# design 1

==> design_1/flops_by_reg.png <==
Scale: 4 px per µm.
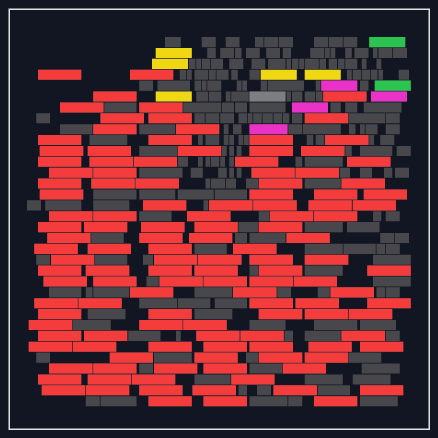
==> design_1/logic_types.png <==
Scale: 4 px per µm.
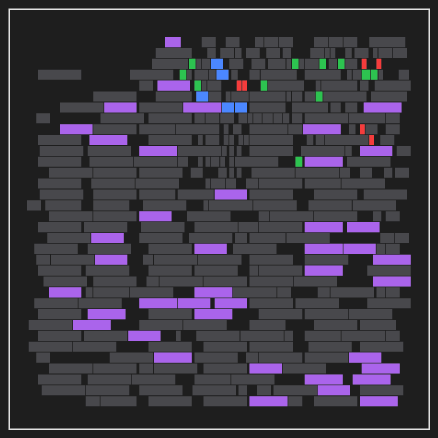
--- src/rtl/prog_rom_sequencer_if.sv ---
// Bus between the instruction sequencer and its users: the program-load
// port, run control, and the instruction handshake toward the CPU.
interface prog_rom_sequencer_if #(
    parameter int INST_W = 8,
    parameter int ADDR_W = 4
);
    logic              prog_we;
    logic [ADDR_W-1:0] prog_addr;
    logic [INST_W-1:0] prog_data;
    logic [ADDR_W:0]   prog_len;
    logic              start;
    logic              loop_en;
    logic              abort;
    logic              inst_done;
    logic [INST_W-1:0] rom_inst;
    logic              inst_valid;
    logic [ADDR_W-1:0] pc;
    logic              busy;
    logic              rom_done;
    logic              prog_err;

    // Host/CPU side: drives program data, control and acknowledges
    modport master (
        output prog_we, prog_addr, prog_data, prog_len,
        output start, loop_en, abort, inst_done,
        input  rom_inst, inst_valid, pc, busy, rom_done, prog_err
    );

    // Sequencer side
    modport slave (
        input  prog_we, prog_addr, prog_data, prog_len,
        input  start, loop_en, abort, inst_done,
        output rom_inst, inst_valid, pc, busy, rom_done, prog_err
    );
endinterface

--- src/rtl/prog_rom_sequencer.sv ---
// Writable instruction store and sequencer for the 4-bit CPU. A program is
// loaded while not issuing, then a start pulse walks through prog_len slots,
// handing each instruction to the CPU with an inst_valid/inst_done handshake.
module prog_rom_sequencer #(
    parameter int                INST_W   = 8,
    parameter int                DEPTH    = 16,
    parameter int                ADDR_W   = 4,
    parameter logic [INST_W-1:0] NOP_INST = INST_W'(8'b1000_0000)
) (
    input logic                  clk,
    input logic                  clr_n,
    prog_rom_sequencer_if.slave  bus
);

    typedef enum logic [1:0] {
        IDLE  = 2'd0,
        ISSUE = 2'd1,
        DONE  = 2'd2
    } state_t;

    localparam logic [ADDR_W:0]   DEPTH_L = (ADDR_W+1)'(DEPTH);
    localparam logic [ADDR_W:0]   ONE_L   = (ADDR_W+1)'(1);
    localparam logic [ADDR_W-1:0] PC_ONE  = ADDR_W'(1);

    state_t            state, state_nxt;
    logic [ADDR_W-1:0] pc, pc_nxt;
    logic [ADDR_W:0]   len_q, len_nxt;
    logic              prog_err;
    logic [INST_W-1:0] mem [DEPTH];
    logic [ADDR_W:0]   len_clamp;
    logic              at_last;

    // Requested lengths beyond the store are clamped to its depth; the
    // last-slot compare is one bit wider than pc so a full-depth run matches.
    assign len_clamp = (bus.prog_len > DEPTH_L) ? DEPTH_L : bus.prog_len;
    assign at_last   = ({1'b0, pc} == (len_q - ONE_L));

    // Program store: writes land only when not issuing, so a running program never changes underneath the CPU
    always_ff @(posedge clk) begin
        if (bus.prog_we && (state != ISSUE)) begin
            mem[bus.prog_addr] <= bus.prog_data;
        end
    end

    // Sequencer state, program counter, latched length and the sticky write-while-busy flag
    always_ff @(posedge clk or negedge clr_n) begin
        if (!clr_n) begin
            state    <= IDLE;
            pc       <= '0;
            len_q    <= '0;
            prog_err <= 1'b0;
        end else begin
            state <= state_nxt;
            pc    <= pc_nxt;
            len_q <= len_nxt;
            if (bus.prog_we && (state == ISSUE)) begin
                prog_err <= 1'b1;
            end
        end
    end

    // Next-state logic: abort overrides everything, start is honoured from IDLE or DONE, inst_done only in ISSUE
    always_comb begin
        state_nxt = state;
        pc_nxt    = pc;
        len_nxt   = len_q;
        if (bus.abort) begin
            state_nxt = IDLE;
            pc_nxt    = '0;
        end else begin
            case (state)
                IDLE, DONE: begin
                    if (bus.start) begin
                        len_nxt   = len_clamp;
                        pc_nxt    = '0;
                        state_nxt = (len_clamp == '0) ? DONE : ISSUE;
                    end
                end
                ISSUE: begin
                    if (bus.inst_done) begin
                        if (!at_last) begin
                            pc_nxt = pc + PC_ONE;
                        end else if (bus.loop_en) begin
                            pc_nxt = '0;
                        end else begin
                            state_nxt = DONE;
                        end
                    end
                end
                default: begin
                    state_nxt = IDLE;
                    pc_nxt    = '0;
                end
            endcase
        end
    end

    // Outputs decode from state alone, so an asynchronous reset clears them immediately
    always_comb begin
        bus.rom_inst   = NOP_INST;
        bus.inst_valid = 1'b0;
        bus.busy       = 1'b0;
        bus.rom_done   = 1'b0;
        case (state)
            ISSUE: begin
                bus.rom_inst   = mem[pc];
                bus.inst_valid = 1'b1;
                bus.busy       = 1'b1;
            end
            DONE: begin
                bus.rom_done = 1'b1;
            end
            default: begin
                bus.rom_inst = NOP_INST;
            end
        endcase
    end

    assign bus.pc       = pc;
    assign bus.prog_err = prog_err;

endmodule
--- src/flat_wrapper.sv ---
// flat-port wrapper written by rule: the top's interface ports become plain ports
module prog_rom_sequencer_flat 
#(
    parameter int                INST_W   = 8,
    parameter int                DEPTH    = 16,
    parameter int                ADDR_W   = 4,
    parameter logic [INST_W-1:0] NOP_INST = INST_W'(8'b1000_0000)
)
  (clk, clr_n, bus_prog_we, bus_prog_addr, bus_prog_data, bus_prog_len, bus_start, bus_loop_en, bus_abort, bus_inst_done, bus_rom_inst, bus_inst_valid, bus_pc, bus_busy, bus_rom_done, bus_prog_err);
  prog_rom_sequencer_if #(.INST_W(INST_W), .ADDR_W(ADDR_W)) bus_i ();
  input logic clk;
  input logic clr_n;
  input wire logic [$bits(bus_i.prog_we)-1:0] bus_prog_we;
  input wire logic [$bits(bus_i.prog_addr)-1:0] bus_prog_addr;
  input wire logic [$bits(bus_i.prog_data)-1:0] bus_prog_data;
  input wire logic [$bits(bus_i.prog_len)-1:0] bus_prog_len;
  input wire logic [$bits(bus_i.start)-1:0] bus_start;
  input wire logic [$bits(bus_i.loop_en)-1:0] bus_loop_en;
  input wire logic [$bits(bus_i.abort)-1:0] bus_abort;
  input wire logic [$bits(bus_i.inst_done)-1:0] bus_inst_done;
  output wire logic [$bits(bus_i.rom_inst)-1:0] bus_rom_inst;
  output wire logic [$bits(bus_i.inst_valid)-1:0] bus_inst_valid;
  output wire logic [$bits(bus_i.pc)-1:0] bus_pc;
  output wire logic [$bits(bus_i.busy)-1:0] bus_busy;
  output wire logic [$bits(bus_i.rom_done)-1:0] bus_rom_done;
  output wire logic [$bits(bus_i.prog_err)-1:0] bus_prog_err;
  assign bus_i.prog_we = bus_prog_we;
  assign bus_i.prog_addr = bus_prog_addr;
  assign bus_i.prog_data = bus_prog_data;
  assign bus_i.prog_len = bus_prog_len;
  assign bus_i.start = bus_start;
  assign bus_i.loop_en = bus_loop_en;
  assign bus_i.abort = bus_abort;
  assign bus_i.inst_done = bus_inst_done;
  assign bus_rom_inst = bus_i.rom_inst;
  assign bus_inst_valid = bus_i.inst_valid;
  assign bus_pc = bus_i.pc;
  assign bus_busy = bus_i.busy;
  assign bus_rom_done = bus_i.rom_done;
  assign bus_prog_err = bus_i.prog_err;
  prog_rom_sequencer #(.INST_W(INST_W), .DEPTH(DEPTH), .ADDR_W(ADDR_W), .NOP_INST(NOP_INST)) u_core (.clk(clk), .clr_n(clr_n), .bus(bus_i));
endmodule
--- config.mk ---
export PLATFORM = sky130hd
export DESIGN_NAME = prog_rom_sequencer_flat
export DESIGN_NICKNAME = d
export VERILOG_FILES = /design/src/rtl/prog_rom_sequencer_if.sv /design/src/rtl/prog_rom_sequencer.sv /design/src/flat_wrapper.sv
export SDC_FILE = /design/constraint.sdc
export NUM_CORES = 1
export LEC_CHECK = 0
export CORE_MARGIN = 4
export CORE_UTILIZATION = 63
export CTS_CLUSTER_SIZE = 25
export DETAILED_ROUTE_END_ITERATION = 16
export PLACE_DENSITY = 0.83
export SYNTH_ARGS = -nofsm -noshare
export SYNTH_HDL_FRONTEND = slang
export SYNTH_SLANG_ARGS = --single-unit
export TNS_END_PERCENT = 5
--- constraint.sdc ---
create_clock -name clk -period 5.7 [get_ports clk]
set_clock_uncertainty 0.2 [all_clocks]
set_input_delay 1.14 -clock clk [delete_from_list [all_inputs] [get_ports clk]]
set_output_delay 1.14 -clock clk [all_outputs]
set_load 0.03 [all_outputs]
==> qor.txt <==
TritonCTS clock tree: built
DR iter-0 viols: 336
Slew HR: 24.9%
DP Area: 6280 µm²
Period Utilization, post-route: 82.9%
# hold bufs at CTS: 0
CTS buffer count: 17
CTS clock-pin slew for the worst setup and hold paths: 0.05 ns
Layout fillers: 470
Latency at later pin: 0.52 ns
MaxCap Viol Count: 0
CP required: 4.36 ns
Grt ovf: 0
Well Taps: 108
Syn-to-layout area delta: 16.8%
Total power: 2650 µW
Crit path launch: u_core.bus.pc[0]
Status: finished, final reports clean
Met3 wire len: 971 µm
Port-buffer cells: 39
Ys async rst share: 8.57%
Net Switching: 646 µW
Comb area leader: multiplexers
Clock Sinks: 140
About design_1/flops_by_reg.png:
color	name in the netlist	placed flops
red	u_core.mem	128
yellow	u_core.len_q	5
magenta	u_core.bus.pc	4
green	u_core.state	2
flop share of the area: 60.4%
Final Util: 77.2%

About design_1/logic_types.png:
color	family	cells
red	inv cells	6
purple	mux cells	41
blue	xor and xnor cells	5
green	aoi and oai cells	11


# design 2

==> design_2/congestion.png <==
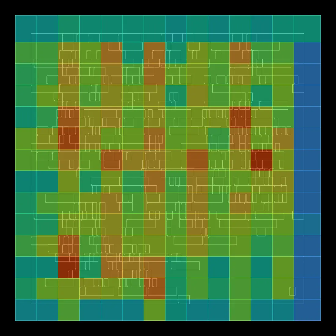
==> design_2/flops_by_reg.png <==
Scale: 4 px per µm.
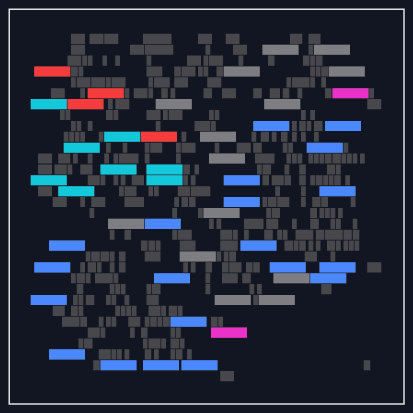
==> design_2/logic_types.png <==
Scale: 4 px per µm.
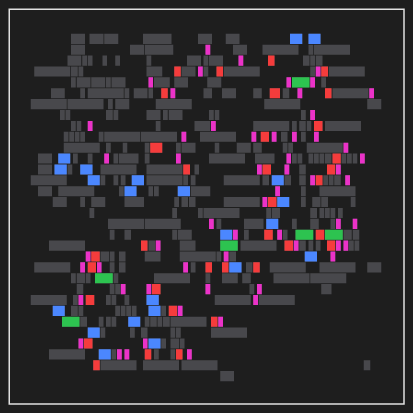
[src/rtl/runway_scheduler_pkg.sv]
// Shared types and constants for the runway scheduler.
package runway_scheduler_pkg;

  localparam int ID_W_DEF = 4;
  localparam int NUM_RW   = 2;

  typedef enum logic {
    TAKEOFF = 1'b0,
    LANDING = 1'b1
  } runway_kind_t;

  typedef enum logic {
    IDLE  = 1'b0,
    GRANT = 1'b1
  } sched_state_t;

endpackage

[src/rtl/runway_tracker.sv]
// Per-runway bookkeeping: occupancy, held plane ID, wake cooldown,
// occupancy timer and the sticky stuck flag.
module runway_tracker #(
  parameter int ID_W        = 4,
  parameter int COOLDOWN    = 8,
  parameter int OCC_TIMEOUT = 1000
) (
  input  logic            clock,
  input  logic            reset_n,
  input  logic            grant_en,
  input  logic [ID_W-1:0] grant_id,
  input  logic            rel_en,
  input  logic [ID_W-1:0] rel_id,
  output logic            available,
  output logic            busy,
  output logic            stuck,
  output logic            rel_ok
);

  localparam int CD_W  = $clog2(COOLDOWN + 1);
  localparam int CNT_W = $clog2(OCC_TIMEOUT + 1);
  localparam logic [CD_W-1:0]  CD_LOAD = CD_W'(COOLDOWN);
  localparam logic [CNT_W-1:0] CNT_MAX = CNT_W'(OCC_TIMEOUT);

  logic             occ_q, occ_d;
  logic [ID_W-1:0]  held_q, held_d;
  logic [CD_W-1:0]  cd_q, cd_d;
  logic [CNT_W-1:0] cnt_q, cnt_d;
  logic             stuck_q, stuck_d;

  // Only the plane actually holding an occupied runway may clear it.
  assign rel_ok    = rel_en && occ_q && (rel_id == held_q);
  assign available = !occ_q && (cd_q == '0);
  assign busy      = occ_q || (cd_q != '0);
  assign stuck     = stuck_q;

  // Next-state: age counters, then apply release, then a new grant.
  // A grant only lands on an available (unoccupied) runway, so it never
  // collides with a valid release on the same runway.
  always_comb begin
    occ_d   = occ_q;
    held_d  = held_q;
    cd_d    = cd_q;
    cnt_d   = cnt_q;
    stuck_d = stuck_q;
    if (cd_q != '0) cd_d = cd_q - 1'b1;
    if (occ_q) begin
      if (cnt_q != CNT_MAX) cnt_d = cnt_q + 1'b1;
      if (cnt_d == CNT_MAX) stuck_d = 1'b1;
    end
    if (rel_ok) begin
      occ_d   = 1'b0;
      stuck_d = 1'b0;
      cd_d    = CD_LOAD;
      cnt_d   = '0;
    end
    if (grant_en) begin
      occ_d  = 1'b1;
      held_d = grant_id;
      cnt_d  = '0;
    end
  end

  // Runway state registers.
  always_ff @(posedge clock or negedge reset_n) begin
    if (!reset_n) begin
      occ_q   <= 1'b0;
      held_q  <= '0;
      cd_q    <= '0;
      cnt_q   <= '0;
      stuck_q <= 1'b0;
    end else begin
      occ_q   <= occ_d;
      held_q  <= held_d;
      cd_q    <= cd_d;
      cnt_q   <= cnt_d;
      stuck_q <= stuck_d;
    end
  end

endmodule

[src/rtl/runway_scheduler.sv]
// Arbitrates takeoff/landing queue heads onto two runways and holds the
// clearance until the reply path accepts it.
module runway_scheduler
  import runway_scheduler_pkg::*;
#(
  parameter int ID_W        = ID_W_DEF,
  parameter int COOLDOWN    = 8,
  parameter int OCC_TIMEOUT = 1000
) (
  input  logic              clock,
  input  logic              reset_n,
  input  logic              takeoff_valid,
  input  logic [ID_W-1:0]   takeoff_id,
  output logic              takeoff_pop,
  input  logic              landing_valid,
  input  logic [ID_W-1:0]   landing_id,
  output logic              landing_pop,
  input  logic              emergency,
  output logic              grant_valid,
  output logic [ID_W-1:0]   grant_id,
  output logic              grant_runway,
  output logic              grant_landing,
  input  logic              grant_ready,
  input  logic              release_valid,
  input  logic              release_runway,
  input  logic [ID_W-1:0]   release_id,
  output logic              release_err,
  output logic [NUM_RW-1:0] runway_busy,
  output logic [NUM_RW-1:0] runway_stuck
);

  sched_state_t      state_q, state_d;
  runway_kind_t      kind_q, kind_d;
  runway_kind_t      last_q, last_d;
  logic [ID_W-1:0]   gid_q, gid_d;
  logic              grw_q, grw_d;
  logic              err_q, err_d;

  logic [NUM_RW-1:0] avail, rel_ok, gnt_en;
  logic              cand_l, cand_t, win_land, sel;

  for (genvar g = 0; g < NUM_RW; g++) begin : g_rw
    runway_tracker #(
      .ID_W        (ID_W),
      .COOLDOWN    (COOLDOWN),
      .OCC_TIMEOUT (OCC_TIMEOUT)
    ) u_trk (
      .clock     (clock),
      .reset_n   (reset_n),
      .grant_en  (gnt_en[g]),
      .grant_id  (gid_d),
      .rel_en    (release_valid && (release_runway == 1'(g))),
      .rel_id    (release_id),
      .available (avail[g]),
      .busy      (runway_busy[g]),
      .stuck     (runway_stuck[g]),
      .rel_ok    (rel_ok[g])
    );
  end

  assign grant_valid   = (state_q == GRANT);
  assign grant_id      = gid_q;
  assign grant_runway  = grw_q;
  assign grant_landing = (kind_q == LANDING);
  assign release_err   = err_q;

  // Selection + FSM next state; pops fire combinationally in the winning cycle.
  always_comb begin
    state_d     = state_q;
    kind_d      = kind_q;
    last_d      = last_q;
    gid_d       = gid_q;
    grw_d       = grw_q;
    gnt_en      = '0;
    takeoff_pop = 1'b0;
    landing_pop = 1'b0;
    cand_l      = landing_valid;
    cand_t      = takeoff_valid && !emergency;
    // With both present, landing wins only if takeoff was served last.
    win_land    = cand_l && (!cand_t || (last_q == TAKEOFF));
    sel         = !avail[0];
    err_d       = release_valid && !rel_ok[release_runway];
    case (state_q)
      IDLE: begin
        if ((|avail) && (cand_l || cand_t)) begin
          landing_pop = win_land;
          takeoff_pop = !win_land;
          gid_d       = win_land ? landing_id : takeoff_id;
          grw_d       = sel;
          kind_d      = win_land ? LANDING : TAKEOFF;
          last_d      = win_land ? LANDING : TAKEOFF;
          gnt_en[sel] = 1'b1;
          state_d     = GRANT;
        end
      end
      GRANT: if (grant_ready) state_d = IDLE;
      default: state_d = IDLE;
    endcase
  end

  // FSM, grant fields and release error pulse.
  always_ff @(posedge clock or negedge reset_n) begin
    if (!reset_n) begin
      state_q <= IDLE;
      kind_q  <= TAKEOFF;
      last_q  <= TAKEOFF;
      gid_q   <= '0;
      grw_q   <= 1'b0;
      err_q   <= 1'b0;
    end else begin
      state_q <= state_d;
      kind_q  <= kind_d;
      last_q  <= last_d;
      gid_q   <= gid_d;
      grw_q   <= grw_d;
      err_q   <= err_d;
    end
  end

endmodule
[config.mk]
export PLATFORM = sky130hd
export DESIGN_NAME = runway_scheduler
export DESIGN_NICKNAME = d
export VERILOG_FILES = /design/src/rtl/runway_scheduler_pkg.sv /design/src/rtl/runway_tracker.sv /design/src/rtl/runway_scheduler.sv
export SDC_FILE = /design/constraint.sdc
export NUM_CORES = 1
export LEC_CHECK = 0
export ABC_AREA = 1
export CORE_MARGIN = 5
export CORE_UTILIZATION = 35
export CTS_CLUSTER_DIAMETER = 50
export CTS_CLUSTER_SIZE = 28
export DETAILED_ROUTE_END_ITERATION = 7
export PLACE_DENSITY_LB_ADDON = 0.08
export SLEW_MARGIN = 5
export SYNTH_ARGS = -nofsm -noshare
export SYNTH_HDL_FRONTEND = slang
export SYNTH_SLANG_ARGS = --single-unit
export TNS_END_PERCENT = 100
[constraint.sdc]
create_clock -name clock -period 3.1 [get_ports clock]
set_input_delay 0.62 -clock clock [delete_from_list [all_inputs] [get_ports clock]]
set_output_delay 0.62 -clock clock [all_outputs]
set_load 0.05 [all_outputs]
==> qor.txt <==
# hold bufs at CTS: 0
EDFF count, synth: 0
Post-CTS setup buffer count: 0
Net Switching: 1230 µW
RR Startpoint: g_rw[0].u_trk.cd_q[0]
Repair and plain buffers: 34
Reg2Reg Depth: 11
Clock buffer count in the final layout: 6
Latency at later pin: 0.29 ns
Flops: 48
Top power group: combinational logic
Cell Pwr Density: 845 nW/µm²
Post-layout min period: 2.66 ns
P_leak: 0.00158 µW
Most frequent cells in the layout: 100 x nand2_1, 53 x inv_1, 48 x dfrtp_1, 30 x clkdlybuf4s50_1, 25 x nor2_1
Simple-Gate Area Share: 29.1%
Biggest Area Class: combinational gates
Final Wtd Congestion: 0.831
Layout Cells excl Fill: 487
DR iter-0 viols: 52
CTS H-tree lvls: 2
Busiest grt layer: met2
Die x size: 98.3 µm
Via count: 2217
Worst r2r dst: g_rw[0].u_trk.cnt_q[1]
Hold Violations, Final: 0
Period Utilization, post-route: 85.8%
Final setup viols: 0
Die height: 98.3 µm
Status: finished, final reports clean
Clk pwr: 357 µW
Ys async rst share: 100%
PostCTS Resize Cnt: 0
CP bufs+invs: 2
## Picture notes: design_2/congestion.png
Final Util: 42.3%
grt met3 use: 2.64%
total track usage: 12.9%
Routed WL per cell: 11.9 µm

## Picture notes: design_2/flops_by_reg.png
color	name in the netlist	placed flops
magenta	g_rw.u_trk.stuck	2
cyan	g_rw.u_trk.held_q	8
blue	g_rw.u_trk.cnt_q	20
red	grant_id	4
not colored	14
flop share of the area: 37.1%
FF+latch area: 1200 µm²
sequential logic power: 1040 µW

## Picture notes: design_2/logic_types.png
color	family	cells	most used
blue	xor and xnor cells	22	xor2_1
green	fa/ha/maj cells	6	ha_1
red	aoi and oai cells	34	o22ai_1
magenta	inv cells	58	inv_1


# design 3

==> design_3/logic_types.png <==
Scale: 8 px per µm.
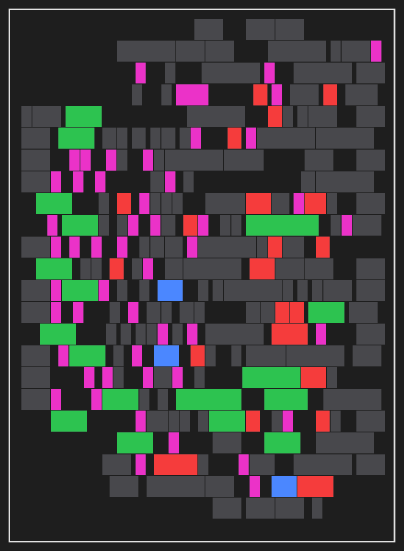
==> design_3/layer_met2.png <==
Scale: 4 px per µm. Cells faint in the background.
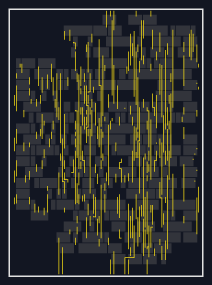
<file path="src/rtl/sub_chain8_pkg.sv">
// Shared types and constants for the sub_chain8 limb-stream subtractor.
package sub_chain8_pkg;

    localparam int unsigned DEF_WIDTH     = 8;
    localparam int unsigned DEF_MAX_LIMBS = 16;

    typedef logic [0:0] state_t;

    localparam state_t ST_IDLE = 1'b0;
    localparam state_t ST_BUSY = 1'b1;

    // Limb-index counter width; never narrower than one bit.
    function automatic int unsigned calc_cw(input int unsigned max_limbs);
        if (max_limbs <= 32'd1) begin
            return 32'd1;
        end
        return 32'(unsigned'($clog2(max_limbs)));
    endfunction

endpackage

</file>
<file path="src/rtl/sub_limb.sv">
// One-limb subtract with borrow: {bout, d} = a - b - bi.
module sub_limb
    import sub_chain8_pkg::*;
#(
    parameter int unsigned WIDTH = DEF_WIDTH
) (
    input  logic [WIDTH-1:0] a,
    input  logic [WIDTH-1:0] b,
    input  logic             bi,
    output logic [WIDTH-1:0] d,
    output logic             bout
);

    // Extend by one bit so the top bit of the result is the borrow-out.
    assign {bout, d} = {1'b0, a} - {1'b0, b} - {{WIDTH{1'b0}}, bi};

endmodule

</file>
<file path="src/rtl/sub_chain8.sv">
// Registered multi-precision subtractor over LS-first limb streams.
// Optional feature macro: SUB_CHAIN8_ZERO_EN builds the operand-wide zero flag;
// without it, zero is tied low.
module sub_chain8
    import sub_chain8_pkg::*;
#(
    parameter  int unsigned WIDTH     = DEF_WIDTH,
    parameter  int unsigned MAX_LIMBS = DEF_MAX_LIMBS,
    localparam int unsigned CW        = calc_cw(MAX_LIMBS)
) (
    input  logic             clock,
    input  logic             reset,
    input  logic             in_valid,
    output logic             in_ready,
    input  logic             in_first,
    input  logic             in_last,
    input  logic [WIDTH-1:0] a,
    input  logic [WIDTH-1:0] b,
    input  logic             bin,
    output logic             out_valid,
    input  logic             out_ready,
    output logic [WIDTH-1:0] d,
    output logic             bout,
    output logic             out_last,
    output logic             zero,
    output logic [CW-1:0]    limb_idx,
    output logic             err
);

    state_t           state;
    state_t           state_nxt;
    logic             borrow_q;
    logic             borrow_nxt;
    logic             out_valid_nxt;
    logic [WIDTH-1:0] d_nxt;
    logic             bout_nxt;
    logic             out_last_nxt;
    logic [CW-1:0]    limb_idx_nxt;
    logic             err_nxt;

    logic             take;
    logic             start;
    logic             bi;
    logic [WIDTH-1:0] d_c;
    logic             bout_c;
    logic [CW:0]      idx_inc;
    logic             idx_wrap;

    // Single output register: accept whenever it is empty or draining.
    assign in_ready = !out_valid || out_ready;
    assign take     = in_valid && in_ready;

    // A limb starts a fresh operand when idle or when flagged first.
    assign start = (state == ST_IDLE) || in_first;
    assign bi    = start ? bin : borrow_q;

    assign idx_inc  = {1'b0, limb_idx} + (CW+1)'(1);
    assign idx_wrap = (idx_inc == (CW+1)'(MAX_LIMBS));

    sub_limb #(
        .WIDTH (WIDTH)
    ) u_limb (
        .a    (a),
        .b    (b),
        .bi   (bi),
        .d    (d_c),
        .bout (bout_c)
    );

    // Next-state and result-register update.
    always_comb begin
        state_nxt     = state;
        borrow_nxt    = borrow_q;
        out_valid_nxt = out_valid;
        d_nxt         = d;
        bout_nxt      = bout;
        out_last_nxt  = out_last;
        limb_idx_nxt  = limb_idx;
        err_nxt       = err;

        if (take) begin
            out_valid_nxt = 1'b1;
            d_nxt         = d_c;
            bout_nxt      = bout_c;
            borrow_nxt    = bout_c;
            out_last_nxt  = in_last;
            state_nxt     = in_last ? ST_IDLE : ST_BUSY;

            if ((state == ST_IDLE && !in_first) || (state == ST_BUSY && in_first)) begin
                err_nxt = 1'b1;
            end

            if (start) begin
                limb_idx_nxt = '0;
            end else if (idx_wrap) begin
                limb_idx_nxt = '0;
                err_nxt      = 1'b1;
            end else begin
                limb_idx_nxt = idx_inc[CW-1:0];
            end
        end else if (out_ready) begin
            out_valid_nxt = 1'b0;
        end
    end

    // State and result registers.
    always_ff @(posedge clock) begin
        if (reset) begin
            state     <= ST_IDLE;
            borrow_q  <= 1'b0;
            out_valid <= 1'b0;
            d         <= '0;
            bout      <= 1'b0;
            out_last  <= 1'b0;
            limb_idx  <= '0;
            err       <= 1'b0;
        end else begin
            state     <= state_nxt;
            borrow_q  <= borrow_nxt;
            out_valid <= out_valid_nxt;
            d         <= d_nxt;
            bout      <= bout_nxt;
            out_last  <= out_last_nxt;
            limb_idx  <= limb_idx_nxt;
            err       <= err_nxt;
        end
    end

`ifdef SUB_CHAIN8_ZERO_EN
    logic zacc_q;
    logic zacc_nxt;
    logic zero_nxt;

    // Running all-zero tracker, reseeded on each operand start.
    always_comb begin
        zacc_nxt = zacc_q;
        zero_nxt = zero;
        if (take) begin
            zacc_nxt = (start || zacc_q) && (d_c == '0);
            zero_nxt = in_last && zacc_nxt;
        end
    end

    // Zero-flag registers.
    always_ff @(posedge clock) begin
        if (reset) begin
            zacc_q <= 1'b0;
            zero   <= 1'b0;
        end else begin
            zacc_q <= zacc_nxt;
            zero   <= zero_nxt;
        end
    end
`else
    assign zero = 1'b0;
`endif

endmodule
</file>
<file path="config.mk">
export PLATFORM = sky130hd
export DESIGN_NAME = sub_chain8
export DESIGN_NICKNAME = d
export VERILOG_FILES = /design/src/rtl/sub_chain8_pkg.sv /design/src/rtl/sub_limb.sv /design/src/rtl/sub_chain8.sv
export SDC_FILE = /design/constraint.sdc
export NUM_CORES = 1
export LEC_CHECK = 0
export ABC_AREA = 1
export ABC_CLOCK_PERIOD_IN_PS = 4100
export CAP_MARGIN = 0
export CORE_ASPECT_RATIO = 1.4
export CORE_UTILIZATION = 45
export CTS_CLUSTER_SIZE = 25
export DETAILED_ROUTE_END_ITERATION = 10
export PLACE_DENSITY = 0.74
export SYNTH_ARGS = -nofsm -noshare
export SYNTH_HDL_FRONTEND = slang
export SYNTH_SLANG_ARGS = --single-unit
</file>
<file path="constraint.sdc">
create_clock -name clock -period 4.1 [get_ports clock]
set_clock_uncertainty 0.05 [all_clocks]
set_input_delay 1.23 -clock clock [delete_from_list [all_inputs] [get_ports clock]]
set_output_delay 1.23 -clock clock [all_outputs]
set_load 0.02 [all_outputs]
</file>
==> qor.txt <==
Status: finished, final reports clean
Internal: 345 µW
Final setup viols: 0
Grt met3 use: 2.46%
Worst r2r dst: d[4]
Yosys cell count: 191
Layout Nets: 273
Arrival time worst endpoint: 4.01 ns
Flops after synth: 17
Initial Utilization: 46.7%
Placed cells: 264
CTS buffer count: 3
Grt ovf: 0
DR iter-0 viols: 17
# hold bufs at CTS: 0
Ys async rst share: 0%
Largest net degree at the start of global routing: 20
Net Switching: 173 µW
Crit path launch: in_first
Latency at later pin: 0.25 ns
CP endpoint kind: flip-flop
Simple-Gate Area Share: 25.7%
Slew HR: 51.3%
Total track usage: 16.3%
Total power: 518 µW
Reg2Reg Depth: 15
Worst-margin pin slew: 0.728 ns
CP max-delay cell: fa_1
CP dominant cell by count: inv_1
Notes on design_3/logic_types.png above:
color	family	cells	most used
red	aoi and oai cells	21	a21oi_1
green	fa/ha/maj cells	18	ha_1
blue	xor and xnor cells	3	xor2_1
magenta	inv cells	50	inv_1
combinational share of cell area: 43.0%
Top cell excl fill/tap: inv_1
Layout Cells excl Fill: 268

Notes on design_3/layer_met2.png above:
wire length on this layer	1210 µm
share of all routed wire	52%
longest straight run	23.5 µm
main direction	vertical
nets with wire on the layer	218
via count: 1220
total wire length: 2.35 mm
met2 Usage GRT: 30.6%


# design 4

## src/rtl/gemm_tile_engine.sv

```systemverilog
// gemm_tile_engine: output-stationary int8 GEMM tile engine.
// One broadcast activation and one weight per lane are consumed per beat. Each lane
// accumulates a signed dot product over k beats. The lanes are then requantised
// (arithmetic shift, saturate, optional ReLU) and drained one lane per cycle.
// Optional feature macro: GEMM_TILE_RELU_EN builds the ReLU stage and latches cmd_relu.
module gemm_tile_engine #(
    parameter int unsigned LANES  = 4,
    parameter int unsigned DATA_W = 8,
    parameter int unsigned ACC_W  = 24,
    parameter int unsigned OUT_W  = 8,
    parameter int unsigned K_W    = 8
) (
    input  logic                      clk,
    input  logic                      reset,
    input  logic                      cmd_valid,
    output logic                      cmd_ready,
    input  logic [K_W-1:0]            cmd_k,
    input  logic [4:0]                cmd_shift,
    input  logic                      cmd_relu,
    input  logic                      in_valid,
    output logic                      in_ready,
    input  logic [DATA_W-1:0]         in_act,
    input  logic [LANES*DATA_W-1:0]   in_wgt,
    output logic                      out_valid,
    input  logic                      out_ready,
    output logic [OUT_W-1:0]          out_data,
    output logic [$clog2(LANES)-1:0]  out_lane,
    output logic                      out_last,
    output logic                      busy,
    output logic [15:0]               progress
);

    localparam int unsigned LANE_W = $clog2(LANES);
    localparam int unsigned PROD_W = 2 * DATA_W;
    localparam logic signed [ACC_W-1:0] SAT_MAX = {{(ACC_W-OUT_W+1){1'b0}}, {(OUT_W-1){1'b1}}};
    localparam logic signed [ACC_W-1:0] SAT_MIN = {{(ACC_W-OUT_W+1){1'b1}}, {(OUT_W-1){1'b0}}};
    localparam logic [LANE_W-1:0] LAST_LANE = LANE_W'(LANES - 1);

    typedef enum logic [1:0] {
        IDLE,
        ACC,
        DRAIN
    } state_t;

    state_t                   state_q, state_d;
    logic [K_W-1:0]           k_q, k_d;
    logic [K_W-1:0]           cnt_q, cnt_d;
    logic [4:0]               shift_q, shift_d;
    logic [15:0]              prog_d;
    logic [LANE_W-1:0]        lane_q, lane_d;
    logic signed [ACC_W-1:0]  acc_q [LANES];
    logic signed [ACC_W-1:0]  acc_d [LANES];
    logic signed [PROD_W-1:0] prod  [LANES];
    logic signed [DATA_W-1:0] act_s;
    logic                     cmd_fire;
    logic                     relu_d;

    assign act_s    = in_act;
    assign cmd_fire = cmd_valid && cmd_ready;

    // Shift, saturate to the output range, then optionally clip negatives to zero.
    function automatic logic [OUT_W-1:0] requant(input logic signed [ACC_W-1:0] a,
                                                 input logic [4:0] sh,
                                                 input logic relu);
        logic signed [ACC_W-1:0] s;
        logic signed [ACC_W-1:0] c;
        s = a >>> sh;
        if (s > SAT_MAX) begin
            c = SAT_MAX;
        end else if (s < SAT_MIN) begin
            c = SAT_MIN;
        end else begin
            c = s;
        end
        if (relu && c[ACC_W-1]) begin
            c = '0;
        end
        return c[OUT_W-1:0];
    endfunction

    // Full-precision signed product per lane.
    for (genvar g = 0; g < LANES; g++) begin : g_lane
        logic signed [DATA_W-1:0] wgt_s;
        assign wgt_s   = in_wgt[g*DATA_W +: DATA_W];
        assign prod[g] = PROD_W'(act_s) * PROD_W'(wgt_s);
    end

`ifdef GEMM_TILE_RELU_EN
    logic relu_q;
    assign relu_d = cmd_fire ? cmd_relu : relu_q;

    // ReLU enable latched with the command.
    always_ff @(posedge clk) begin
        if (reset) begin
            relu_q <= 1'b0;
        end else begin
            relu_q <= relu_d;
        end
    end
`else
    logic unused_relu;
    assign unused_relu = cmd_relu;
    assign relu_d      = 1'b0;
`endif

    // Next-state, accumulator, beat counter and drain lane logic.
    always_comb begin
        state_d = state_q;
        k_d     = k_q;
        cnt_d   = cnt_q;
        shift_d = shift_q;
        prog_d  = progress;
        lane_d  = lane_q;
        for (int i = 0; i < LANES; i++) begin
            acc_d[i] = acc_q[i];
        end
        unique case (state_q)
            IDLE: begin
                if (cmd_fire) begin
                    k_d     = cmd_k;
                    shift_d = cmd_shift;
                    cnt_d   = '0;
                    prog_d  = '0;
                    lane_d  = '0;
                    for (int i = 0; i < LANES; i++) begin
                        acc_d[i] = '0;
                    end
                    state_d = (cmd_k == '0) ? DRAIN : ACC;
                end
            end
            ACC: begin
                if (in_valid && in_ready) begin
                    for (int i = 0; i < LANES; i++) begin
                        acc_d[i] = acc_q[i] + ACC_W'(prod[i]);
                    end
                    cnt_d = cnt_q + K_W'(1);
                    if (progress != 16'hFFFF) begin
                        prog_d = progress + 16'd1;
                    end
                    if (cnt_q == k_q - K_W'(1)) begin
                        state_d = DRAIN;
                    end
                end
            end
            DRAIN: begin
                if (out_ready) begin
                    lane_d = lane_q + LANE_W'(1);
                    if (lane_q == LAST_LANE) begin
                        state_d = IDLE;
                    end
                end
            end
            default: state_d = IDLE;
        endcase
    end

    // State, datapath and registered outputs; outputs are computed from the next state.
    always_ff @(posedge clk) begin
        if (reset) begin
            state_q   <= IDLE;
            k_q       <= '0;
            cnt_q     <= '0;
            shift_q   <= '0;
            lane_q    <= '0;
            progress  <= '0;
            cmd_ready <= 1'b1;
            in_ready  <= 1'b0;
            busy      <= 1'b0;
            out_valid <= 1'b0;
            out_data  <= '0;
            out_lane  <= '0;
            out_last  <= 1'b0;
            for (int i = 0; i < LANES; i++) begin
                acc_q[i] <= '0;
            end
        end else begin
            state_q   <= state_d;
            k_q       <= k_d;
            cnt_q     <= cnt_d;
            shift_q   <= shift_d;
            lane_q    <= lane_d;
            progress  <= prog_d;
            cmd_ready <= (state_d == IDLE);
            in_ready  <= (state_d == ACC);
            busy      <= (state_d != IDLE);
            out_valid <= (state_d == DRAIN);
            out_lane  <= (state_d == DRAIN) ? lane_d : '0;
            out_last  <= (state_d == DRAIN) && (lane_d == LAST_LANE);
            out_data  <= (state_d == DRAIN) ? requant(acc_d[lane_d], shift_d, relu_d) : '0;
            for (int i = 0; i < LANES; i++) begin
                acc_q[i] <= acc_d[i];
            end
        end
    end

endmodule

```

## config.mk

```make
export PLATFORM = sky130hd
export DESIGN_NAME = gemm_tile_engine
export DESIGN_NICKNAME = d
export VERILOG_FILES = /design/src/rtl/gemm_tile_engine.sv
export SDC_FILE = /design/constraint.sdc
export NUM_CORES = 2
export LEC_CHECK = 0
export ABC_AREA = 1
export CORE_ASPECT_RATIO = 1.4
export CORE_MARGIN = 3
export CORE_UTILIZATION = 55
export DETAILED_ROUTE_END_ITERATION = 16
export DONT_BUFFER_PORTS = 1
export GPL_ROUTABILITY_DRIVEN = 0
export PLACE_DENSITY = 0.7
export RECOVER_POWER = 50
export SYNTH_ARGS = -nofsm -noshare
export SYNTH_HDL_FRONTEND = slang
export SYNTH_SLANG_ARGS = --single-unit
export TNS_END_PERCENT = 10
```

## constraint.sdc

```tcl
create_clock -name clk -period 16.24 [get_ports clk]
set_input_delay 2.436 -clock clk [delete_from_list [all_inputs] [get_ports clk]]
set_output_delay 2.436 -clock clk [all_outputs]
set_load 0.03 [all_outputs]
```

==> design_4/congestion.png <==
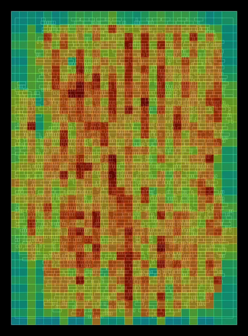
total track usage: 28.0%
grt met3 use: 2.84%
met2 Usage GRT: 50.8%
Final Util: 58.0%

==> qor.txt <==
Clock Sinks: 152
MaxCap Viol Count: 4
Syn. warnings: 0
CP endpoint kind: flip-flop
Min Hold Slack: 0.476 ns
Grt ovf: 0
Internal: 2220 µW
Clock buffer count in the final layout: 17
Area fraction in compound gates: 6.63%
Invs w/o clock: 831
Failing checks: capacitance limit, slew limit
Core ar.: 47500 µm²
Arrival time worst endpoint: 8.89 ns
Status: complete, but fails checks
Syn-to-layout area delta: 3.15%
Setup tns final: 0 ns
WL met1: 27.7 mm
Max-slew violations: 132
# hold bufs at CTS: 0
Startpoint types: input pin
Largest stage delay on the critical path: 0.70 ns
Placed cells: 4220
Number of global-route vias before repair: 23104
Met3 wire len: 3.03 mm
IO Pins: 90
Multiplexer share: 0%
Worst r2r dst: out_data[2]
Initial antenna violation count: 0
P_leak: 0.0153 µW
Via count: 22662
Fin area: 27600 µm²
==> design_4/layer_met2.png <==
Scale: 1 px per µm. Cells faint in the background.
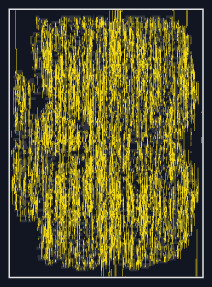
longest straight run	83.8 µm
share of all routed wire	51%
main direction	vertical
wire length on this layer	35.2 mm


# design 5

==> design_5/congestion.png <==
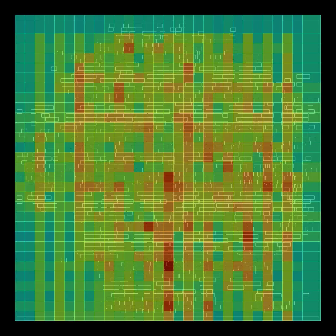
### src/rtl/fir_feeder.sv
// Coefficient/sample sequencer for the Fir filter: FIFO-buffered word stream, TAPS coefficients then samples.
// Optional FLUSH state (TAPS-1 zero samples after each frame) enabled by FIR_FEEDER_FLUSH_EN.
module fir_feeder #(
   parameter int DATA_WIDTH = 32,
   parameter int TAPS       = 8,
   parameter int FIFO_DEPTH = 8
) (
   input  logic                  clk,
   input  logic                  reset_n,
   input  logic                  s_valid,
   input  logic [DATA_WIDTH-1:0] s_data,
   input  logic                  s_last,
   output logic                  s_ready,
   input  logic                  reload,
   input  logic                  stall,
   output logic                  fir_enable,
   output logic                  fir_control,
   output logic [DATA_WIDTH-1:0] fir_b,
   output logic [DATA_WIDTH-1:0] fir_x,
   output logic                  frame_done
);
   localparam int AW = $clog2(FIFO_DEPTH);
   localparam int CW = $clog2(TAPS);
   localparam logic [CW-1:0] LAST_COEF = CW'(TAPS - 1);
`ifdef FIR_FEEDER_FLUSH_EN
   localparam logic [CW-1:0] LAST_FLUSH = CW'(TAPS - 2);

   typedef enum logic [1:0] {ST_LOAD, ST_STREAM, ST_FLUSH} state_t;
`else
   typedef enum logic [1:0] {ST_LOAD, ST_STREAM} state_t;
`endif

   logic [DATA_WIDTH:0]   mem_q [FIFO_DEPTH];
   logic [AW:0]           wr_ptr_q, rd_ptr_q;
   logic                  full, empty, push, pop;
   logic [DATA_WIDTH-1:0] rd_data;
   logic                  rd_last;

   state_t                state_q, state_d;
   logic [CW-1:0]         coef_cnt_q, coef_cnt_d;
   logic                  pending_q, pending_d;
   logic                  enable_q, enable_d;
   logic                  control_q, control_d;
   logic [DATA_WIDTH-1:0] b_q, b_d;
   logic [DATA_WIDTH-1:0] x_q, x_d;
   logic                  done_q, done_d;
`ifdef FIR_FEEDER_FLUSH_EN
   logic [CW-1:0]         flush_cnt_q, flush_cnt_d;
`endif

   // Extra pointer bit distinguishes full from empty when the indices match.
   assign full    = (wr_ptr_q[AW] != rd_ptr_q[AW]) && (wr_ptr_q[AW-1:0] == rd_ptr_q[AW-1:0]);
   assign empty   = (wr_ptr_q == rd_ptr_q);
   assign push    = s_valid && !full;
   assign s_ready = !full;
   assign {rd_last, rd_data} = mem_q[rd_ptr_q[AW-1:0]];

   always_ff @(posedge clk) begin
      if (push) begin
         mem_q[wr_ptr_q[AW-1:0]] <= {s_last, s_data};
      end
   end

   always_ff @(posedge clk or negedge reset_n) begin
      if (!reset_n) begin
         wr_ptr_q <= '0;
         rd_ptr_q <= '0;
      end else begin
         if (push) wr_ptr_q <= wr_ptr_q + (AW+1)'(1);
         if (pop)  rd_ptr_q <= rd_ptr_q + (AW+1)'(1);
      end
   end

   always_comb begin
      state_d     = state_q;
      coef_cnt_d  = coef_cnt_q;
      pending_d   = pending_q;
      enable_d    = 1'b0;
      control_d   = control_q;
      b_d         = b_q;
      x_d         = x_q;
      done_d      = 1'b0;
      pop         = 1'b0;
`ifdef FIR_FEEDER_FLUSH_EN
      flush_cnt_d = flush_cnt_q;
`endif
      case (state_q)
         ST_LOAD: begin
            if (!empty && !stall) begin
               pop       = 1'b1;
               enable_d  = 1'b1;
               control_d = 1'b0;
               b_d       = rd_data;
               if (coef_cnt_q == LAST_COEF) begin
                  coef_cnt_d = '0;
                  state_d    = ST_STREAM;
               end else begin
                  coef_cnt_d = coef_cnt_q + CW'(1);
               end
            end
         end
         ST_STREAM: begin
            if (!empty && !stall) begin
               pop       = 1'b1;
               enable_d  = 1'b1;
               control_d = 1'b1;
               x_d       = rd_data;
               if (rd_last) begin
`ifdef FIR_FEEDER_FLUSH_EN
                  state_d     = ST_FLUSH;
                  flush_cnt_d = '0;
`else
                  done_d  = 1'b1;
                  state_d = (pending_q || reload) ? ST_LOAD : ST_STREAM;
`endif
               end
            end
         end
`ifdef FIR_FEEDER_FLUSH_EN
         ST_FLUSH: begin
            if (!stall) begin
               enable_d  = 1'b1;
               control_d = 1'b1;
               x_d       = '0;
               if (flush_cnt_q == LAST_FLUSH) begin
                  flush_cnt_d = '0;
                  done_d      = 1'b1;
                  state_d     = (pending_q || reload) ? ST_LOAD : ST_STREAM;
               end else begin
                  flush_cnt_d = flush_cnt_q + CW'(1);
               end
            end
         end
`endif
         default: state_d = ST_LOAD;
      endcase
      // Any request seen while loading, or consumed by a boundary into LOAD, is already satisfied.
      if (state_q == ST_LOAD || state_d == ST_LOAD) begin
         pending_d = 1'b0;
      end else if (reload) begin
         pending_d = 1'b1;
      end
   end

   always_ff @(posedge clk or negedge reset_n) begin
      if (!reset_n) begin
         state_q     <= ST_LOAD;
         coef_cnt_q  <= '0;
         pending_q   <= 1'b0;
         enable_q    <= 1'b0;
         control_q   <= 1'b0;
         b_q         <= '0;
         x_q         <= '0;
         done_q      <= 1'b0;
`ifdef FIR_FEEDER_FLUSH_EN
         flush_cnt_q <= '0;
`endif
      end else begin
         state_q     <= state_d;
         coef_cnt_q  <= coef_cnt_d;
         pending_q   <= pending_d;
         enable_q    <= enable_d;
         control_q   <= control_d;
         b_q         <= b_d;
         x_q         <= x_d;
         done_q      <= done_d;
`ifdef FIR_FEEDER_FLUSH_EN
         flush_cnt_q <= flush_cnt_d;
`endif
      end
   end

   assign fir_enable  = enable_q;
   assign fir_control = control_q;
   assign fir_b       = b_q;
   assign fir_x       = x_q;
   assign frame_done  = done_q;

endmodule

### config.mk
export PLATFORM = sky130hd
export DESIGN_NAME = fir_feeder
export DESIGN_NICKNAME = d
export VERILOG_FILES = /design/src/rtl/fir_feeder.sv
export SDC_FILE = /design/constraint.sdc
export NUM_CORES = 1
export LEC_CHECK = 0
export CAP_MARGIN = 20
export CORE_UTILIZATION = 30
export DETAILED_ROUTE_END_ITERATION = 12
export PLACE_DENSITY_LB_ADDON = 0.2
export SLEW_MARGIN = 20
export SYNTH_ARGS = -nofsm -noshare
export SYNTH_HDL_FRONTEND = slang
export SYNTH_SLANG_ARGS = --single-unit
### constraint.sdc
create_clock -name clk -period 11.07 [get_ports clk]
set_clock_uncertainty 0.1 [all_clocks]
set_input_delay 1.107 -clock clk [delete_from_list [all_inputs] [get_ports clk]]
set_output_delay 1.107 -clock clk [all_outputs]
set_load 0.01 [all_outputs]
==> qor.txt <==
Post-CTS setup buffer count: 0
Area fraction in compound gates: 0.460%
RR Startpoint: rd_ptr_q[1]
Syn Area/Cell: 22.2 µm²
Synth top cells by count: 264 x edfxtp_1, 81 x dfrtp_1, 68 x mux2_2
Setup tns final: 0 ns
CP endpoint kind: output port
Sequential logic power: 1940 µW
Die footprint: 45300 µm²
Die x size: 213 µm
Repair and plain buffers: 117
Top area contributor share: 59.5%
VDD IR max: 0.115 mV
Arrival time worst endpoint: 2.65 ns
Main flop type: edfxtp_1
Remaining antenna violation count: 0
Busiest grt layer: met2
Cell Pwr Density: 276 nW/µm²
DR iter-0 viols: 413
Clock buffer count in the final layout: 48
Seq pwr share: 42.7%
RSZ-0062 raised after global routing: no
Worst path cell trace: xnor2_1, nand4_1, clkdlybuf4s50_1
Comb area leader: multiplexers
Max-slew violations: 0
CP required: 9.86 ns
Fa+ha+maj area frac: 0.376%
Clk pwr: 1280 µW
Drt first pass iters: 4
Top power group: sequential cells
Max layer used: met4
Synth Instances: 600
MaxCap Viol Count: 0
Flops after synth: 345
Multiplexer share: 20.5%
Status: finished, final reports clean
Max Fclk: 259 MHz
Met1 Track Usage GR: 16.9%
Final Worst Setup Slack: 7.21 ns
Notes on design_5/congestion.png above:
grt met3 use: 2.99%
Routed WL per cell: 20.4 µm
total track usage: 12.7%
met2 Usage GRT: 20.9%


# design 6

==> design_6/layer_met2.png <==
Scale: 2 px per µm. Cells faint in the background.
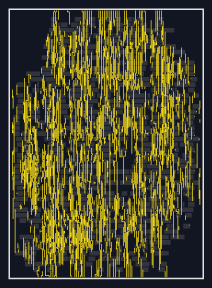
==> design_6/logic_types.png <==
Scale: 4 px per µm.
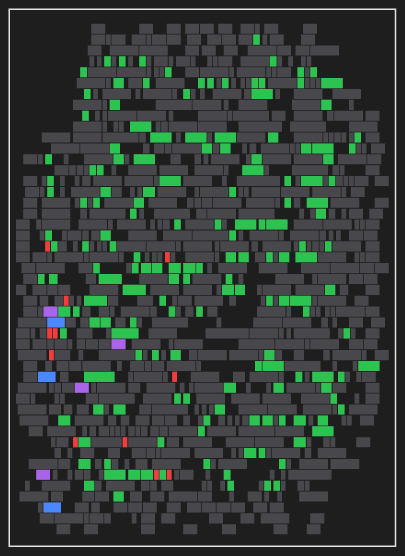
<file path="src/rtl/pcs_pkg.sv">
// Shared PCS constants, block type and controller state encoding for the TX gearbox path.
package pcs_pkg;

   // Last gearbox sequence value; the gearbox pauses for one cycle at this slot.
   localparam logic [5:0]  GB_SEQ_MAX  = 6'd32;

   // Idle control block inserted when no payload block is available (bit 0 first on the line).
   localparam logic [1:0]  IDLE_HEADER = 2'b01;
   localparam logic [63:0] IDLE_BLOCK  = 64'h0000_0000_0000_001E;

   typedef enum logic {
      ST_IDLE = 1'b0,
      ST_RUN  = 1'b1
   } gb_state_e;

   // One 66-bit PCS block: sync header plus 64-bit payload.
   typedef struct packed {
      logic [1:0]  header;
      logic [63:0] data;
   } pcs_block_t;

   // Sequence successor over 0..32 with wrap back to 0.
   function automatic logic [5:0] next_seq(input logic [5:0] seq);
      return (seq == GB_SEQ_MAX) ? 6'd0 : seq + 6'd1;
   endfunction

endpackage

</file>
<file path="src/rtl/gb_seq_counter.sv">
// Gearbox sequence counter: walks 0..32 and wraps, or parks at 32 while the controller is idle.
module gb_seq_counter
   import pcs_pkg::*;
(
   input  logic       clk,
   input  logic       reset,
   input  logic       load_max,
   input  logic       advance,
   output logic [5:0] seq,
   output logic [5:0] nseq
);

   assign nseq = next_seq(seq);

   // Sequence register: reset and load_max park at 32, advance steps to the successor.
   always_ff @(posedge clk) begin
      // NOTE: sequential state uses non-blocking assignments so every register sees pre-edge values.
      if (reset || load_max) begin
         seq <= GB_SEQ_MAX;
      end else if (advance) begin
         seq <= nseq;
      end
   end

endmodule

</file>
<file path="src/rtl/tx_gearbox_ctrl.sv">
// TX gearbox controller: splits 66-bit PCS blocks into 32-bit gearbox words, inserting idle
// blocks on underflow and only stopping at block boundaries.
module tx_gearbox_ctrl
   import pcs_pkg::*;
#(
   parameter int UNDERFLOW_CNT_WIDTH = 16
) (
   input  logic                           i_clk,
   input  logic                           i_reset,
   input  logic                           i_enable,
   input  logic [63:0]                    s_data,
   input  logic [1:0]                     s_header,
   input  logic                           s_valid,
   output logic                           s_ready,
   output logic [31:0]                    o_gb_data,
   output logic [1:0]                     o_gb_header,
   output logic [5:0]                     o_gb_seq,
   output logic                           o_gb_pause,
   output logic                           o_running,
   output logic [UNDERFLOW_CNT_WIDTH-1:0] o_underflow_count
);

   gb_state_e   state;
   gb_state_e   state_next;
   logic [5:0]  nseq;
   logic        step;        // RUN edge that advances the sequence (not the exit edge)
   logic        park;
   logic        load_slot;   // a fresh block goes onto the line at this edge
   logic        consume;
   logic        underflow;
   logic        accept;
   logic        hold_valid;
   pcs_block_t  hold;
   pcs_block_t  slot_block;
   logic [31:0] upper_word;

   gb_seq_counter u_seq_counter (
      .clk      (i_clk),
      .reset    (i_reset),
      .load_max (park),
      .advance  (step),
      .seq      (o_gb_seq),
      .nseq     (nseq)
   );

   // Next state and per-edge slot decisions.
   always_comb begin
      // NOTE: every signal gets a default first, so no path can leave one unassigned and infer a latch.
      state_next = state;
      step       = 1'b0;
      unique case (state)
         ST_IDLE: begin
            if (i_enable) state_next = ST_RUN;
         end
         ST_RUN: begin
            // Leave only at a block boundary so a block is never split across a stop.
            if (!i_enable && !nseq[0]) begin
               state_next = ST_IDLE;
            end else begin
               step = 1'b1;
            end
         end
      endcase
      park      = !step;
      // The exit edge emits nothing, so the held block is only taken when it really goes out.
      load_slot = step && !nseq[0] && (nseq != GB_SEQ_MAX);
      consume   = load_slot && hold_valid;
      underflow = load_slot && !hold_valid;
      s_ready   = !hold_valid || consume;
      accept    = s_valid && s_ready;
      slot_block = hold_valid ? hold : pcs_block_t'{header: IDLE_HEADER, data: IDLE_BLOCK};
   end

   // Controller state register.
   always_ff @(posedge i_clk) begin
      if (i_reset) begin
         state <= ST_IDLE;
      end else begin
         state <= state_next;
      end
   end

   // Single-entry hold register; refilled on the same edge it drains when both happen.
   always_ff @(posedge i_clk) begin
      if (i_reset) begin
         hold_valid <= 1'b0;
         hold       <= '0;
      end else if (accept) begin
         hold_valid <= 1'b1;
         hold       <= pcs_block_t'{header: s_header, data: s_data};
      end else if (consume) begin
         hold_valid <= 1'b0;
      end
   end

   // Gearbox word, header and pause: lower word on even slots, upper word on odd slots.
   always_ff @(posedge i_clk) begin
      if (i_reset) begin
         o_gb_data   <= '0;
         o_gb_header <= '0;
         o_gb_pause  <= 1'b1;
         upper_word  <= '0;
      end else begin
         o_gb_pause <= !step || (nseq == GB_SEQ_MAX);
         if (load_slot) begin
            o_gb_data   <= slot_block.data[31:0];
            o_gb_header <= slot_block.header;
            upper_word  <= slot_block.data[63:32];
         end else if (step && nseq[0]) begin
            o_gb_data <= upper_word;
         end
      end
   end

   // Saturating count of idle blocks inserted on underflow.
   always_ff @(posedge i_clk) begin
      if (i_reset) begin
         o_underflow_count <= '0;
      end else if (underflow && (o_underflow_count != '1)) begin
         o_underflow_count <= o_underflow_count + UNDERFLOW_CNT_WIDTH'(1);
      end
   end

   assign o_running = (state == ST_RUN);

endmodule

</file>
<file path="config.mk">
export PLATFORM = sky130hd
export DESIGN_NAME = tx_gearbox_ctrl
export DESIGN_NICKNAME = d
export VERILOG_FILES = /design/src/rtl/pcs_pkg.sv /design/src/rtl/gb_seq_counter.sv /design/src/rtl/tx_gearbox_ctrl.sv
export SDC_FILE = /design/constraint.sdc
export NUM_CORES = 1
export LEC_CHECK = 0
export CAP_MARGIN = 20
export CORE_ASPECT_RATIO = 1.4
export CORE_UTILIZATION = 50
export DETAILED_ROUTE_END_ITERATION = 7
export HOLD_SLACK_MARGIN = 0.1
export MAX_ROUTING_LAYER = met4
export PLACE_DENSITY = 0.78
export SKIP_LAST_GASP = 1
export SLEW_MARGIN = 20
export SYNTH_ARGS = -nofsm -noshare
export SYNTH_HDL_FRONTEND = slang
export SYNTH_HIERARCHICAL = 1
export SYNTH_SLANG_ARGS = --single-unit
export TNS_END_PERCENT = 20
</file>
<file path="constraint.sdc">
create_clock -name i_clk -period 3.7 [get_ports i_clk]
set_clock_uncertainty 0.1 [all_clocks]
set_input_delay 0.74 -clock i_clk [delete_from_list [all_inputs] [get_ports i_clk]]
set_output_delay 0.74 -clock i_clk [all_outputs]
set_load 0.005 [all_outputs]
</file>
==> qor.txt <==
EDFF count, synth: 0
Largest net degree at the start of global routing: 93
Main flop type: dfxtp_1
Met2 Usage GRT: 44.0%
Worst path cell trace: inv_1, ha_1, a41oi_1, buf_4, or4_4, o21ai_4, nand2_1, clkdlybuf4s50_1
Comb power frac: 8.3%
Cell Pwr Density: 480 nW/µm²
Crit Path Category: reg2out
HPWL Detailed: 10.5 mm
# DRC: 0
Flops after synth: 157
Layout fillers: 966
Min-Delay Endpoint: hold[45]
Standard-cell rows: 47
Total track usage: 26.5%
Status: finished, final reports clean
Clk buf depth: 2
Worst-margin pin slew: 1.07 ns
Seq pwr share: 45.5%
DP Area: 7600 µm²
Root buf cell: clkbuf_16
Busiest grt layer: met2
CTS clock-pin slew for the worst setup and hold paths: 0.06 ns
Well Taps: 147
Synth top cells by count: 157 x dfxtp_1, 150 x nand2_1, 82 x nor2_1
Syn nets: 795
Max Fclk: 282 MHz
Notes on design_6/layer_met2.png above:
main direction	vertical
wire length on this layer	8230 µm
nets with wire on the layer	778

Notes on design_6/logic_types.png above:
color	family	cells	most used
red	inv cells	11	inv_1
green	aoi and oai cells	161	a21oi_1
purple	mux cells	4	mux2i_1
blue	fa/ha/maj cells	3	ha_1


# design 7

## config.mk

```make
export PLATFORM = sky130hd
export DESIGN_NAME = box_drawer
export DESIGN_NICKNAME = d
export VERILOG_FILES = /design/src/rtl/box_drawer.sv
export SDC_FILE = /design/constraint.sdc
export NUM_CORES = 1
export LEC_CHECK = 0
export CAP_MARGIN = 20
export CORE_UTILIZATION = 53
export CTS_CLUSTER_DIAMETER = 50
export CTS_CLUSTER_SIZE = 20
export DETAILED_ROUTE_END_ITERATION = 12
export PLACE_DENSITY = 0.89
export SLEW_MARGIN = 20
export SYNTH_ARGS = -nofsm -noshare
export SYNTH_HDL_FRONTEND = slang
export SYNTH_SLANG_ARGS = --single-unit
export TNS_END_PERCENT = 20
```

## constraint.sdc

```tcl
create_clock -name clk -period 3.5 [get_ports clk]
set_clock_uncertainty 0.2 [all_clocks]
set_input_delay 0.35 -clock clk [delete_from_list [all_inputs] [get_ports clk]]
set_output_delay 0.35 -clock clk [all_outputs]
set_load 0.03 [all_outputs]
```

## src/rtl/box_drawer.sv

```systemverilog
// Box drawer: streams a BOX_W x BOX_H rectangle of pixels, one per cycle, to a VGA-style write port.
// Optional feature macro BOX_OUTLINE_EN adds an 'outline' input that writes only the box perimeter.
module box_drawer #(
    parameter int BOX_W       = 4,
    parameter int BOX_H       = 4,
    parameter int SCREEN_W    = 160,
    parameter int SCREEN_H    = 120,
    parameter int COLOUR_BITS = 3
) (
    input  logic                   clk,
    input  logic                   resetn,
    input  logic                   start,
    input  logic                   erase,
    input  logic [7:0]             x_in,
    input  logic [6:0]             y_in,
    input  logic [COLOUR_BITS-1:0] colour_in,
    input  logic [COLOUR_BITS-1:0] bg_colour,
`ifdef BOX_OUTLINE_EN
    input  logic                   outline,
`endif
    output logic [7:0]             x,
    output logic [6:0]             y,
    output logic [COLOUR_BITS-1:0] colour,
    output logic                   wren,
    output logic                   busy,
    output logic                   finish,
    output logic [2:0]             curr
);

    localparam logic [3:0] COL_LAST     = 4'(BOX_W - 1);
    localparam logic [3:0] ROW_LAST     = 4'(BOX_H - 1);
    localparam logic [8:0] SCREEN_W_LIM = 9'(SCREEN_W);
    localparam logic [7:0] SCREEN_H_LIM = 8'(SCREEN_H);

    typedef enum logic [2:0] {
        S_IDLE = 3'd0,
        S_LOAD = 3'd1,
        S_DRAW = 3'd2,
        S_DONE = 3'd3
    } state_t;

    // Coordinates are widened by one bit so off-screen pixels clip instead of wrapping.
    function automatic logic in_screen(input logic [8:0] px, input logic [7:0] py);
        return (px < SCREEN_W_LIM) && (py < SCREEN_H_LIM);
    endfunction

`ifdef BOX_OUTLINE_EN
    function automatic logic on_perimeter(input logic [3:0] col, input logic [3:0] row);
        return (col == 4'd0) || (col == COL_LAST) || (row == 4'd0) || (row == ROW_LAST);
    endfunction
`endif

    state_t                 state_q;
    state_t                 state_d;
    logic [7:0]             base_x_q;
    logic [6:0]             base_y_q;
    logic [COLOUR_BITS-1:0] draw_colour_q;
`ifdef BOX_OUTLINE_EN
    logic                   outline_q;
`endif
    logic [3:0]             col_q;
    logic [3:0]             col_d;
    logic [3:0]             row_q;
    logic [3:0]             row_d;

    logic [7:0]             x_q;
    logic [7:0]             x_d;
    logic [6:0]             y_q;
    logic [6:0]             y_d;
    logic [COLOUR_BITS-1:0] colour_q;
    logic [COLOUR_BITS-1:0] colour_d;
    logic                   wren_q;
    logic                   wren_d;
    logic                   busy_q;
    logic                   busy_d;
    logic                   finish_q;
    logic                   finish_d;

    logic                   capture_s;
    logic                   last_px_s;
    logic [8:0]             px_x_s;
    logic [7:0]             px_y_s;
    logic                   px_write_s;

    assign capture_s = (state_q == S_IDLE) && start;
    assign last_px_s = (col_q == COL_LAST) && (row_q == ROW_LAST);
    assign px_x_s    = {1'b0, base_x_q} + {5'b0_0000, col_q};
    assign px_y_s    = {1'b0, base_y_q} + {4'b0000, row_q};

    // Pixel write qualifier: on-screen, and on the perimeter when outlining.
    always_comb begin
        px_write_s = in_screen(px_x_s, px_y_s);
`ifdef BOX_OUTLINE_EN
        if (outline_q) begin
            px_write_s = px_write_s && on_perimeter(col_q, row_q);
        end else begin
            px_write_s = px_write_s;
        end
`endif
    end

    // State register.
    always_ff @(posedge clk) begin
        if (resetn) begin
            state_q <= S_IDLE;
        end else begin
            state_q <= state_d;
        end
    end

    // Next-state logic.
    always_comb begin
        state_d = state_q;
        case (state_q)
            S_IDLE: begin
                if (start) begin
                    state_d = S_LOAD;
                end else begin
                    state_d = S_IDLE;
                end
            end
            S_LOAD: state_d = S_DRAW;
            S_DRAW: begin
                if (last_px_s) begin
                    state_d = S_DONE;
                end else begin
                    state_d = S_DRAW;
                end
            end
            S_DONE:  state_d = S_IDLE;
            default: state_d = S_IDLE;
        endcase
    end

    // Column/row scan counters: cleared in LOAD, row-major advance in DRAW.
    always_comb begin
        col_d = col_q;
        row_d = row_q;
        case (state_q)
            S_LOAD: begin
                col_d = 4'd0;
                row_d = 4'd0;
            end
            S_DRAW: begin
                if (col_q == COL_LAST) begin
                    col_d = 4'd0;
                    row_d = row_q + 4'd1;
                end else begin
                    col_d = col_q + 4'd1;
                    row_d = row_q;
                end
            end
            default: begin
                col_d = col_q;
                row_d = row_q;
            end
        endcase
    end

    // Request operands are captured on the accepting edge so later input changes cannot disturb the box.
    always_ff @(posedge clk) begin
        if (resetn) begin
            base_x_q      <= 8'd0;
            base_y_q      <= 7'd0;
            draw_colour_q <= {COLOUR_BITS{1'b0}};
`ifdef BOX_OUTLINE_EN
            outline_q     <= 1'b0;
`endif
            col_q         <= 4'd0;
            row_q         <= 4'd0;
        end else begin
            if (capture_s) begin
                base_x_q      <= x_in;
                base_y_q      <= y_in;
                draw_colour_q <= erase ? bg_colour : colour_in;
`ifdef BOX_OUTLINE_EN
                outline_q     <= outline;
`endif
            end
            col_q <= col_d;
            row_q <= row_d;
        end
    end

    // Output decode; results are registered, so pixels and finish trail the state by one cycle.
    always_comb begin
        x_d      = 8'd0;
        y_d      = 7'd0;
        colour_d = {COLOUR_BITS{1'b0}};
        wren_d   = 1'b0;
        finish_d = 1'b0;
        busy_d   = (state_d == S_LOAD) || (state_d == S_DRAW);
        case (state_q)
            S_DRAW: begin
                x_d      = px_x_s[7:0];
                y_d      = px_y_s[6:0];
                colour_d = draw_colour_q;
                wren_d   = px_write_s;
            end
            S_DONE:  finish_d = 1'b1;
            default: finish_d = 1'b0;
        endcase
    end

    // Output registers.
    always_ff @(posedge clk) begin
        if (resetn) begin
            x_q      <= 8'd0;
            y_q      <= 7'd0;
            colour_q <= {COLOUR_BITS{1'b0}};
            wren_q   <= 1'b0;
            busy_q   <= 1'b0;
            finish_q <= 1'b0;
        end else begin
            x_q      <= x_d;
            y_q      <= y_d;
            colour_q <= colour_d;
            wren_q   <= wren_d;
            busy_q   <= busy_d;
            finish_q <= finish_d;
        end
    end

    assign x      = x_q;
    assign y      = y_q;
    assign colour = colour_q;
    assign wren   = wren_q;
    assign busy   = busy_q;
    assign finish = finish_q;
    assign curr   = state_q;

endmodule

```

==> design_7/detail.png <==
Window x 13 to 53, y 26 to 66 µm. Cells in gray, sequential cells in the stronger gray; small squares are vias.
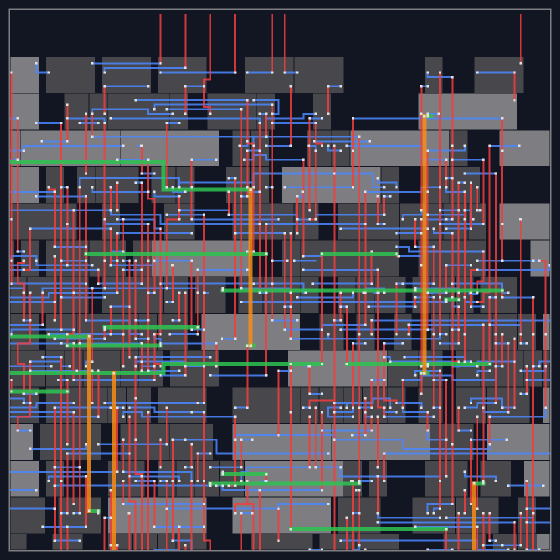
color	layer
green	metal 3
red	metal 2
blue	metal 1
orange	metal 4
cells with their middle in the window	134
netlist names of flops here include	base_x_q (8), row_q (3), x (3)
sequential cells in the window	16
most frequent	nand2_1 (22), dfxtp_1 (16)

==> design_7/congestion.png <==
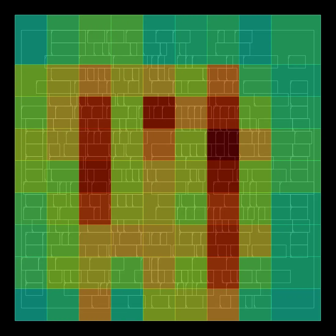
grt met3 use: 5.17%
busiest grt layer: met2
total track usage: 21.8%
Routed WL per cell: 12.8 µm
Final Util: 72.4%

==> design_7/flops_by_reg.png <==
Scale: 8 px per µm.
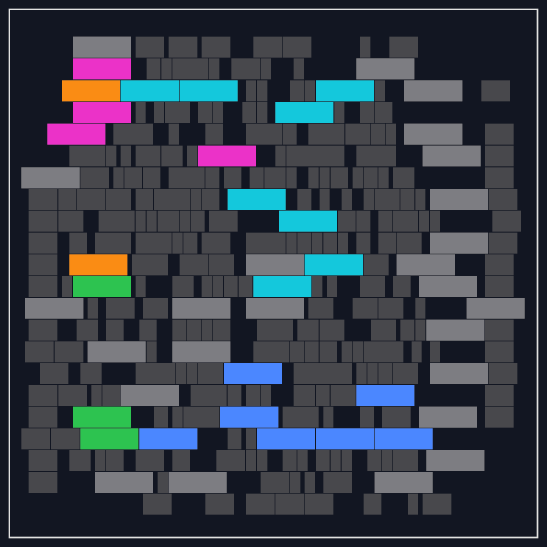
color	name in the netlist	placed flops
cyan	base_x_q	8
green	draw_colour_q	3
magenta	col_q	4
blue	base_y_q	7
orange	curr	2

==> qor.txt <==
Flops: 49
Simple-Gate Area Share: 20.5%
Period Utilization, post-route: 69.8%
Min-Delay Endpoint: colour[0]
Biggest Area Class: combinational gates
Vias per cell: 5.31
Die height: 65.9 µm
CTS buffer count: 5
TritonCTS clock tree: built
Comb. pwr: 169 µW
Root buf cell: clkbuf_8
WL met1: 1.82 mm
Arrival time worst endpoint: 2.43 ns
DR iter-0 viols: 121
Total power: 1090 µW
Die footprint: 4340 µm²
Core ar.: 3770 µm²
RR Startpoint: col_q[1]
Multiplexer share: 1.39%
Status: finished, final reports clean
Sequential logic power: 605 µW
Drt first pass iters: 4
Placed cells: 328
Well Taps: 48
CTS clock-pin slew for the worst setup and hold paths: 0.08 ns
Post-synthesis cell type count: 36
Met2 WL: 2.09 mm
Reg2Reg Depth: 6
Die x size: 65.9 µm
Syn-to-layout area delta: 26.3%
MaxCap Viol Count: 0
Layout Cells excl Fill: 336
RSZ-0062 raised after global routing: no
Ant diodes: 0
Cell type with the largest total area: dfxtp_1
Largest stage delay on the critical path: 0.88 ns
Latency at later pin: 0.30 ns
Invs w/o clock: 10
Fraction of layout cells with a size suffix above 1: 3.47%
Via count: 1783
Fa+ha+maj area frac: 10.5%
IO Pins: 49
Seq pwr share: 55.6%

# design 8

==> design_8/logic_types.png <==
Scale: 4 px per µm.
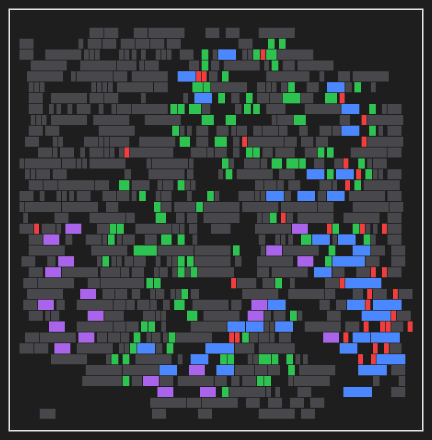
==> design_8/flops_by_reg.png <==
Scale: 4 px per µm.
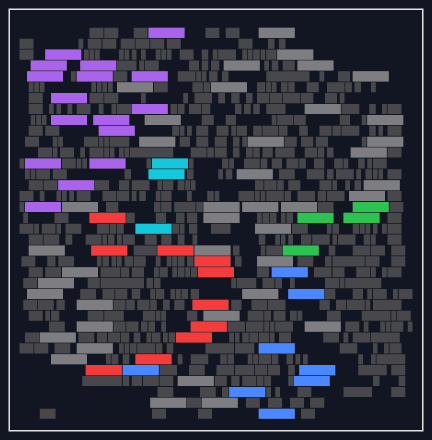
==> design_8/congestion.png <==
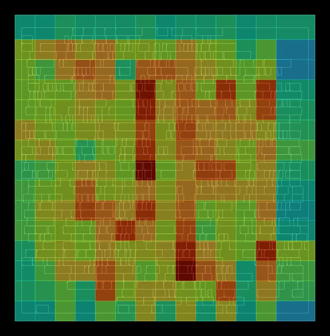
[config.mk]
export PLATFORM = sky130hd
export DESIGN_NAME = psum_in_bus_ctrl
export DESIGN_NICKNAME = d
export VERILOG_FILES = /design/src/rtl/psum_in_bus_ctrl.sv
export SDC_FILE = /design/constraint.sdc
export NUM_CORES = 1
export LEC_CHECK = 0
export CORE_AREA = 2 2 101 103
export CTS_CLUSTER_DIAMETER = 50
export CTS_CLUSTER_SIZE = 30
export DETAILED_ROUTE_END_ITERATION = 6
export DIE_AREA = 0 0 103 105
export GPL_TIMING_DRIVEN = 0
export PLACE_DENSITY_LB_ADDON = 0.2
export SLEW_MARGIN = 30
export SYNTH_ARGS = -nofsm -noshare
export SYNTH_HDL_FRONTEND = slang
export SYNTH_SLANG_ARGS = --single-unit
[constraint.sdc]
create_clock -name clk -period 5.6 [get_ports clk]
set_input_delay 1.4 -clock clk [delete_from_list [all_inputs] [get_ports clk]]
set_output_delay 1.4 -clock clk [all_outputs]
set_load 0.01 [all_outputs]
[src/rtl/psum_in_bus_ctrl.sv]
// psum_in_bus_ctrl: walks a range of group IDs and streams psum buffer words onto the PE-array bus
// Ports:
//   clk, rst_n         clock, asynchronous active-low reset
//   start, abort       begin a pass (idle only) / cancel the current pass
//   cfg_*              pass configuration, captured on an accepted start
//   buf_data/valid     psum buffer head; buf_ready is the combinational pop strobe
//   pe_ready_vec       per-router ready flags
//   source_id          ID broadcast to routers (registered)
//   bus_data_out/valid bus word to routers (registered, 1-cycle after the pop)
//   busy, done         not idle / one-cycle end-of-pass pulse
module psum_in_bus_ctrl #(
    parameter int DATA_WIDTH = 16,
    parameter int ID_WIDTH   = 8,
    parameter int NUM_PE     = 12,
    parameter int CNT_WIDTH  = 10,
    localparam int PW        = $clog2(NUM_PE + 1)
) (
    input  logic                  clk,
    input  logic                  rst_n,
    input  logic                  start,
    input  logic                  abort,
    input  logic [ID_WIDTH-1:0]   cfg_base_id,
    input  logic [CNT_WIDTH-1:0]  cfg_num_ids,
    input  logic [CNT_WIDTH-1:0]  cfg_words_per_id,
    input  logic [PW-1:0]         cfg_pe_per_id,
    input  logic [DATA_WIDTH-1:0] buf_data,
    input  logic                  buf_valid,
    output logic                  buf_ready,
    input  logic [NUM_PE-1:0]     pe_ready_vec,
    output logic [ID_WIDTH-1:0]   source_id,
    output logic [DATA_WIDTH-1:0] bus_data_out,
    output logic                  bus_data_valid,
    output logic                  busy,
    output logic                  done
);
    typedef enum logic [2:0] {IDLE, ISSUE, WAIT, SEND, NEXT, DONE} state_t;
    state_t               state, nxt;
    logic [ID_WIDTH-1:0]  base_id;
    logic [CNT_WIDTH-1:0] num_ids, words, id_cnt, word_cnt, id_inc, word_inc;
    logic [PW-1:0]        pe_need, pe_cnt;
    logic                 settled, pop, kill;
    always_comb begin
        pe_cnt = '0;
        for (int i = 0; i < NUM_PE; i++) pe_cnt = pe_cnt + PW'(pe_ready_vec[i]);
    end
    assign id_inc    = id_cnt + CNT_WIDTH'(1);
    assign word_inc  = word_cnt + CNT_WIDTH'(1);
    assign kill      = abort && state != IDLE;
    assign pop       = state == SEND && buf_valid && word_cnt < words && !abort;
    assign buf_ready = pop;
    assign busy      = state != IDLE;
    assign done      = state == DONE;
    // settled is low in the first WAIT cycle so routers get one cycle to see the new source_id
    always_comb begin
        nxt = state;
        case (state)
            IDLE:    nxt = start ? (cfg_num_ids == '0 ? DONE : ISSUE) : IDLE;
            ISSUE:   nxt = WAIT;
            WAIT:    nxt = settled && pe_cnt >= pe_need ? (words == '0 ? NEXT : SEND) : WAIT;
            SEND:    nxt = pop && word_inc == words ? NEXT : SEND;
            NEXT:    nxt = id_inc == num_ids ? DONE : ISSUE;
            DONE:    nxt = IDLE;
            default: nxt = IDLE;
        endcase
        if (kill) nxt = IDLE;
    end
    always_ff @(posedge clk or negedge rst_n) begin
        if (!rst_n) begin
            state          <= IDLE;
            base_id        <= '0;
            num_ids        <= '0;
            words          <= '0;
            pe_need        <= '0;
            id_cnt         <= '0;
            word_cnt       <= '0;
            settled        <= 1'b0;
            source_id      <= '0;
            bus_data_out   <= '0;
            bus_data_valid <= 1'b0;
        end else begin
            state          <= nxt;
            settled        <= state == WAIT;
            bus_data_valid <= pop;
            if (pop) begin
                bus_data_out <= buf_data;
                word_cnt     <= word_inc;
            end
            if (state == IDLE && start) begin
                base_id <= cfg_base_id;
                num_ids <= cfg_num_ids;
                words   <= cfg_words_per_id;
                pe_need <= cfg_pe_per_id;
                id_cnt  <= '0;
            end
            if (state == ISSUE) begin
                source_id <= base_id + ID_WIDTH'(id_cnt);
                word_cnt  <= '0;
            end
            if (state == NEXT) id_cnt <= id_inc;
        end
    end
endmodule
==> qor.txt <==
Reg2Reg Depth: 11
HPWL Detailed: 8.57 mm
Final setup viols: 0
Port-buffer cells: 92
CP required: 5.86 ns
Logic area: 2490 µm²
# hold bufs at CTS: 0
Clk_skew: 0.00963 ns
Top power group: combinational logic
Final Wtd Congestion: 0.903
Clk buf depth: 2
DP Area: 5880 µm²
Syn. warnings: 0
Internal: 1680 µW
Crit path launch: pe_ready_vec[7]
CTS clock-pin slew for the worst setup and hold paths: 0.08 ns
Total power: 2610 µW
Post-layout min period: 5.45 ns
Syn nets: 608
XOR/XNOR Area Share: 6.25%
Top area contributor share: 42.6%
Status: finished, final reports clean
Invs w/o clock: 35
CP endpoint kind: flip-flop
Ys async rst share: 100%
Fraction of layout cells with a size suffix above 1: 11.1%
Slew HR: 48.7%
Pre-CTS WS: -0.701 ns
Notes on design_8/logic_types.png above:
color	family	cells	most used
blue	fa/ha/maj cells	35	ha_1
red	inv cells	35	inv_1
green	aoi and oai cells	94	o21ai_0
purple	mux cells	20	mux2_2
Layout Cells excl Fill: 752
Top cell excl fill/tap: nand2_1

Notes on design_8/flops_by_reg.png above:
color	name in the netlist	placed flops
green	pe_need	4
red	id_cnt	10
blue	source_id	8
purple	bus_data_out	16
cyan	state	3

Notes on design_8/congestion.png above:
met1 Track Usage GR: 30.6%
Routed WL per cell: 15.3 µm
Final Util: 63.8%
total track usage: 22.2%


# design 9

==> design_9/logic_types.png <==
Scale: 3 px per µm.
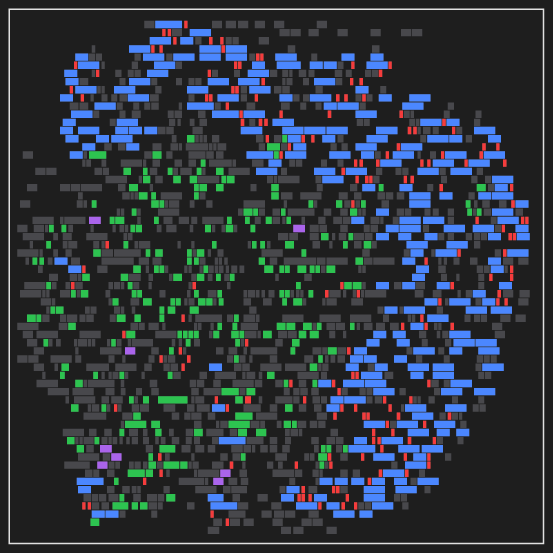
==> design_9/congestion.png <==
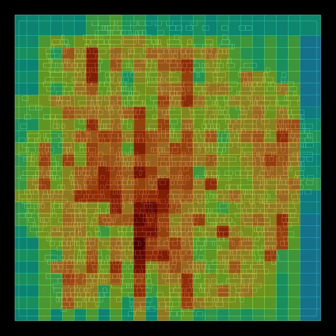
==> design_9/detail.png <==
Window x 69 to 109, y 104 to 144 µm. Cells in gray, sequential cells in the stronger gray; small squares are vias.
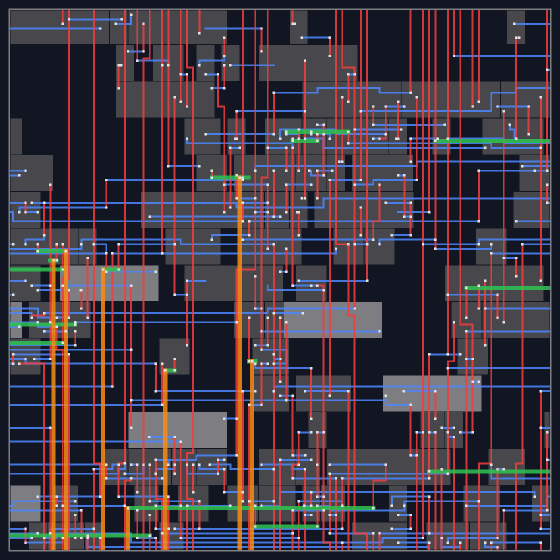
## src/rtl/cs_pkg.sv

```systemverilog
// Shared types and constants for the colour sequencer and its hue mapper.
package cs_pkg;

    typedef enum logic [1:0] {
        MODE_HOLD    = 2'b00,
        MODE_HUE     = 2'b01,
        MODE_BREATHE = 2'b10
    } mode_e;

    // Hue wheel segments, named by the colour pair each one ramps between.
    typedef enum logic [2:0] {
        SEG_RY = 3'd0,
        SEG_YG = 3'd1,
        SEG_GC = 3'd2,
        SEG_CB = 3'd3,
        SEG_BM = 3'd4,
        SEG_MR = 3'd5
    } seg_e;

    typedef enum logic {
        DIR_UP   = 1'b0,
        DIR_DOWN = 1'b1
    } dir_e;

    localparam logic [7:0]  CH_MAX   = 8'hFF;
    localparam logic [23:0] HUE_INIT = {CH_MAX, 8'h00, 8'h00};

    // The unused encoding 2'b11 behaves exactly like HOLD.
    function automatic mode_e decode_mode(input logic [1:0] m);
        case (m)
            2'b01:   return MODE_HUE;
            2'b10:   return MODE_BREATHE;
            default: return MODE_HOLD;
        endcase
    endfunction

endpackage

```

## src/rtl/hue_map.sv

```systemverilog
// Combinational hue wheel: segment plus ramp position to a {R,G,B} colour word.
module hue_map
    import cs_pkg::*;
(
    input  seg_e        seg_i,
    input  logic [7:0]  ramp_i,
    output logic [23:0] color_o
);

    logic [7:0] rise;
    logic [7:0] fall;

    assign rise = ramp_i;
    assign fall = CH_MAX - ramp_i;

    always_comb begin
        color_o = HUE_INIT;
        case (seg_i)
            SEG_RY:  color_o = {CH_MAX, rise,   8'h00};
            SEG_YG:  color_o = {fall,   CH_MAX, 8'h00};
            SEG_GC:  color_o = {8'h00,  CH_MAX, rise};
            SEG_CB:  color_o = {8'h00,  fall,   CH_MAX};
            SEG_BM:  color_o = {rise,   8'h00,  CH_MAX};
            SEG_MR:  color_o = {CH_MAX, 8'h00,  fall};
            default: color_o = HUE_INIT;
        endcase
    end

endmodule

```

## src/rtl/color_sequencer.sv

```systemverilog
// Animation sequencer for the RGB mixer: frozen, hue-wheel or breathing colour,
// advanced once every DWELL end-of-period pulses from the mixer.
module color_sequencer
    import cs_pkg::*;
#(
    parameter int STEP  = 1,
    parameter int DWELL = 1
) (
    input  logic        clk_i,
    input  logic        rst_i,
    input  logic        en_i,
    input  logic [1:0]  mode_i,
    input  logic [23:0] base_i,
    input  logic        timeout_i,
    output logic [23:0] color_o,
    output logic        step_o,
    output logic        wrap_o
);

    localparam int              DW         = (DWELL > 1) ? $clog2(DWELL) : 1;
    localparam logic [DW-1:0]   DWELL_LAST = DW'(DWELL - 1);
    localparam logic [8:0]      STEP9      = 9'(STEP);

    mode_e          mode_q, mode_d, mode_in;
    seg_e           seg_q, seg_d, seg_nx;
    logic [7:0]     ramp_q, ramp_d, ramp_nx;
    logic [7:0]     lvl_q, lvl_d, lvl_nx, lvl_sel;
    dir_e           dir_q, dir_d, dir_nx;
    logic [DW-1:0]  dwell_q, dwell_d;
    logic [23:0]    color_q, color_d;
    logic           step_q, step_d;
    logic           wrap_q, wrap_d;

    logic           mode_chg;
    logic           step_evt;
    logic           dwell_last;
    logic [8:0]     ramp_sum;
    logic [8:0]     lvl_sum;
    logic           hue_roll;
    logic           hue_wrap;
    logic           brt_wrap;
    logic [8:0]     lvl_p1;
    logic [23:0]    hue_color;
    logic [23:0]    brt_color;

    // A mode change outranks a coincident step, so the step is masked here.
    always_comb begin
        mode_in    = decode_mode(mode_i);
        mode_chg   = en_i && (mode_in != mode_q);
        dwell_last = (dwell_q == DWELL_LAST);
        step_evt   = en_i && timeout_i && dwell_last && !mode_chg;
    end

    always_comb begin
        dwell_d = dwell_q;
        if (mode_chg) begin
            dwell_d = '0;
        end else if (en_i && timeout_i) begin
            dwell_d = dwell_last ? '0 : dwell_q + DW'(1);
        end
    end

    always_comb begin
        ramp_sum = {1'b0, ramp_q} + STEP9;
        hue_roll = (ramp_sum >= 9'd255);
        hue_wrap = hue_roll && (seg_q == SEG_MR);
        seg_nx   = seg_q;
        ramp_nx  = ramp_sum[7:0];
        if (hue_roll) begin
            ramp_nx = '0;
            seg_nx  = (seg_q == SEG_MR) ? SEG_RY : seg_e'(seg_q + 3'd1);
        end
    end

    // Breathe level bounces between 0 and 255, clamping at both ends.
    always_comb begin
        lvl_sum  = {1'b0, lvl_q} + STEP9;
        lvl_nx   = lvl_q;
        dir_nx   = dir_q;
        brt_wrap = 1'b0;
        if (dir_q == DIR_UP) begin
            if (lvl_sum >= 9'd255) begin
                lvl_nx = CH_MAX;
                dir_nx = DIR_DOWN;
            end else begin
                lvl_nx = lvl_sum[7:0];
            end
        end else begin
            if ({1'b0, lvl_q} <= STEP9) begin
                lvl_nx   = '0;
                dir_nx   = DIR_UP;
                brt_wrap = 1'b1;
            end else begin
                lvl_nx = lvl_q - STEP9[7:0];
            end
        end
    end

    hue_map u_hue_map (
        .seg_i   (seg_nx),
        .ramp_i  (ramp_nx),
        .color_o (hue_color)
    );

    // Scaling by lvl+1 lets lvl=255 reproduce the base colour exactly.
    assign lvl_sel = mode_chg ? 8'h00 : lvl_nx;
    assign lvl_p1  = {1'b0, lvl_sel} + 9'd1;

    generate
        for (genvar gi = 0; gi < 3; gi++) begin : g_scale
            assign brt_color[gi*8 +: 8] =
                8'((16'(base_i[gi*8 +: 8]) * 16'(lvl_p1)) >> 8);
        end
    endgenerate

    always_comb begin
        mode_d  = mode_q;
        seg_d   = seg_q;
        ramp_d  = ramp_q;
        lvl_d   = lvl_q;
        dir_d   = dir_q;
        color_d = color_q;
        step_d  = step_q;
        wrap_d  = wrap_q;
        if (mode_chg) begin
            mode_d = mode_in;
            seg_d  = SEG_RY;
            ramp_d = '0;
            lvl_d  = '0;
            dir_d  = DIR_UP;
            step_d = 1'b0;
            wrap_d = 1'b0;
            case (mode_in)
                MODE_HUE:     color_d = HUE_INIT;
                MODE_BREATHE: color_d = brt_color;
                default:      color_d = base_i;
            endcase
        end else if (en_i) begin
            step_d = 1'b0;
            wrap_d = 1'b0;
            case (mode_q)
                MODE_HUE: begin
                    if (step_evt) begin
                        seg_d   = seg_nx;
                        ramp_d  = ramp_nx;
                        color_d = hue_color;
                        step_d  = 1'b1;
                        wrap_d  = hue_wrap;
                    end
                end
                MODE_BREATHE: begin
                    if (step_evt) begin
                        lvl_d   = lvl_nx;
                        dir_d   = dir_nx;
                        color_d = brt_color;
                        step_d  = 1'b1;
                        wrap_d  = brt_wrap;
                    end
                end
                default: color_d = base_i;
            endcase
        end
    end

    always_ff @(posedge clk_i) begin
        if (rst_i) begin
            mode_q  <= MODE_HOLD;
            seg_q   <= SEG_RY;
            ramp_q  <= '0;
            lvl_q   <= '0;
            dir_q   <= DIR_UP;
            dwell_q <= '0;
            color_q <= '0;
            step_q  <= 1'b0;
            wrap_q  <= 1'b0;
        end else begin
            mode_q  <= mode_d;
            seg_q   <= seg_d;
            ramp_q  <= ramp_d;
            lvl_q   <= lvl_d;
            dir_q   <= dir_d;
            dwell_q <= dwell_d;
            color_q <= color_d;
            step_q  <= step_d;
            wrap_q  <= wrap_d;
        end
    end

    assign color_o = color_q;
    assign step_o  = step_q;
    assign wrap_o  = wrap_q;

endmodule
```

## config.mk

```make
export PLATFORM = sky130hd
export DESIGN_NAME = color_sequencer
export DESIGN_NICKNAME = d
export VERILOG_FILES = /design/src/rtl/cs_pkg.sv /design/src/rtl/hue_map.sv /design/src/rtl/color_sequencer.sv
export SDC_FILE = /design/constraint.sdc
export NUM_CORES = 1
export LEC_CHECK = 0
export CAP_MARGIN = 20
export CORE_MARGIN = 2
export CORE_UTILIZATION = 35
export CTS_CLUSTER_DIAMETER = 120
export DETAILED_ROUTE_END_ITERATION = 16
export PLACE_DENSITY = 0.52
export SETUP_SLACK_MARGIN = 0.2
export SLEW_MARGIN = 20
export SYNTH_ARGS = -nofsm -noshare
export SYNTH_HDL_FRONTEND = slang
export SYNTH_SLANG_ARGS = --single-unit
export TNS_END_PERCENT = 1
```

## constraint.sdc

```tcl
create_clock -name clk_i -period 7.2 [get_ports clk_i]
set_input_delay 1.08 -clock clk_i [delete_from_list [all_inputs] [get_ports clk_i]]
set_output_delay 1.08 -clock clk_i [all_outputs]
set_load 0.01 [all_outputs]
```

==> qor.txt <==
Clk buf depth: 2
Min-Delay Endpoint: color_o[21]
Clock-cell share: 1.50%
Layout Cells excl Fill: 1852
Min Hold Slack: 0.505 ns
Core ar.: 29600 µm²
Area fraction in compound gates: 17.6%
Number of global-route vias before repair: 9914
Startpoint types: flip-flop
Final Worst Setup Slack: 0.277 ns
Initial antenna violation count: 0
Clock Sinks: 48
Met3 wire len: 1.69 mm
Fraction of layout cells with a size suffix above 1: 15.4%
Clock power frac: 31.8%
Top cell excl fill/tap: inv_1
Initial Utilization: 35.6%
Status: finished, final reports clean
Clk pwr: 321 µW
Syn Area/Cell: 7.87 µm²
CP max-delay cell: or4_4
Worst path top cell family by delay: adder cells
Slew HR: 36.4%
Sw Ratio: 36.2%
Reg-to-reg slack, setup: 0.28 ns
Worst r2r dst: color_o[3]
Yosys cell count: 1339
Hold depth: 2
Die height: 178 µm
## Picture notes: design_9/logic_types.png
color	family	cells	most used
red	inv cells	166	inv_1
green	aoi and oai cells	212	a21oi_1
purple	mux cells	8	mux2i_1
blue	fa/ha/maj cells	227	fa_1

## Picture notes: design_9/congestion.png
Routed WL per cell: 19.4 µm
busiest grt layer: met2

## Picture notes: design_9/detail.png
color	layer
blue	metal 1
orange	metal 4
green	metal 3
red	metal 2
netlist names of flops here include	color_o (4)
cells with their middle in the window	87
most frequent	inv_1 (9), fa_1 (9), and2_1 (8)
sequential cells in the window	4


# design 10

==> design_10/flops_by_reg.png <==
Scale: 6 px per µm.
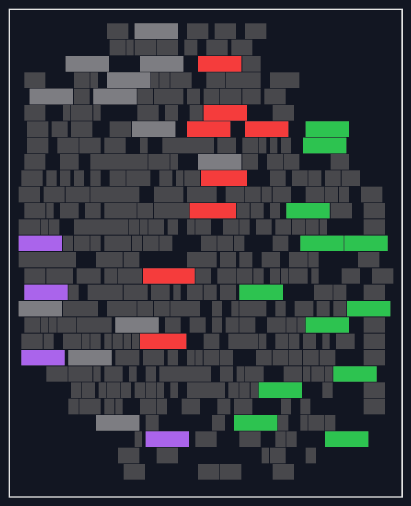
==> design_10/congestion.png <==
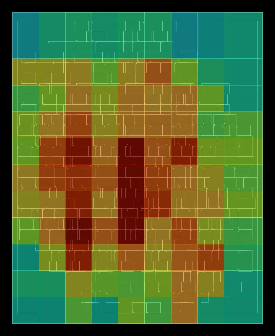
### config.mk
export PLATFORM = sky130hd
export DESIGN_NAME = cpu_core_pipe
export DESIGN_NICKNAME = d
export VERILOG_FILES = /design/src/rtl/cpu_core_pipe.sv
export SDC_FILE = /design/constraint.sdc
export NUM_CORES = 1
export LEC_CHECK = 0
export CAP_MARGIN = 0
export CORE_ASPECT_RATIO = 1.25
export CORE_UTILIZATION = 47
export DETAILED_ROUTE_END_ITERATION = 7
export HOLD_SLACK_MARGIN = 0.06
export PLACE_DENSITY = 0.83
export REMOVE_ABC_BUFFERS = 1
export SLEW_MARGIN = 20
export SYNTH_ARGS = -nofsm -noshare
export SYNTH_HDL_FRONTEND = slang
export SYNTH_SLANG_ARGS = --single-unit
export TNS_END_PERCENT = 10
### constraint.sdc
create_clock -name clock -period 2.7 [get_ports clock]
set_clock_uncertainty 0.15 [all_clocks]
set_input_delay 0.54 -clock clock [delete_from_list [all_inputs] [get_ports clock]]
set_output_delay 0.54 -clock clock [all_outputs]
set_load 0.02 [all_outputs]
### src/rtl/cpu_core_pipe.sv
// cpu_core_pipe: two-stage fetch/execute accumulator CPU with valid/ready output port
// Ports: clock/reset (sync, active-high); D_BUS/inst_valid instruction fetch for address;
//        in_port sampled by IN; out_port/out_valid/out_ready output handshake;
//        A_reg_out/B_reg_out debug registers; cflag/zflag carry and zero flags.
module cpu_core_pipe #(
  parameter int DATA_W = 4,
  parameter int ADDR_W = 12,
  localparam int INST_W = 4 + DATA_W
) (
  input  logic              clock,
  input  logic              reset,
  input  logic [INST_W-1:0] D_BUS,
  input  logic              inst_valid,
  input  logic [DATA_W-1:0] in_port,
  input  logic              out_ready,
  output logic [ADDR_W-1:0] address,
  output logic [DATA_W-1:0] A_reg_out,
  output logic [DATA_W-1:0] B_reg_out,
  output logic [DATA_W-1:0] out_port,
  output logic              out_valid,
  output logic              cflag,
  output logic              zflag
);
  logic [ADDR_W-1:0] pc;
  logic [INST_W-1:0] ir;
  logic ir_v, stall, taken, is_out, is_add;
  logic [3:0] op;
  logic [DATA_W-1:0] imm, add_x, add_y, out_val;
  logic [DATA_W:0] sum;
  logic [ADDR_W+DATA_W-1:0] target_ext;
  assign op = ir[INST_W-1:DATA_W];
  assign imm = ir[DATA_W-1:0];
  assign address = pc;
  always_comb begin
    is_out = ir_v & (op == 4'b1001 | op == 4'b1011);
    is_add = ir_v & (op == 4'b0000 | op == 4'b0101 | op == 4'b1000);
    stall = is_out & out_valid & ~out_ready;
    taken = ir_v & (op == 4'b1111 | (op == 4'b1110 & ~cflag) | (op == 4'b1100 & cflag) | (op == 4'b1010 & ~zflag));
    add_x = op == 4'b0101 ? B_reg_out : A_reg_out;
    add_y = op == 4'b1000 ? B_reg_out : imm;
    sum = {1'b0, add_x} + {1'b0, add_y};
    out_val = op == 4'b1001 ? B_reg_out : imm;
    // zero-extend then keep the low ADDR_W bits, covering both wider and narrower data paths
    target_ext = {{ADDR_W{1'b0}}, imm};
  end
  always_ff @(posedge clock) begin
    if (reset) begin
      pc <= '0;
      ir <= '0;
      ir_v <= 1'b0;
      A_reg_out <= '0;
      B_reg_out <= '0;
      cflag <= 1'b0;
      zflag <= 1'b0;
      out_port <= '0;
      out_valid <= 1'b0;
    end else if (!stall) begin
      if (ir_v)
        case (op)
          4'b0000, 4'b1000: A_reg_out <= sum[DATA_W-1:0];
          4'b0101: B_reg_out <= sum[DATA_W-1:0];
          4'b0011: A_reg_out <= imm;
          4'b0111: B_reg_out <= imm;
          4'b0001: A_reg_out <= B_reg_out;
          4'b0100: B_reg_out <= A_reg_out;
          4'b0010: A_reg_out <= in_port;
          4'b0110: B_reg_out <= in_port;
          default: ;
        endcase
      if (is_add) begin
        cflag <= sum[DATA_W];
        zflag <= sum[DATA_W-1:0] == '0;
      end
      // an accepted OUT reloads the port, so valid stays high across a handover
      if (is_out) begin
        out_port <= out_val;
        out_valid <= 1'b1;
      end else if (out_ready) out_valid <= 1'b0;
      // a taken jump flushes whatever is fetched this edge
      if (taken) begin
        pc <= target_ext[ADDR_W-1:0];
        ir_v <= 1'b0;
      end else if (inst_valid) begin
        ir <= D_BUS;
        ir_v <= 1'b1;
        pc <= pc + ADDR_W'(1);
      end else ir_v <= 1'b0;
    end
  end
endmodule

==> qor.txt <==
Layout fillers: 412
DP Area: 2890 µm²
Syn-to-layout area delta: 30.1%
Clk pwr: 404 µW
Grt met3 use: 4.63%
Number of flip-flops in the largest register: 12
Net Switching: 357 µW
Status: finished, final reports clean
Non-clock buffer contribution to total cell area: 18.4%
Comb power frac: 20.7%
Final Worst Setup Slack: 0.0893 ns
Flops after synth: 36
Drt first pass iters: 4
Crit path launch: ir[5]
Min Hold Slack: 0.350 ns
Clock buffer count in the final layout: 8
Cell type with the largest total area: dfxtp_1
CTS H-tree lvls: 2
About design_10/flops_by_reg.png:
color	name in the netlist	placed flops
green	address	12
purple	A_reg_out	4
red	ir	8
not colored	12

About design_10/congestion.png:
met2 Usage GRT: 45.6%
total track usage: 25.4%
Routed WL per cell: 17.2 µm
Final Util: 64.2%
busiest grt layer: met2


# design 11

==> design_11/layer_met2.png <==
Scale: 3 px per µm. Cells faint in the background.
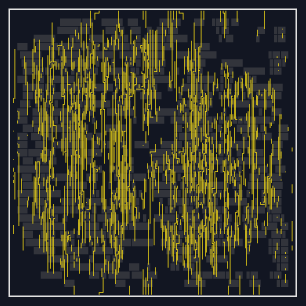
==> design_11/congestion.png <==
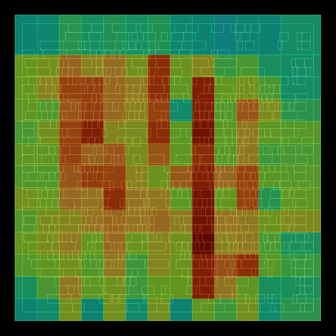
==> design_11/logic_types.png <==
Scale: 4 px per µm.
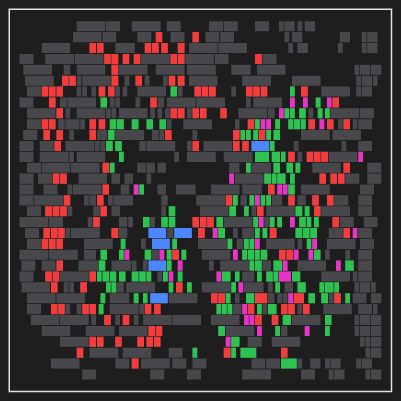
===== src/rtl/insmem_loader_pkg.sv =====
// Shared definitions for the instruction-memory loader and the instruction store.
package insmem_pkg;

  typedef enum logic [2:0] {
    IDLE,
    RECV,
    WRITE,
    DONE,
    ERR
  } loader_state_t;

  localparam int unsigned INS_BYTES           = 4;
  localparam int unsigned DEPTH_BYTES_DEFAULT = 80;

endpackage


===== src/rtl/insmem_loader_if.sv =====
// Byte-stream input and word-write port of the instruction-memory loader.
interface insmem_loader_if #(
  parameter int unsigned ADDR_W = 32
) ();

  logic              byte_valid;
  logic [7:0]        byte_data;
  logic              byte_ready;
  logic              wr_en;
  logic [ADDR_W-1:0] wr_addr;
  logic [31:0]       wr_data;

  // master is the loader; slave is the byte source plus the instruction store
  modport master (
    input  byte_valid, byte_data,
    output byte_ready, wr_en, wr_addr, wr_data
  );

  modport slave (
    output byte_valid, byte_data,
    input  byte_ready, wr_en, wr_addr, wr_data
  );

endinterface


===== src/rtl/insmem_byte_packer.sv =====
// Assembles little-endian bytes into a 32-bit instruction word, one lane per beat.
module insmem_byte_packer
  import insmem_pkg::*;
(
  input  logic        clk,
  input  logic        rst,
  input  logic        i_clear,
  input  logic        i_beat,
  input  logic [7:0]  i_byte_data,
  output logic [31:0] o_word,
  output logic        o_word_full
);

  localparam int CNT_W = $clog2(INS_BYTES);

  logic [CNT_W-1:0] r_byte_cnt;
  logic [31:0]      r_word;
  logic [31:0]      w_word;

  // The word includes the byte of the current beat so the completing beat can be written straight out
  always_comb begin
    w_word = r_word;
    if (i_beat) begin
      w_word[{r_byte_cnt, 3'b000} +: 8] = i_byte_data;
    end
  end

  assign o_word      = w_word;
  assign o_word_full = i_beat && (r_byte_cnt == CNT_W'(INS_BYTES - 1));

  always_ff @(posedge clk) begin
    if (rst || i_clear) begin
      r_byte_cnt <= '0;
      r_word     <= '0;
    end else if (i_beat) begin
      r_byte_cnt <= r_byte_cnt + 1'b1;
      r_word     <= w_word;
    end
  end

endmodule


===== src/rtl/insmem_loader.sv =====
// Boot-time program loader: packs a byte stream into words, writes them from address 0
// and holds the core in reset until the requested number of words has been written.
module insmem_loader
  import insmem_pkg::*;
#(
  parameter int unsigned DEPTH_BYTES = DEPTH_BYTES_DEFAULT,
  parameter int unsigned ADDR_W      = 32
) (
  input  logic                  clk,
  input  logic                  rst,
  input  logic                  i_start,
  input  logic [7:0]            i_len_words,
  insmem_loader_if.master       bus,
  output logic                  o_busy,
  output logic                  o_done,
  output logic                  o_error,
  output logic                  o_cpu_hold
);

  loader_state_t     r_state;
  logic [7:0]        r_len;
  logic [7:0]        r_word_cnt;
  logic              r_byte_ready;
  logic              r_wr_en;
  logic [ADDR_W-1:0] r_wr_addr;
  logic [31:0]       r_wr_data;
  logic              r_busy;
  logic              r_done;
  logic              r_error;
  logic              r_cpu_hold;

  logic [9:0]        w_len_bytes;
  logic              w_too_long;
  logic              w_accept;
  logic              w_beat;
  logic [7:0]        w_word_cnt_nxt;
  logic [31:0]       w_word;
  logic              w_word_full;

  // 10-bit product covers 255 words * 4 without wrapping
  assign w_len_bytes    = {i_len_words, 2'b00};
  assign w_too_long     = (32'(w_len_bytes) > DEPTH_BYTES);
  assign w_accept       = i_start && (r_state == IDLE || r_state == DONE || r_state == ERR);
  assign w_beat         = bus.byte_valid && r_byte_ready;
  assign w_word_cnt_nxt = r_word_cnt + 8'd1;

  insmem_byte_packer u_packer (
    .clk         (clk),
    .rst         (rst),
    .i_clear     (w_accept),
    .i_beat      (w_beat),
    .i_byte_data (bus.byte_data),
    .o_word      (w_word),
    .o_word_full (w_word_full)
  );

  always_ff @(posedge clk) begin
    if (rst) begin
      r_state      <= IDLE;
      r_len        <= '0;
      r_word_cnt   <= '0;
      r_byte_ready <= 1'b0;
      r_wr_en      <= 1'b0;
      r_wr_addr    <= '0;
      r_wr_data    <= '0;
      r_busy       <= 1'b0;
      r_done       <= 1'b0;
      r_error      <= 1'b0;
      r_cpu_hold   <= 1'b1;
    end else begin
      r_wr_en <= 1'b0;
      case (r_state)
        IDLE, DONE, ERR: begin
          if (w_accept) begin
            if (w_too_long) begin
              r_state    <= ERR;
              r_error    <= 1'b1;
              r_done     <= 1'b0;
              r_busy     <= 1'b0;
              r_cpu_hold <= 1'b1;
            end else if (i_len_words == 8'd0) begin
              r_state    <= DONE;
              r_error    <= 1'b0;
              r_done     <= 1'b1;
              r_busy     <= 1'b0;
              r_cpu_hold <= 1'b0;
            end else begin
              r_state      <= RECV;
              r_len        <= i_len_words;
              r_word_cnt   <= '0;
              r_byte_ready <= 1'b1;
              r_error      <= 1'b0;
              r_done       <= 1'b0;
              r_busy       <= 1'b1;
              r_cpu_hold   <= 1'b1;
            end
          end
        end
        RECV: begin
          if (w_word_full) begin
            r_state      <= WRITE;
            r_byte_ready <= 1'b0;
            r_wr_en      <= 1'b1;
            r_wr_addr    <= ADDR_W'({r_word_cnt, 2'b00});
            r_wr_data    <= w_word;
          end
        end
        WRITE: begin
          r_word_cnt <= w_word_cnt_nxt;
          if (w_word_cnt_nxt == r_len) begin
            r_state    <= DONE;
            r_busy     <= 1'b0;
            r_done     <= 1'b1;
            r_cpu_hold <= 1'b0;
          end else begin
            r_state      <= RECV;
            r_byte_ready <= 1'b1;
          end
        end
        default: begin
          r_state      <= IDLE;
          r_byte_ready <= 1'b0;
          r_busy       <= 1'b0;
          r_cpu_hold   <= 1'b1;
        end
      endcase
    end
  end

  assign bus.byte_ready = r_byte_ready;
  assign bus.wr_en      = r_wr_en;
  assign bus.wr_addr    = r_wr_addr;
  assign bus.wr_data    = r_wr_data;
  assign o_busy         = r_busy;
  assign o_done         = r_done;
  assign o_error        = r_error;
  assign o_cpu_hold     = r_cpu_hold;

endmodule


===== src/flat_wrapper.sv =====
// flat-port wrapper written by rule: the top's interface ports become plain ports
module insmem_loader_flat import insmem_pkg::*;
#(
  parameter int unsigned DEPTH_BYTES = DEPTH_BYTES_DEFAULT,
  parameter int unsigned ADDR_W      = 32
)
  (clk, rst, i_start, i_len_words, o_busy, o_done, o_error, o_cpu_hold, bus_byte_valid, bus_byte_data, bus_byte_ready, bus_wr_en, bus_wr_addr, bus_wr_data);
  insmem_loader_if #(.ADDR_W(ADDR_W)) bus_i ();
  input  logic clk;
  input  logic rst;
  input  logic i_start;
  input  logic [7:0] i_len_words;
  output logic o_busy;
  output logic o_done;
  output logic o_error;
  output logic o_cpu_hold;
  input wire logic [$bits(bus_i.byte_valid)-1:0] bus_byte_valid;
  input wire logic [$bits(bus_i.byte_data)-1:0] bus_byte_data;
  output wire logic [$bits(bus_i.byte_ready)-1:0] bus_byte_ready;
  output wire logic [$bits(bus_i.wr_en)-1:0] bus_wr_en;
  output wire logic [$bits(bus_i.wr_addr)-1:0] bus_wr_addr;
  output wire logic [$bits(bus_i.wr_data)-1:0] bus_wr_data;
  assign bus_i.byte_valid = bus_byte_valid;
  assign bus_i.byte_data = bus_byte_data;
  assign bus_byte_ready = bus_i.byte_ready;
  assign bus_wr_en = bus_i.wr_en;
  assign bus_wr_addr = bus_i.wr_addr;
  assign bus_wr_data = bus_i.wr_data;
  insmem_loader #(.DEPTH_BYTES(DEPTH_BYTES), .ADDR_W(ADDR_W)) u_core (.clk(clk), .rst(rst), .i_start(i_start), .i_len_words(i_len_words), .bus(bus_i), .o_busy(o_busy), .o_done(o_done), .o_error(o_error), .o_cpu_hold(o_cpu_hold));
endmodule

===== config.mk =====
export PLATFORM = sky130hd
export DESIGN_NAME = insmem_loader_flat
export DESIGN_NICKNAME = d
export VERILOG_FILES = /design/src/rtl/insmem_loader_pkg.sv /design/src/rtl/insmem_loader_if.sv /design/src/rtl/insmem_byte_packer.sv /design/src/rtl/insmem_loader.sv /design/src/flat_wrapper.sv
export SDC_FILE = /design/constraint.sdc
export NUM_CORES = 1
export LEC_CHECK = 0
export ABC_AREA = 1
export ABC_CLOCK_PERIOD_IN_PS = 3300
export CAP_MARGIN = 20
export CORE_MARGIN = 2
export CORE_UTILIZATION = 50
export DETAILED_ROUTE_END_ITERATION = 8
export GPL_TIMING_DRIVEN = 0
export PLACE_DENSITY = 0.9
export SYNTH_ARGS = -nofsm -noshare
export SYNTH_HDL_FRONTEND = slang
export SYNTH_SLANG_ARGS = --single-unit
export TNS_END_PERCENT = 5

===== constraint.sdc =====
create_clock -name clk -period 3.3 [get_ports clk]
set_input_delay 0.495 -clock clk [delete_from_list [all_inputs] [get_ports clk]]
set_output_delay 0.495 -clock clk [all_outputs]
set_load 0.02 [all_outputs]

==> qor.txt <==
Status: finished, final reports clean
Root buf cell: clkbuf_8
P_leak: 0.00207 µW
Crit path launch: u_core.u_packer.r_byte_cnt[0]
Flops: 96
Ant diodes: 0
Post-synthesis sequential area ratio: 46.2%
IO Pins: 90
CTS buffer count: 9
Total wire length: 10.4 mm
Post-CTS setup buffer count: 0
Main flop type: dfxtp_1
Clk buf depth: 2
Post-layout min period: 2.18 ns
CP max-delay cell: dfxtp_1
Worst-margin pin slew: 0.506 ns
Number of flip-flops in the largest register: 32
## Picture notes: design_11/layer_met2.png
longest straight run	47.9 µm
share of all routed wire	49%
main direction	vertical
wire length on this layer	5080 µm

## Picture notes: design_11/congestion.png
Routed WL per cell: 13.6 µm
busiest grt layer: met2
met1 Track Usage GR: 30.0%
Final Util: 63.9%

## Picture notes: design_11/logic_types.png
color	family	cells	most used
green	nand cells	139	nand2_1
red	aoi and oai cells	142	a21oi_1
blue	fa/ha/maj cells	6	ha_1
magenta	inv cells	38	inv_1


# design 12

==> design_12/flops_by_reg.png <==
Scale: 6 px per µm.
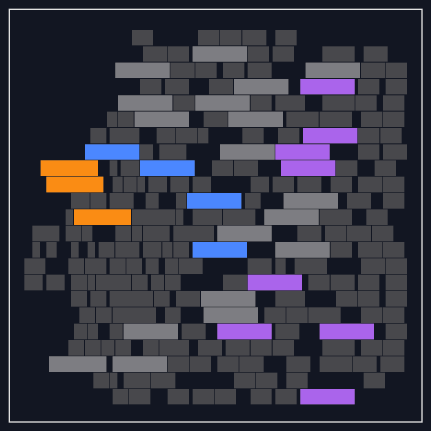
==> design_12/congestion.png <==
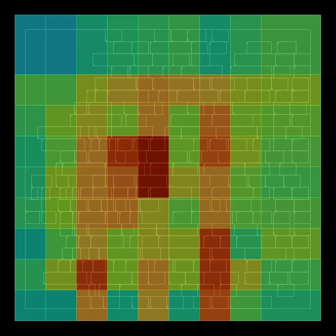
==> design_12/detail.png <==
Window x 14 to 54, y 28 to 68 µm. Cells in gray, sequential cells in the stronger gray; small squares are vias.
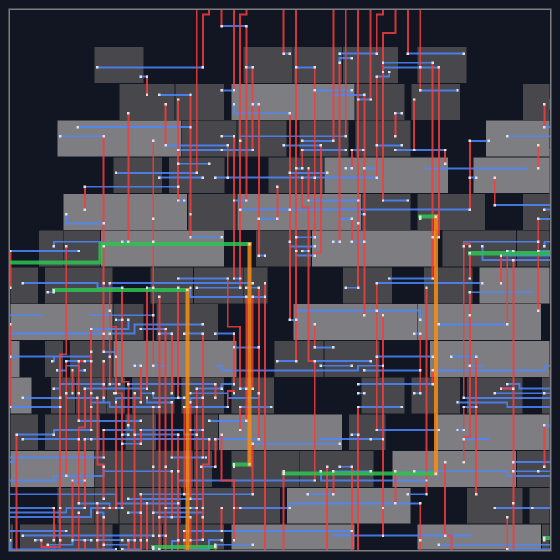
## config.mk

```make
export PLATFORM = sky130hd
export DESIGN_NAME = and_path_sequencer_flat
export DESIGN_NICKNAME = d
export VERILOG_FILES = /design/src/rtl/and_seq_pkg.sv /design/src/rtl/and_path_sequencer_if.sv /design/src/rtl/and_seq_rr_arb.sv /design/src/rtl/and_path_sequencer.sv /design/src/flat_wrapper.sv
export SDC_FILE = /design/constraint.sdc
export NUM_CORES = 1
export LEC_CHECK = 0
export CAP_MARGIN = 20
export CORE_MARGIN = 2
export CORE_UTILIZATION = 42
export DETAILED_ROUTE_END_ITERATION = 12
export PLACE_DENSITY = 0.82
export SETUP_SLACK_MARGIN = 0.3
export SYNTH_ARGS = -nofsm -noshare
export SYNTH_HDL_FRONTEND = slang
export SYNTH_HIERARCHICAL = 1
export SYNTH_SLANG_ARGS = --single-unit
```

## constraint.sdc

```tcl
create_clock -name clk -period 2.2 [get_ports clk]
set_input_delay 0.44 -clock clk [delete_from_list [all_inputs] [get_ports clk]]
set_output_delay 0.44 -clock clk [all_outputs]
set_load 0.005 [all_outputs]
```

## src/rtl/and_seq_pkg.sv

```systemverilog
// ============================================================================
// Module : and_seq_pkg
// Brief  : Shared types and helpers for the AND-path sequencer.
// Rev    : 1.0 - initial release
// ============================================================================
`default_nettype none

package and_seq_pkg;

  localparam int NUM_REQ = 2;

  typedef enum logic [2:0] {
    IDLE  = 3'd0,
    SETUP = 3'd1,
    EVAL  = 3'd2,
    HOLD  = 3'd3,
    RESP  = 3'd4
  } state_t;

  // Enough bits to hold the largest phase length without wrapping.
  function automatic int cnt_width(input int s, input int p, input int h);
    int m;
    m = s;
    if (p > m) m = p;
    if (h > m) m = h;
    return $clog2(m + 1);
  endfunction

endpackage

`default_nettype wire

```

## src/rtl/and_path_sequencer_if.sv

```systemverilog
// ============================================================================
// Module : and_path_sequencer_if
// Brief  : Request, datapath and response bundle of the AND-path sequencer.
// Rev    : 1.0 - initial release
// ============================================================================
`default_nettype none

interface and_path_sequencer_if
  import and_seq_pkg::*;
#(
  parameter int WIDTH = 8
);
  logic [NUM_REQ-1:0]       req_valid;
  logic [NUM_REQ-1:0]       req_ready;
  logic [NUM_REQ*WIDTH-1:0] req_a;
  logic [NUM_REQ*WIDTH-1:0] req_b;
  logic [WIDTH-1:0]         dp_a;
  logic [WIDTH-1:0]         dp_b;
  logic [WIDTH-1:0]         dp_out;
  logic                     rsp_valid;
  logic                     rsp_ready;
  logic                     rsp_id;
  logic [WIDTH-1:0]         rsp_data;
  logic                     rsp_viol;

  modport master (
    output req_valid, req_a, req_b, dp_out, rsp_ready,
    input  req_ready, dp_a, dp_b, rsp_valid, rsp_id, rsp_data, rsp_viol
  );

  modport slave (
    input  req_valid, req_a, req_b, dp_out, rsp_ready,
    output req_ready, dp_a, dp_b, rsp_valid, rsp_id, rsp_data, rsp_viol
  );
endinterface

`default_nettype wire

```

## src/rtl/and_seq_rr_arb.sv

```systemverilog
// ============================================================================
// Module : and_seq_rr_arb
// Brief  : Two-way round-robin arbiter; requester 0 has priority after reset.
// Rev    : 1.0 - initial release
// ============================================================================
`default_nettype none

module and_seq_rr_arb
  import and_seq_pkg::*;
(
  input  wire logic               clk,
  input  wire logic               rst_n,
  input  wire logic [NUM_REQ-1:0] valid,
  input  wire logic               advance,
  output logic      [NUM_REQ-1:0] grant,
  output logic                    idx
);

  logic last;

  always_comb begin
    idx   = 1'b0;
    grant = '0;
    if (valid[0] && valid[1]) begin
      idx = ~last;
    end else if (valid[1]) begin
      idx = 1'b1;
    end
    if (|valid) begin
      grant = idx ? 2'b10 : 2'b01;
    end
  end

  // Pointer moves only when a grant is actually taken.
  always_ff @(posedge clk or negedge rst_n) begin
    if (!rst_n) begin
      last <= 1'b1;
    end else if (advance && |valid) begin
      last <= idx;
    end
  end

endmodule

`default_nettype wire

```

## src/rtl/and_path_sequencer.sv

```systemverilog
// ============================================================================
// Module : and_path_sequencer
// Brief  : Arbitrates operand pairs onto an AND datapath with setup/path/hold
//          windows counted in cycles. TIMING_CHECK_EN adds a hold checker.
// Rev    : 1.0 - initial release
// ============================================================================
`default_nettype none

module and_path_sequencer
  import and_seq_pkg::*;
#(
  parameter int WIDTH     = 8,
  parameter int SETUP_CYC = 5,
  parameter int PATH_CYC  = 10,
  parameter int HOLD_CYC  = 5
)(
  input  wire logic       clk,
  input  wire logic       rst_n,
  and_path_sequencer_if.slave bus
);

  localparam int CW = cnt_width(SETUP_CYC, PATH_CYC, HOLD_CYC);

  state_t          state, state_nxt;
  logic [CW-1:0]   cnt, cnt_nxt;
  logic            accept, capture;
  logic [1:0]      grant;
  logic            gidx;

  and_seq_rr_arb u_arb (
    .clk     (clk),
    .rst_n   (rst_n),
    .valid   (bus.req_valid),
    .advance (state == IDLE),
    .grant   (grant),
    .idx     (gidx)
  );

  always_ff @(posedge clk or negedge rst_n) begin
    if (!rst_n) begin
      state <= IDLE;
      cnt   <= '0;
    end else begin
      state <= state_nxt;
      cnt   <= cnt_nxt;
    end
  end

  always_comb begin
    state_nxt = state;
    cnt_nxt   = cnt;
    accept    = 1'b0;
    capture   = 1'b0;
    case (state)
      IDLE: begin
        if (|bus.req_valid) begin
          accept    = 1'b1;
          state_nxt = SETUP;
          cnt_nxt   = CW'(SETUP_CYC - 1);
        end
      end
      SETUP: begin
        if (cnt == '0) begin
          state_nxt = EVAL;
          cnt_nxt   = CW'(PATH_CYC - 1);
        end else begin
          cnt_nxt = cnt - CW'(1);
        end
      end
      EVAL: begin
        if (cnt == '0) begin
          capture   = 1'b1;
          state_nxt = HOLD;
          cnt_nxt   = CW'(HOLD_CYC - 1);
        end else begin
          cnt_nxt = cnt - CW'(1);
        end
      end
      HOLD: begin
        if (cnt == '0) begin
          state_nxt = RESP;
        end else begin
          cnt_nxt = cnt - CW'(1);
        end
      end
      RESP: begin
        if (bus.rsp_ready) begin
          state_nxt = IDLE;
        end
      end
      default: begin
        state_nxt = IDLE;
        cnt_nxt   = '0;
      end
    endcase
  end

  // Operands load only on accept so the datapath never sees a mid-transaction change.
  always_ff @(posedge clk or negedge rst_n) begin
    if (!rst_n) begin
      bus.dp_a     <= '0;
      bus.dp_b     <= '0;
      bus.rsp_id   <= 1'b0;
      bus.rsp_data <= '0;
    end else begin
      if (accept) begin
        bus.dp_a   <= gidx ? bus.req_a[2*WIDTH-1:WIDTH] : bus.req_a[WIDTH-1:0];
        bus.dp_b   <= gidx ? bus.req_b[2*WIDTH-1:WIDTH] : bus.req_b[WIDTH-1:0];
        bus.rsp_id <= gidx;
      end
      if (capture) begin
        bus.rsp_data <= bus.dp_out;
      end
    end
  end

`ifdef TIMING_CHECK_EN
  logic viol;

  always_ff @(posedge clk or negedge rst_n) begin
    if (!rst_n) begin
      viol <= 1'b0;
    end else if (accept) begin
      viol <= 1'b0;
    end else if (state == HOLD && bus.dp_out != bus.rsp_data) begin
      viol <= 1'b1;
    end
  end

  assign bus.rsp_viol = viol;
`else
  assign bus.rsp_viol = 1'b0;
`endif

  // Gated by rst_n so the strobe is quiet while reset is held.
  assign bus.req_ready = (state == IDLE && rst_n) ? grant : '0;
  assign bus.rsp_valid = (state == RESP);

endmodule

`default_nettype wire

```

## src/flat_wrapper.sv

```systemverilog
// flat-port wrapper written by rule: the top's interface ports become plain ports
module and_path_sequencer_flat import and_seq_pkg::*;
#(
  parameter int WIDTH     = 8,
  parameter int SETUP_CYC = 5,
  parameter int PATH_CYC  = 10,
  parameter int HOLD_CYC  = 5
)
  (clk, rst_n, bus_req_valid, bus_req_a, bus_req_b, bus_dp_out, bus_rsp_ready, bus_req_ready, bus_dp_a, bus_dp_b, bus_rsp_valid, bus_rsp_id, bus_rsp_data, bus_rsp_viol);
  and_path_sequencer_if #(.WIDTH(WIDTH)) bus_i ();
  input  wire logic clk;
  input  wire logic rst_n;
  input wire logic [$bits(bus_i.req_valid)-1:0] bus_req_valid;
  input wire logic [$bits(bus_i.req_a)-1:0] bus_req_a;
  input wire logic [$bits(bus_i.req_b)-1:0] bus_req_b;
  input wire logic [$bits(bus_i.dp_out)-1:0] bus_dp_out;
  input wire logic [$bits(bus_i.rsp_ready)-1:0] bus_rsp_ready;
  output wire logic [$bits(bus_i.req_ready)-1:0] bus_req_ready;
  output wire logic [$bits(bus_i.dp_a)-1:0] bus_dp_a;
  output wire logic [$bits(bus_i.dp_b)-1:0] bus_dp_b;
  output wire logic [$bits(bus_i.rsp_valid)-1:0] bus_rsp_valid;
  output wire logic [$bits(bus_i.rsp_id)-1:0] bus_rsp_id;
  output wire logic [$bits(bus_i.rsp_data)-1:0] bus_rsp_data;
  output wire logic [$bits(bus_i.rsp_viol)-1:0] bus_rsp_viol;
  assign bus_i.req_valid = bus_req_valid;
  assign bus_i.req_a = bus_req_a;
  assign bus_i.req_b = bus_req_b;
  assign bus_i.dp_out = bus_dp_out;
  assign bus_i.rsp_ready = bus_rsp_ready;
  assign bus_req_ready = bus_i.req_ready;
  assign bus_dp_a = bus_i.dp_a;
  assign bus_dp_b = bus_i.dp_b;
  assign bus_rsp_valid = bus_i.rsp_valid;
  assign bus_rsp_id = bus_i.rsp_id;
  assign bus_rsp_data = bus_i.rsp_data;
  assign bus_rsp_viol = bus_i.rsp_viol;
  and_path_sequencer #(.WIDTH(WIDTH), .SETUP_CYC(SETUP_CYC), .PATH_CYC(PATH_CYC), .HOLD_CYC(HOLD_CYC)) u_core (.clk(clk), .rst_n(rst_n), .bus(bus_i));
endmodule
```

==> qor.txt <==
Tool Warnings: 27
WL met1: 1.66 mm
Multiplexer share: 28.5%
CP required: 1.76 ns
Grt ovf: 0
Capture point of the worst path: bus_req_ready[0]
Logic area: 860 µm²
Top cell excl fill/tap: clkdlybuf4s50_1
Top power group: combinational logic
Clock Sinks: 33
Met2 Usage GRT: 32.3%
Busiest grt layer: met2
Initial antenna violation count: 1
Status: finished, final reports clean
Clk buf depth: 2
Cell Pwr Density: 1210 nW/µm²
CTS buffer count: 5
Period Utilization, post-route: 84.7%
Min-Delay Path Class: in2async
Crit Path Category: reg2out
Met1 Track Usage GR: 20.8%
CP bufs+invs: 2
Ys async rst share: 100%
Layout fillers: 282
Arrival time worst endpoint: 1.42 ns
Post-layout min period: 1.86 ns
RR Startpoint: u_core/state[1]
Clock-cell share: 3.14%
CTS H-tree lvls: 2
Reg-to-reg slack, setup: 0.42 ns
## Picture notes: design_12/flops_by_reg.png
color	name in the netlist	placed flops
purple	u_core/bus.dp_a	8
blue	u_core/cnt	4
orange	u_core/state	3

## Picture notes: design_12/congestion.png
total track usage: 18.6%
Final Util: 68.7%

## Picture notes: design_12/detail.png
color	layer
red	metal 2
green	metal 3
blue	metal 1
orange	metal 4
cells with their middle in the window	86
netlist names of flops here include	u_core/bus.rsp_data (8), u_core/bus.dp_a (4), u_core/bus.dp_b (4)
sequential cells in the window	22
most frequent	dfrtp_1 (21), clkdlybuf4s50_1 (17), mux2_2 (10)


# design 13

--- src/rtl/alu_result_buffer.sv ---
// Registered in-order result queue between execute and memory/writeback.
// Optional operand-forwarding search is compiled in with `define ALU_RESULT_BYPASS_EN.
module alu_result_buffer #(
    parameter int DEPTH = 4
) (
    input  logic                       clk,
    input  logic                       resetn,
    input  logic                       flush,
    input  logic                       in_valid,
    output logic                       in_ready,
    input  logic [63:0]                in_result,
    input  logic [4:0]                 in_rd,
    input  logic                       in_wen,
    output logic                       out_valid,
    input  logic                       out_ready,
    output logic [63:0]                out_result,
    output logic [4:0]                 out_rd,
    output logic                       out_wen,
`ifdef ALU_RESULT_BYPASS_EN
    input  logic [4:0]                 byp_rs,
    output logic                       byp_hit,
    output logic [63:0]                byp_data,
`endif
    output logic [$clog2(DEPTH+1)-1:0] count
);

    localparam int PW = $clog2(DEPTH);
    localparam int CW = $clog2(DEPTH+1);

    logic [63:0]   mem_result [DEPTH];
    logic [4:0]    mem_rd     [DEPTH];
    logic          mem_wen    [DEPTH];
    logic [PW-1:0] head;
    logic [PW-1:0] tail;
    logic          push;
    logic          pop;

    // Handshakes: a transfer happens on a rising edge where valid && ready.
    // in_ready depends only on registered occupancy, never on out_ready, so a
    // full buffer refuses a push even in a cycle where it also pops.
    assign in_ready  = (count != CW'(DEPTH));
    assign out_valid = (count != '0);
    assign push      = in_valid && in_ready;
    assign pop       = out_valid && out_ready;

    always_ff @(posedge clk or negedge resetn) begin
        if (!resetn) begin
            head  <= '0;
            tail  <= '0;
            count <= '0;
        end else if (flush) begin
            head  <= '0;
            tail  <= '0;
            count <= '0;
        end else begin
            if (push) tail <= tail + PW'(1);
            if (pop)  head <= head + PW'(1);
            case ({push, pop})
                2'b10:   count <= count + CW'(1);
                2'b01:   count <= count - CW'(1);
                default: count <= count;
            endcase
        end
    end

    // Payload storage needs no reset: it is only observed while occupied.
    always_ff @(posedge clk) begin
        if (push && !flush) begin
            mem_result[tail] <= in_result;
            mem_rd[tail]     <= in_rd;
            mem_wen[tail]    <= in_wen;
        end
    end

    assign out_result = out_valid ? mem_result[head] : 64'd0;
    assign out_rd     = out_valid ? mem_rd[head]     : 5'd0;
    assign out_wen    = out_valid ? mem_wen[head]    : 1'b0;

`ifdef ALU_RESULT_BYPASS_EN
    logic [PW-1:0] byp_idx;

    // Walk oldest to youngest so the last match (closest to tail) wins.
    always_comb begin
        byp_hit  = 1'b0;
        byp_data = 64'd0;
        byp_idx  = '0;
        for (int k = 0; k < DEPTH; k++) begin
            byp_idx = head + PW'(k);
            if ((CW'(k) < count) && mem_wen[byp_idx] &&
                (mem_rd[byp_idx] == byp_rs) && (byp_rs != 5'd0)) begin
                byp_hit  = 1'b1;
                byp_data = mem_result[byp_idx];
            end
        end
    end
`endif

endmodule

--- config.mk ---
export PLATFORM = sky130hd
export DESIGN_NAME = alu_result_buffer
export DESIGN_NICKNAME = d
export VERILOG_FILES = /design/src/rtl/alu_result_buffer.sv
export SDC_FILE = /design/constraint.sdc
export NUM_CORES = 1
export LEC_CHECK = 0
export CORE_UTILIZATION = 35
export CTS_CLUSTER_SIZE = 25
export DETAILED_ROUTE_END_ITERATION = 12
export GPL_TIMING_DRIVEN = 0
export SYNTH_ARGS = -nofsm -noshare
export SYNTH_HDL_FRONTEND = slang
export SYNTH_SLANG_ARGS = --single-unit
--- constraint.sdc ---
create_clock -name clk -period 7.45 [get_ports clk]
set_input_delay 0.745 -clock clk [delete_from_list [all_inputs] [get_ports clk]]
set_output_delay 0.745 -clock clk [all_outputs]
set_load 0.1 [all_outputs]
==> design_13/detail.png <==
Window x 70 to 110, y 106 to 146 µm. Cells in gray, sequential cells in the stronger gray; small squares are vias.
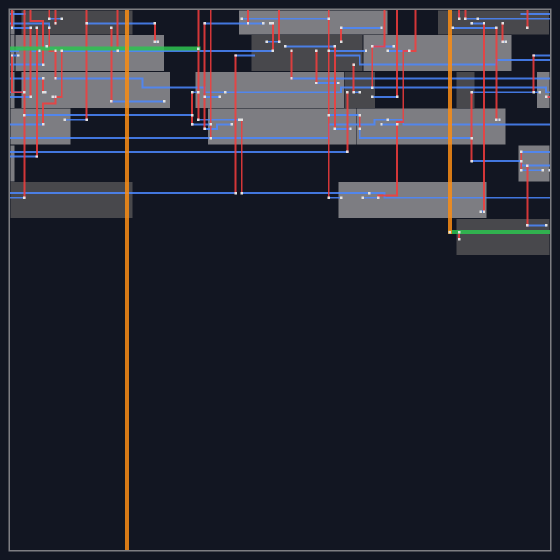
color	layer
orange	metal 4
blue	metal 1
red	metal 2
green	metal 3
cells with their middle in the window	15
most frequent	edfxtp_1 (8), mux4_2 (3)
sequential cells in the window	8
netlist names of flops here include	mem_result (5), mem_wen (3)

==> qor.txt <==
Net Switching: 1530 µW
Seq pwr share: 40.0%
Flops after synth: 287
CP bufs+invs: 3
Status: finished, final reports clean
Startpoint types: flip-flop
Non-clock buffer contribution to total cell area: 12.2%
Setup tns final: 0 ns
Slew HR: 28.6%
Post-CTS setup buffer count: 0
Final Worst Setup Slack: 3.34 ns
Port-buffer cells: 149
Met2 Usage GRT: 23.9%
Worst path cell trace: buf_2, clkbuf_1, mux4_2, and2_1, clkdlybuf4s50_1
Cell with the most instances after synthesis: edfxtp_1
CP max-delay cell: clkdlybuf4s50_1
Total wire length: 22.2 mm
Post-layout min period: 4.11 ns
Tool Warnings: 29
Well Taps: 396
Placed cells: 1058
Internal: 3100 µW
Clk buf depth: 3
Reg-to-reg slack, setup: 4.58 ns
Vias per cell: 4.90


==> layout pictures side by side <==
Close-up of the layout.
shot_01.png
Window x 28 to 68, y 47 to 87 µm. Cells in gray, sequential cells in the stronger gray; small squares are vias.
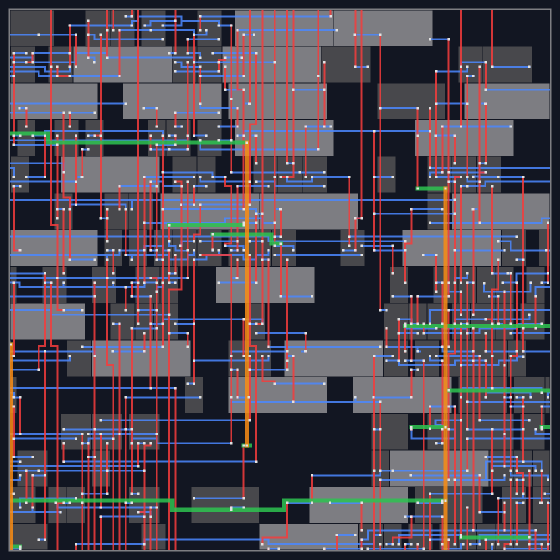
shot_02.png
Window x 29 to 69, y 49 to 89 µm. Cells in gray, sequential cells in the stronger gray; small squares are vias.
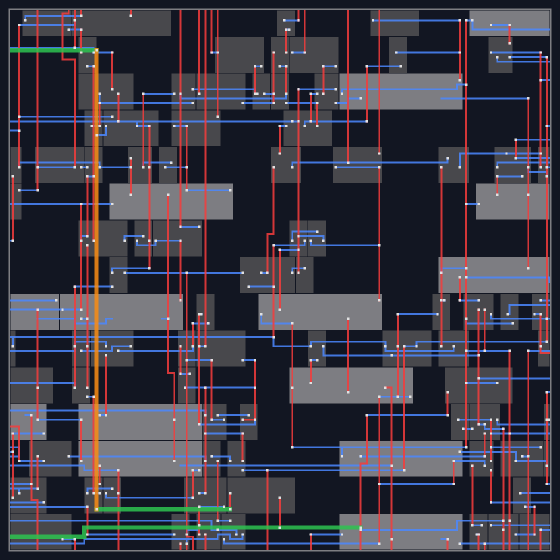
shot_03.png
Window x 32 to 72, y 54 to 94 µm. Cells in gray, sequential cells in the stronger gray; small squares are vias.
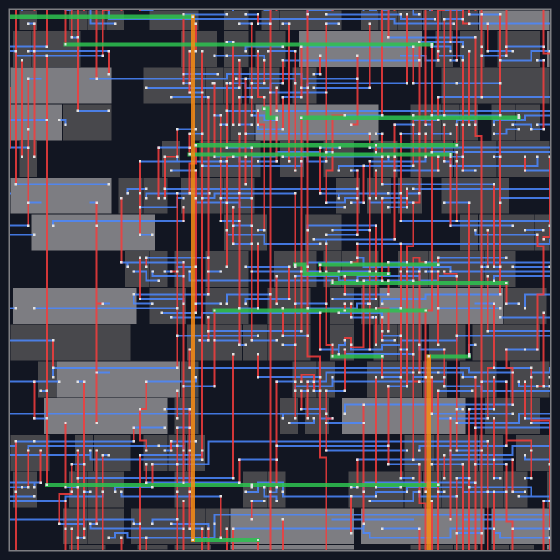
shot_04.png
Window x 86 to 126, y 129 to 169 µm. Cells in gray, sequential cells in the stronger gray; small squares are vias.
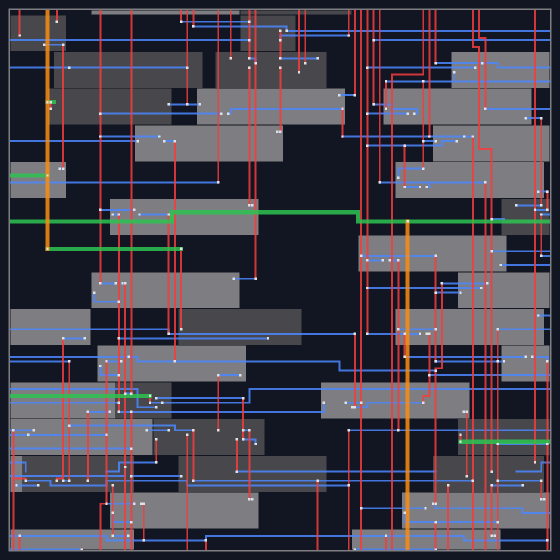
shot_05.png
Window x 32 to 72, y 53 to 93 µm. Cells in gray, sequential cells in the stronger gray; small squares are vias.
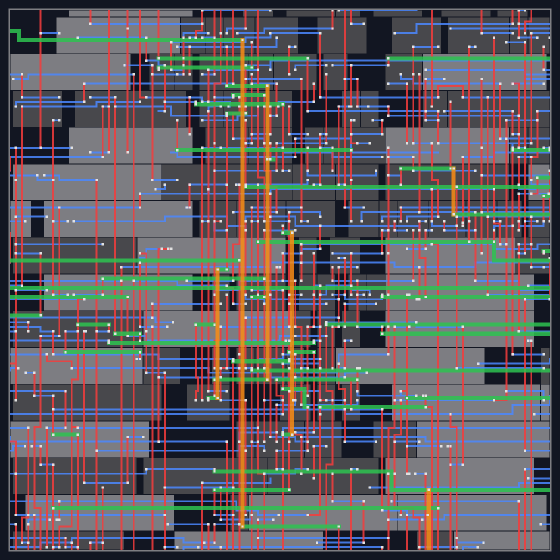
shot_06.png
Window x 28 to 68, y 74 to 114 µm. Cells in gray, sequential cells in the stronger gray; small squares are vias.
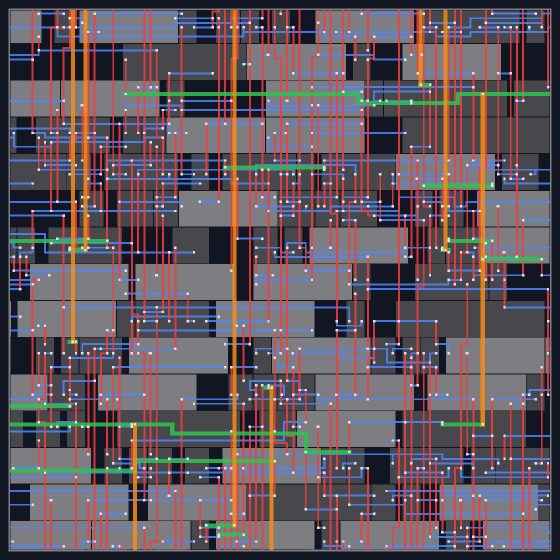
- design 11 = shot_01.png
- design 2 = shot_02.png
- design 1 = shot_05.png
- design 8 = shot_03.png
- design 6 = shot_06.png
- design 5 = shot_04.png

Key to shot_03.png:
color	layer
red	metal 2
blue	metal 1
orange	metal 4
green	metal 3
netlist names of flops here include	word_cnt (7), bus_data_out (2), state (2)
most frequent	nand2_1 (19), o21ai_0 (15), dfrtp_1 (13)
cells with their middle in the window	131
sequential cells in the window	13


==> screenshots <==
Signal wires on met2.
picture 1
Scale: 3 px per µm. Cells faint in the background.
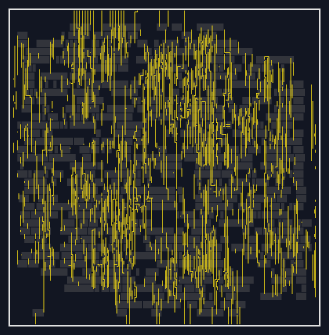
picture 2
Scale: 1 px per µm. Cells faint in the background.
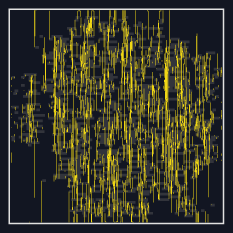
picture 3
Scale: 3 px per µm. Cells faint in the background.
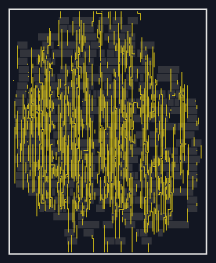
picture 4
Scale: 1.5 px per µm. Cells faint in the background.
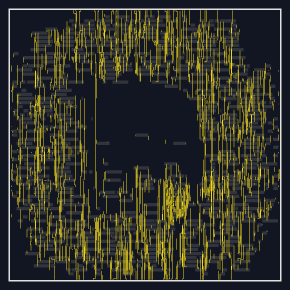
picture 5
Scale: 4 px per µm. Cells faint in the background.
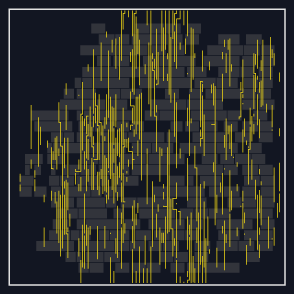
picture 6
Scale: 4 px per µm. Cells faint in the background.
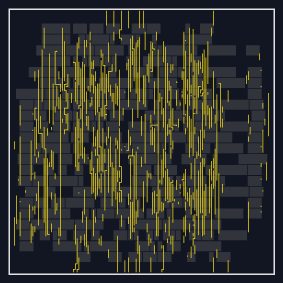
| picture | from |
|---|---|
| picture 1 | design 8 |
| picture 6 | design 7 |
| picture 5 | design 12 |
| picture 2 | design 5 |
| picture 3 | design 10 |
| picture 4 | design 13 |
Of these, largest die: picture 2

Key to picture 5:
share of all routed wire	51%
main direction	vertical
nets with wire on the layer	240
wire length on this layer	2130 µm

Power figures rest on the tool's default switching activity, not on a simulated workload.
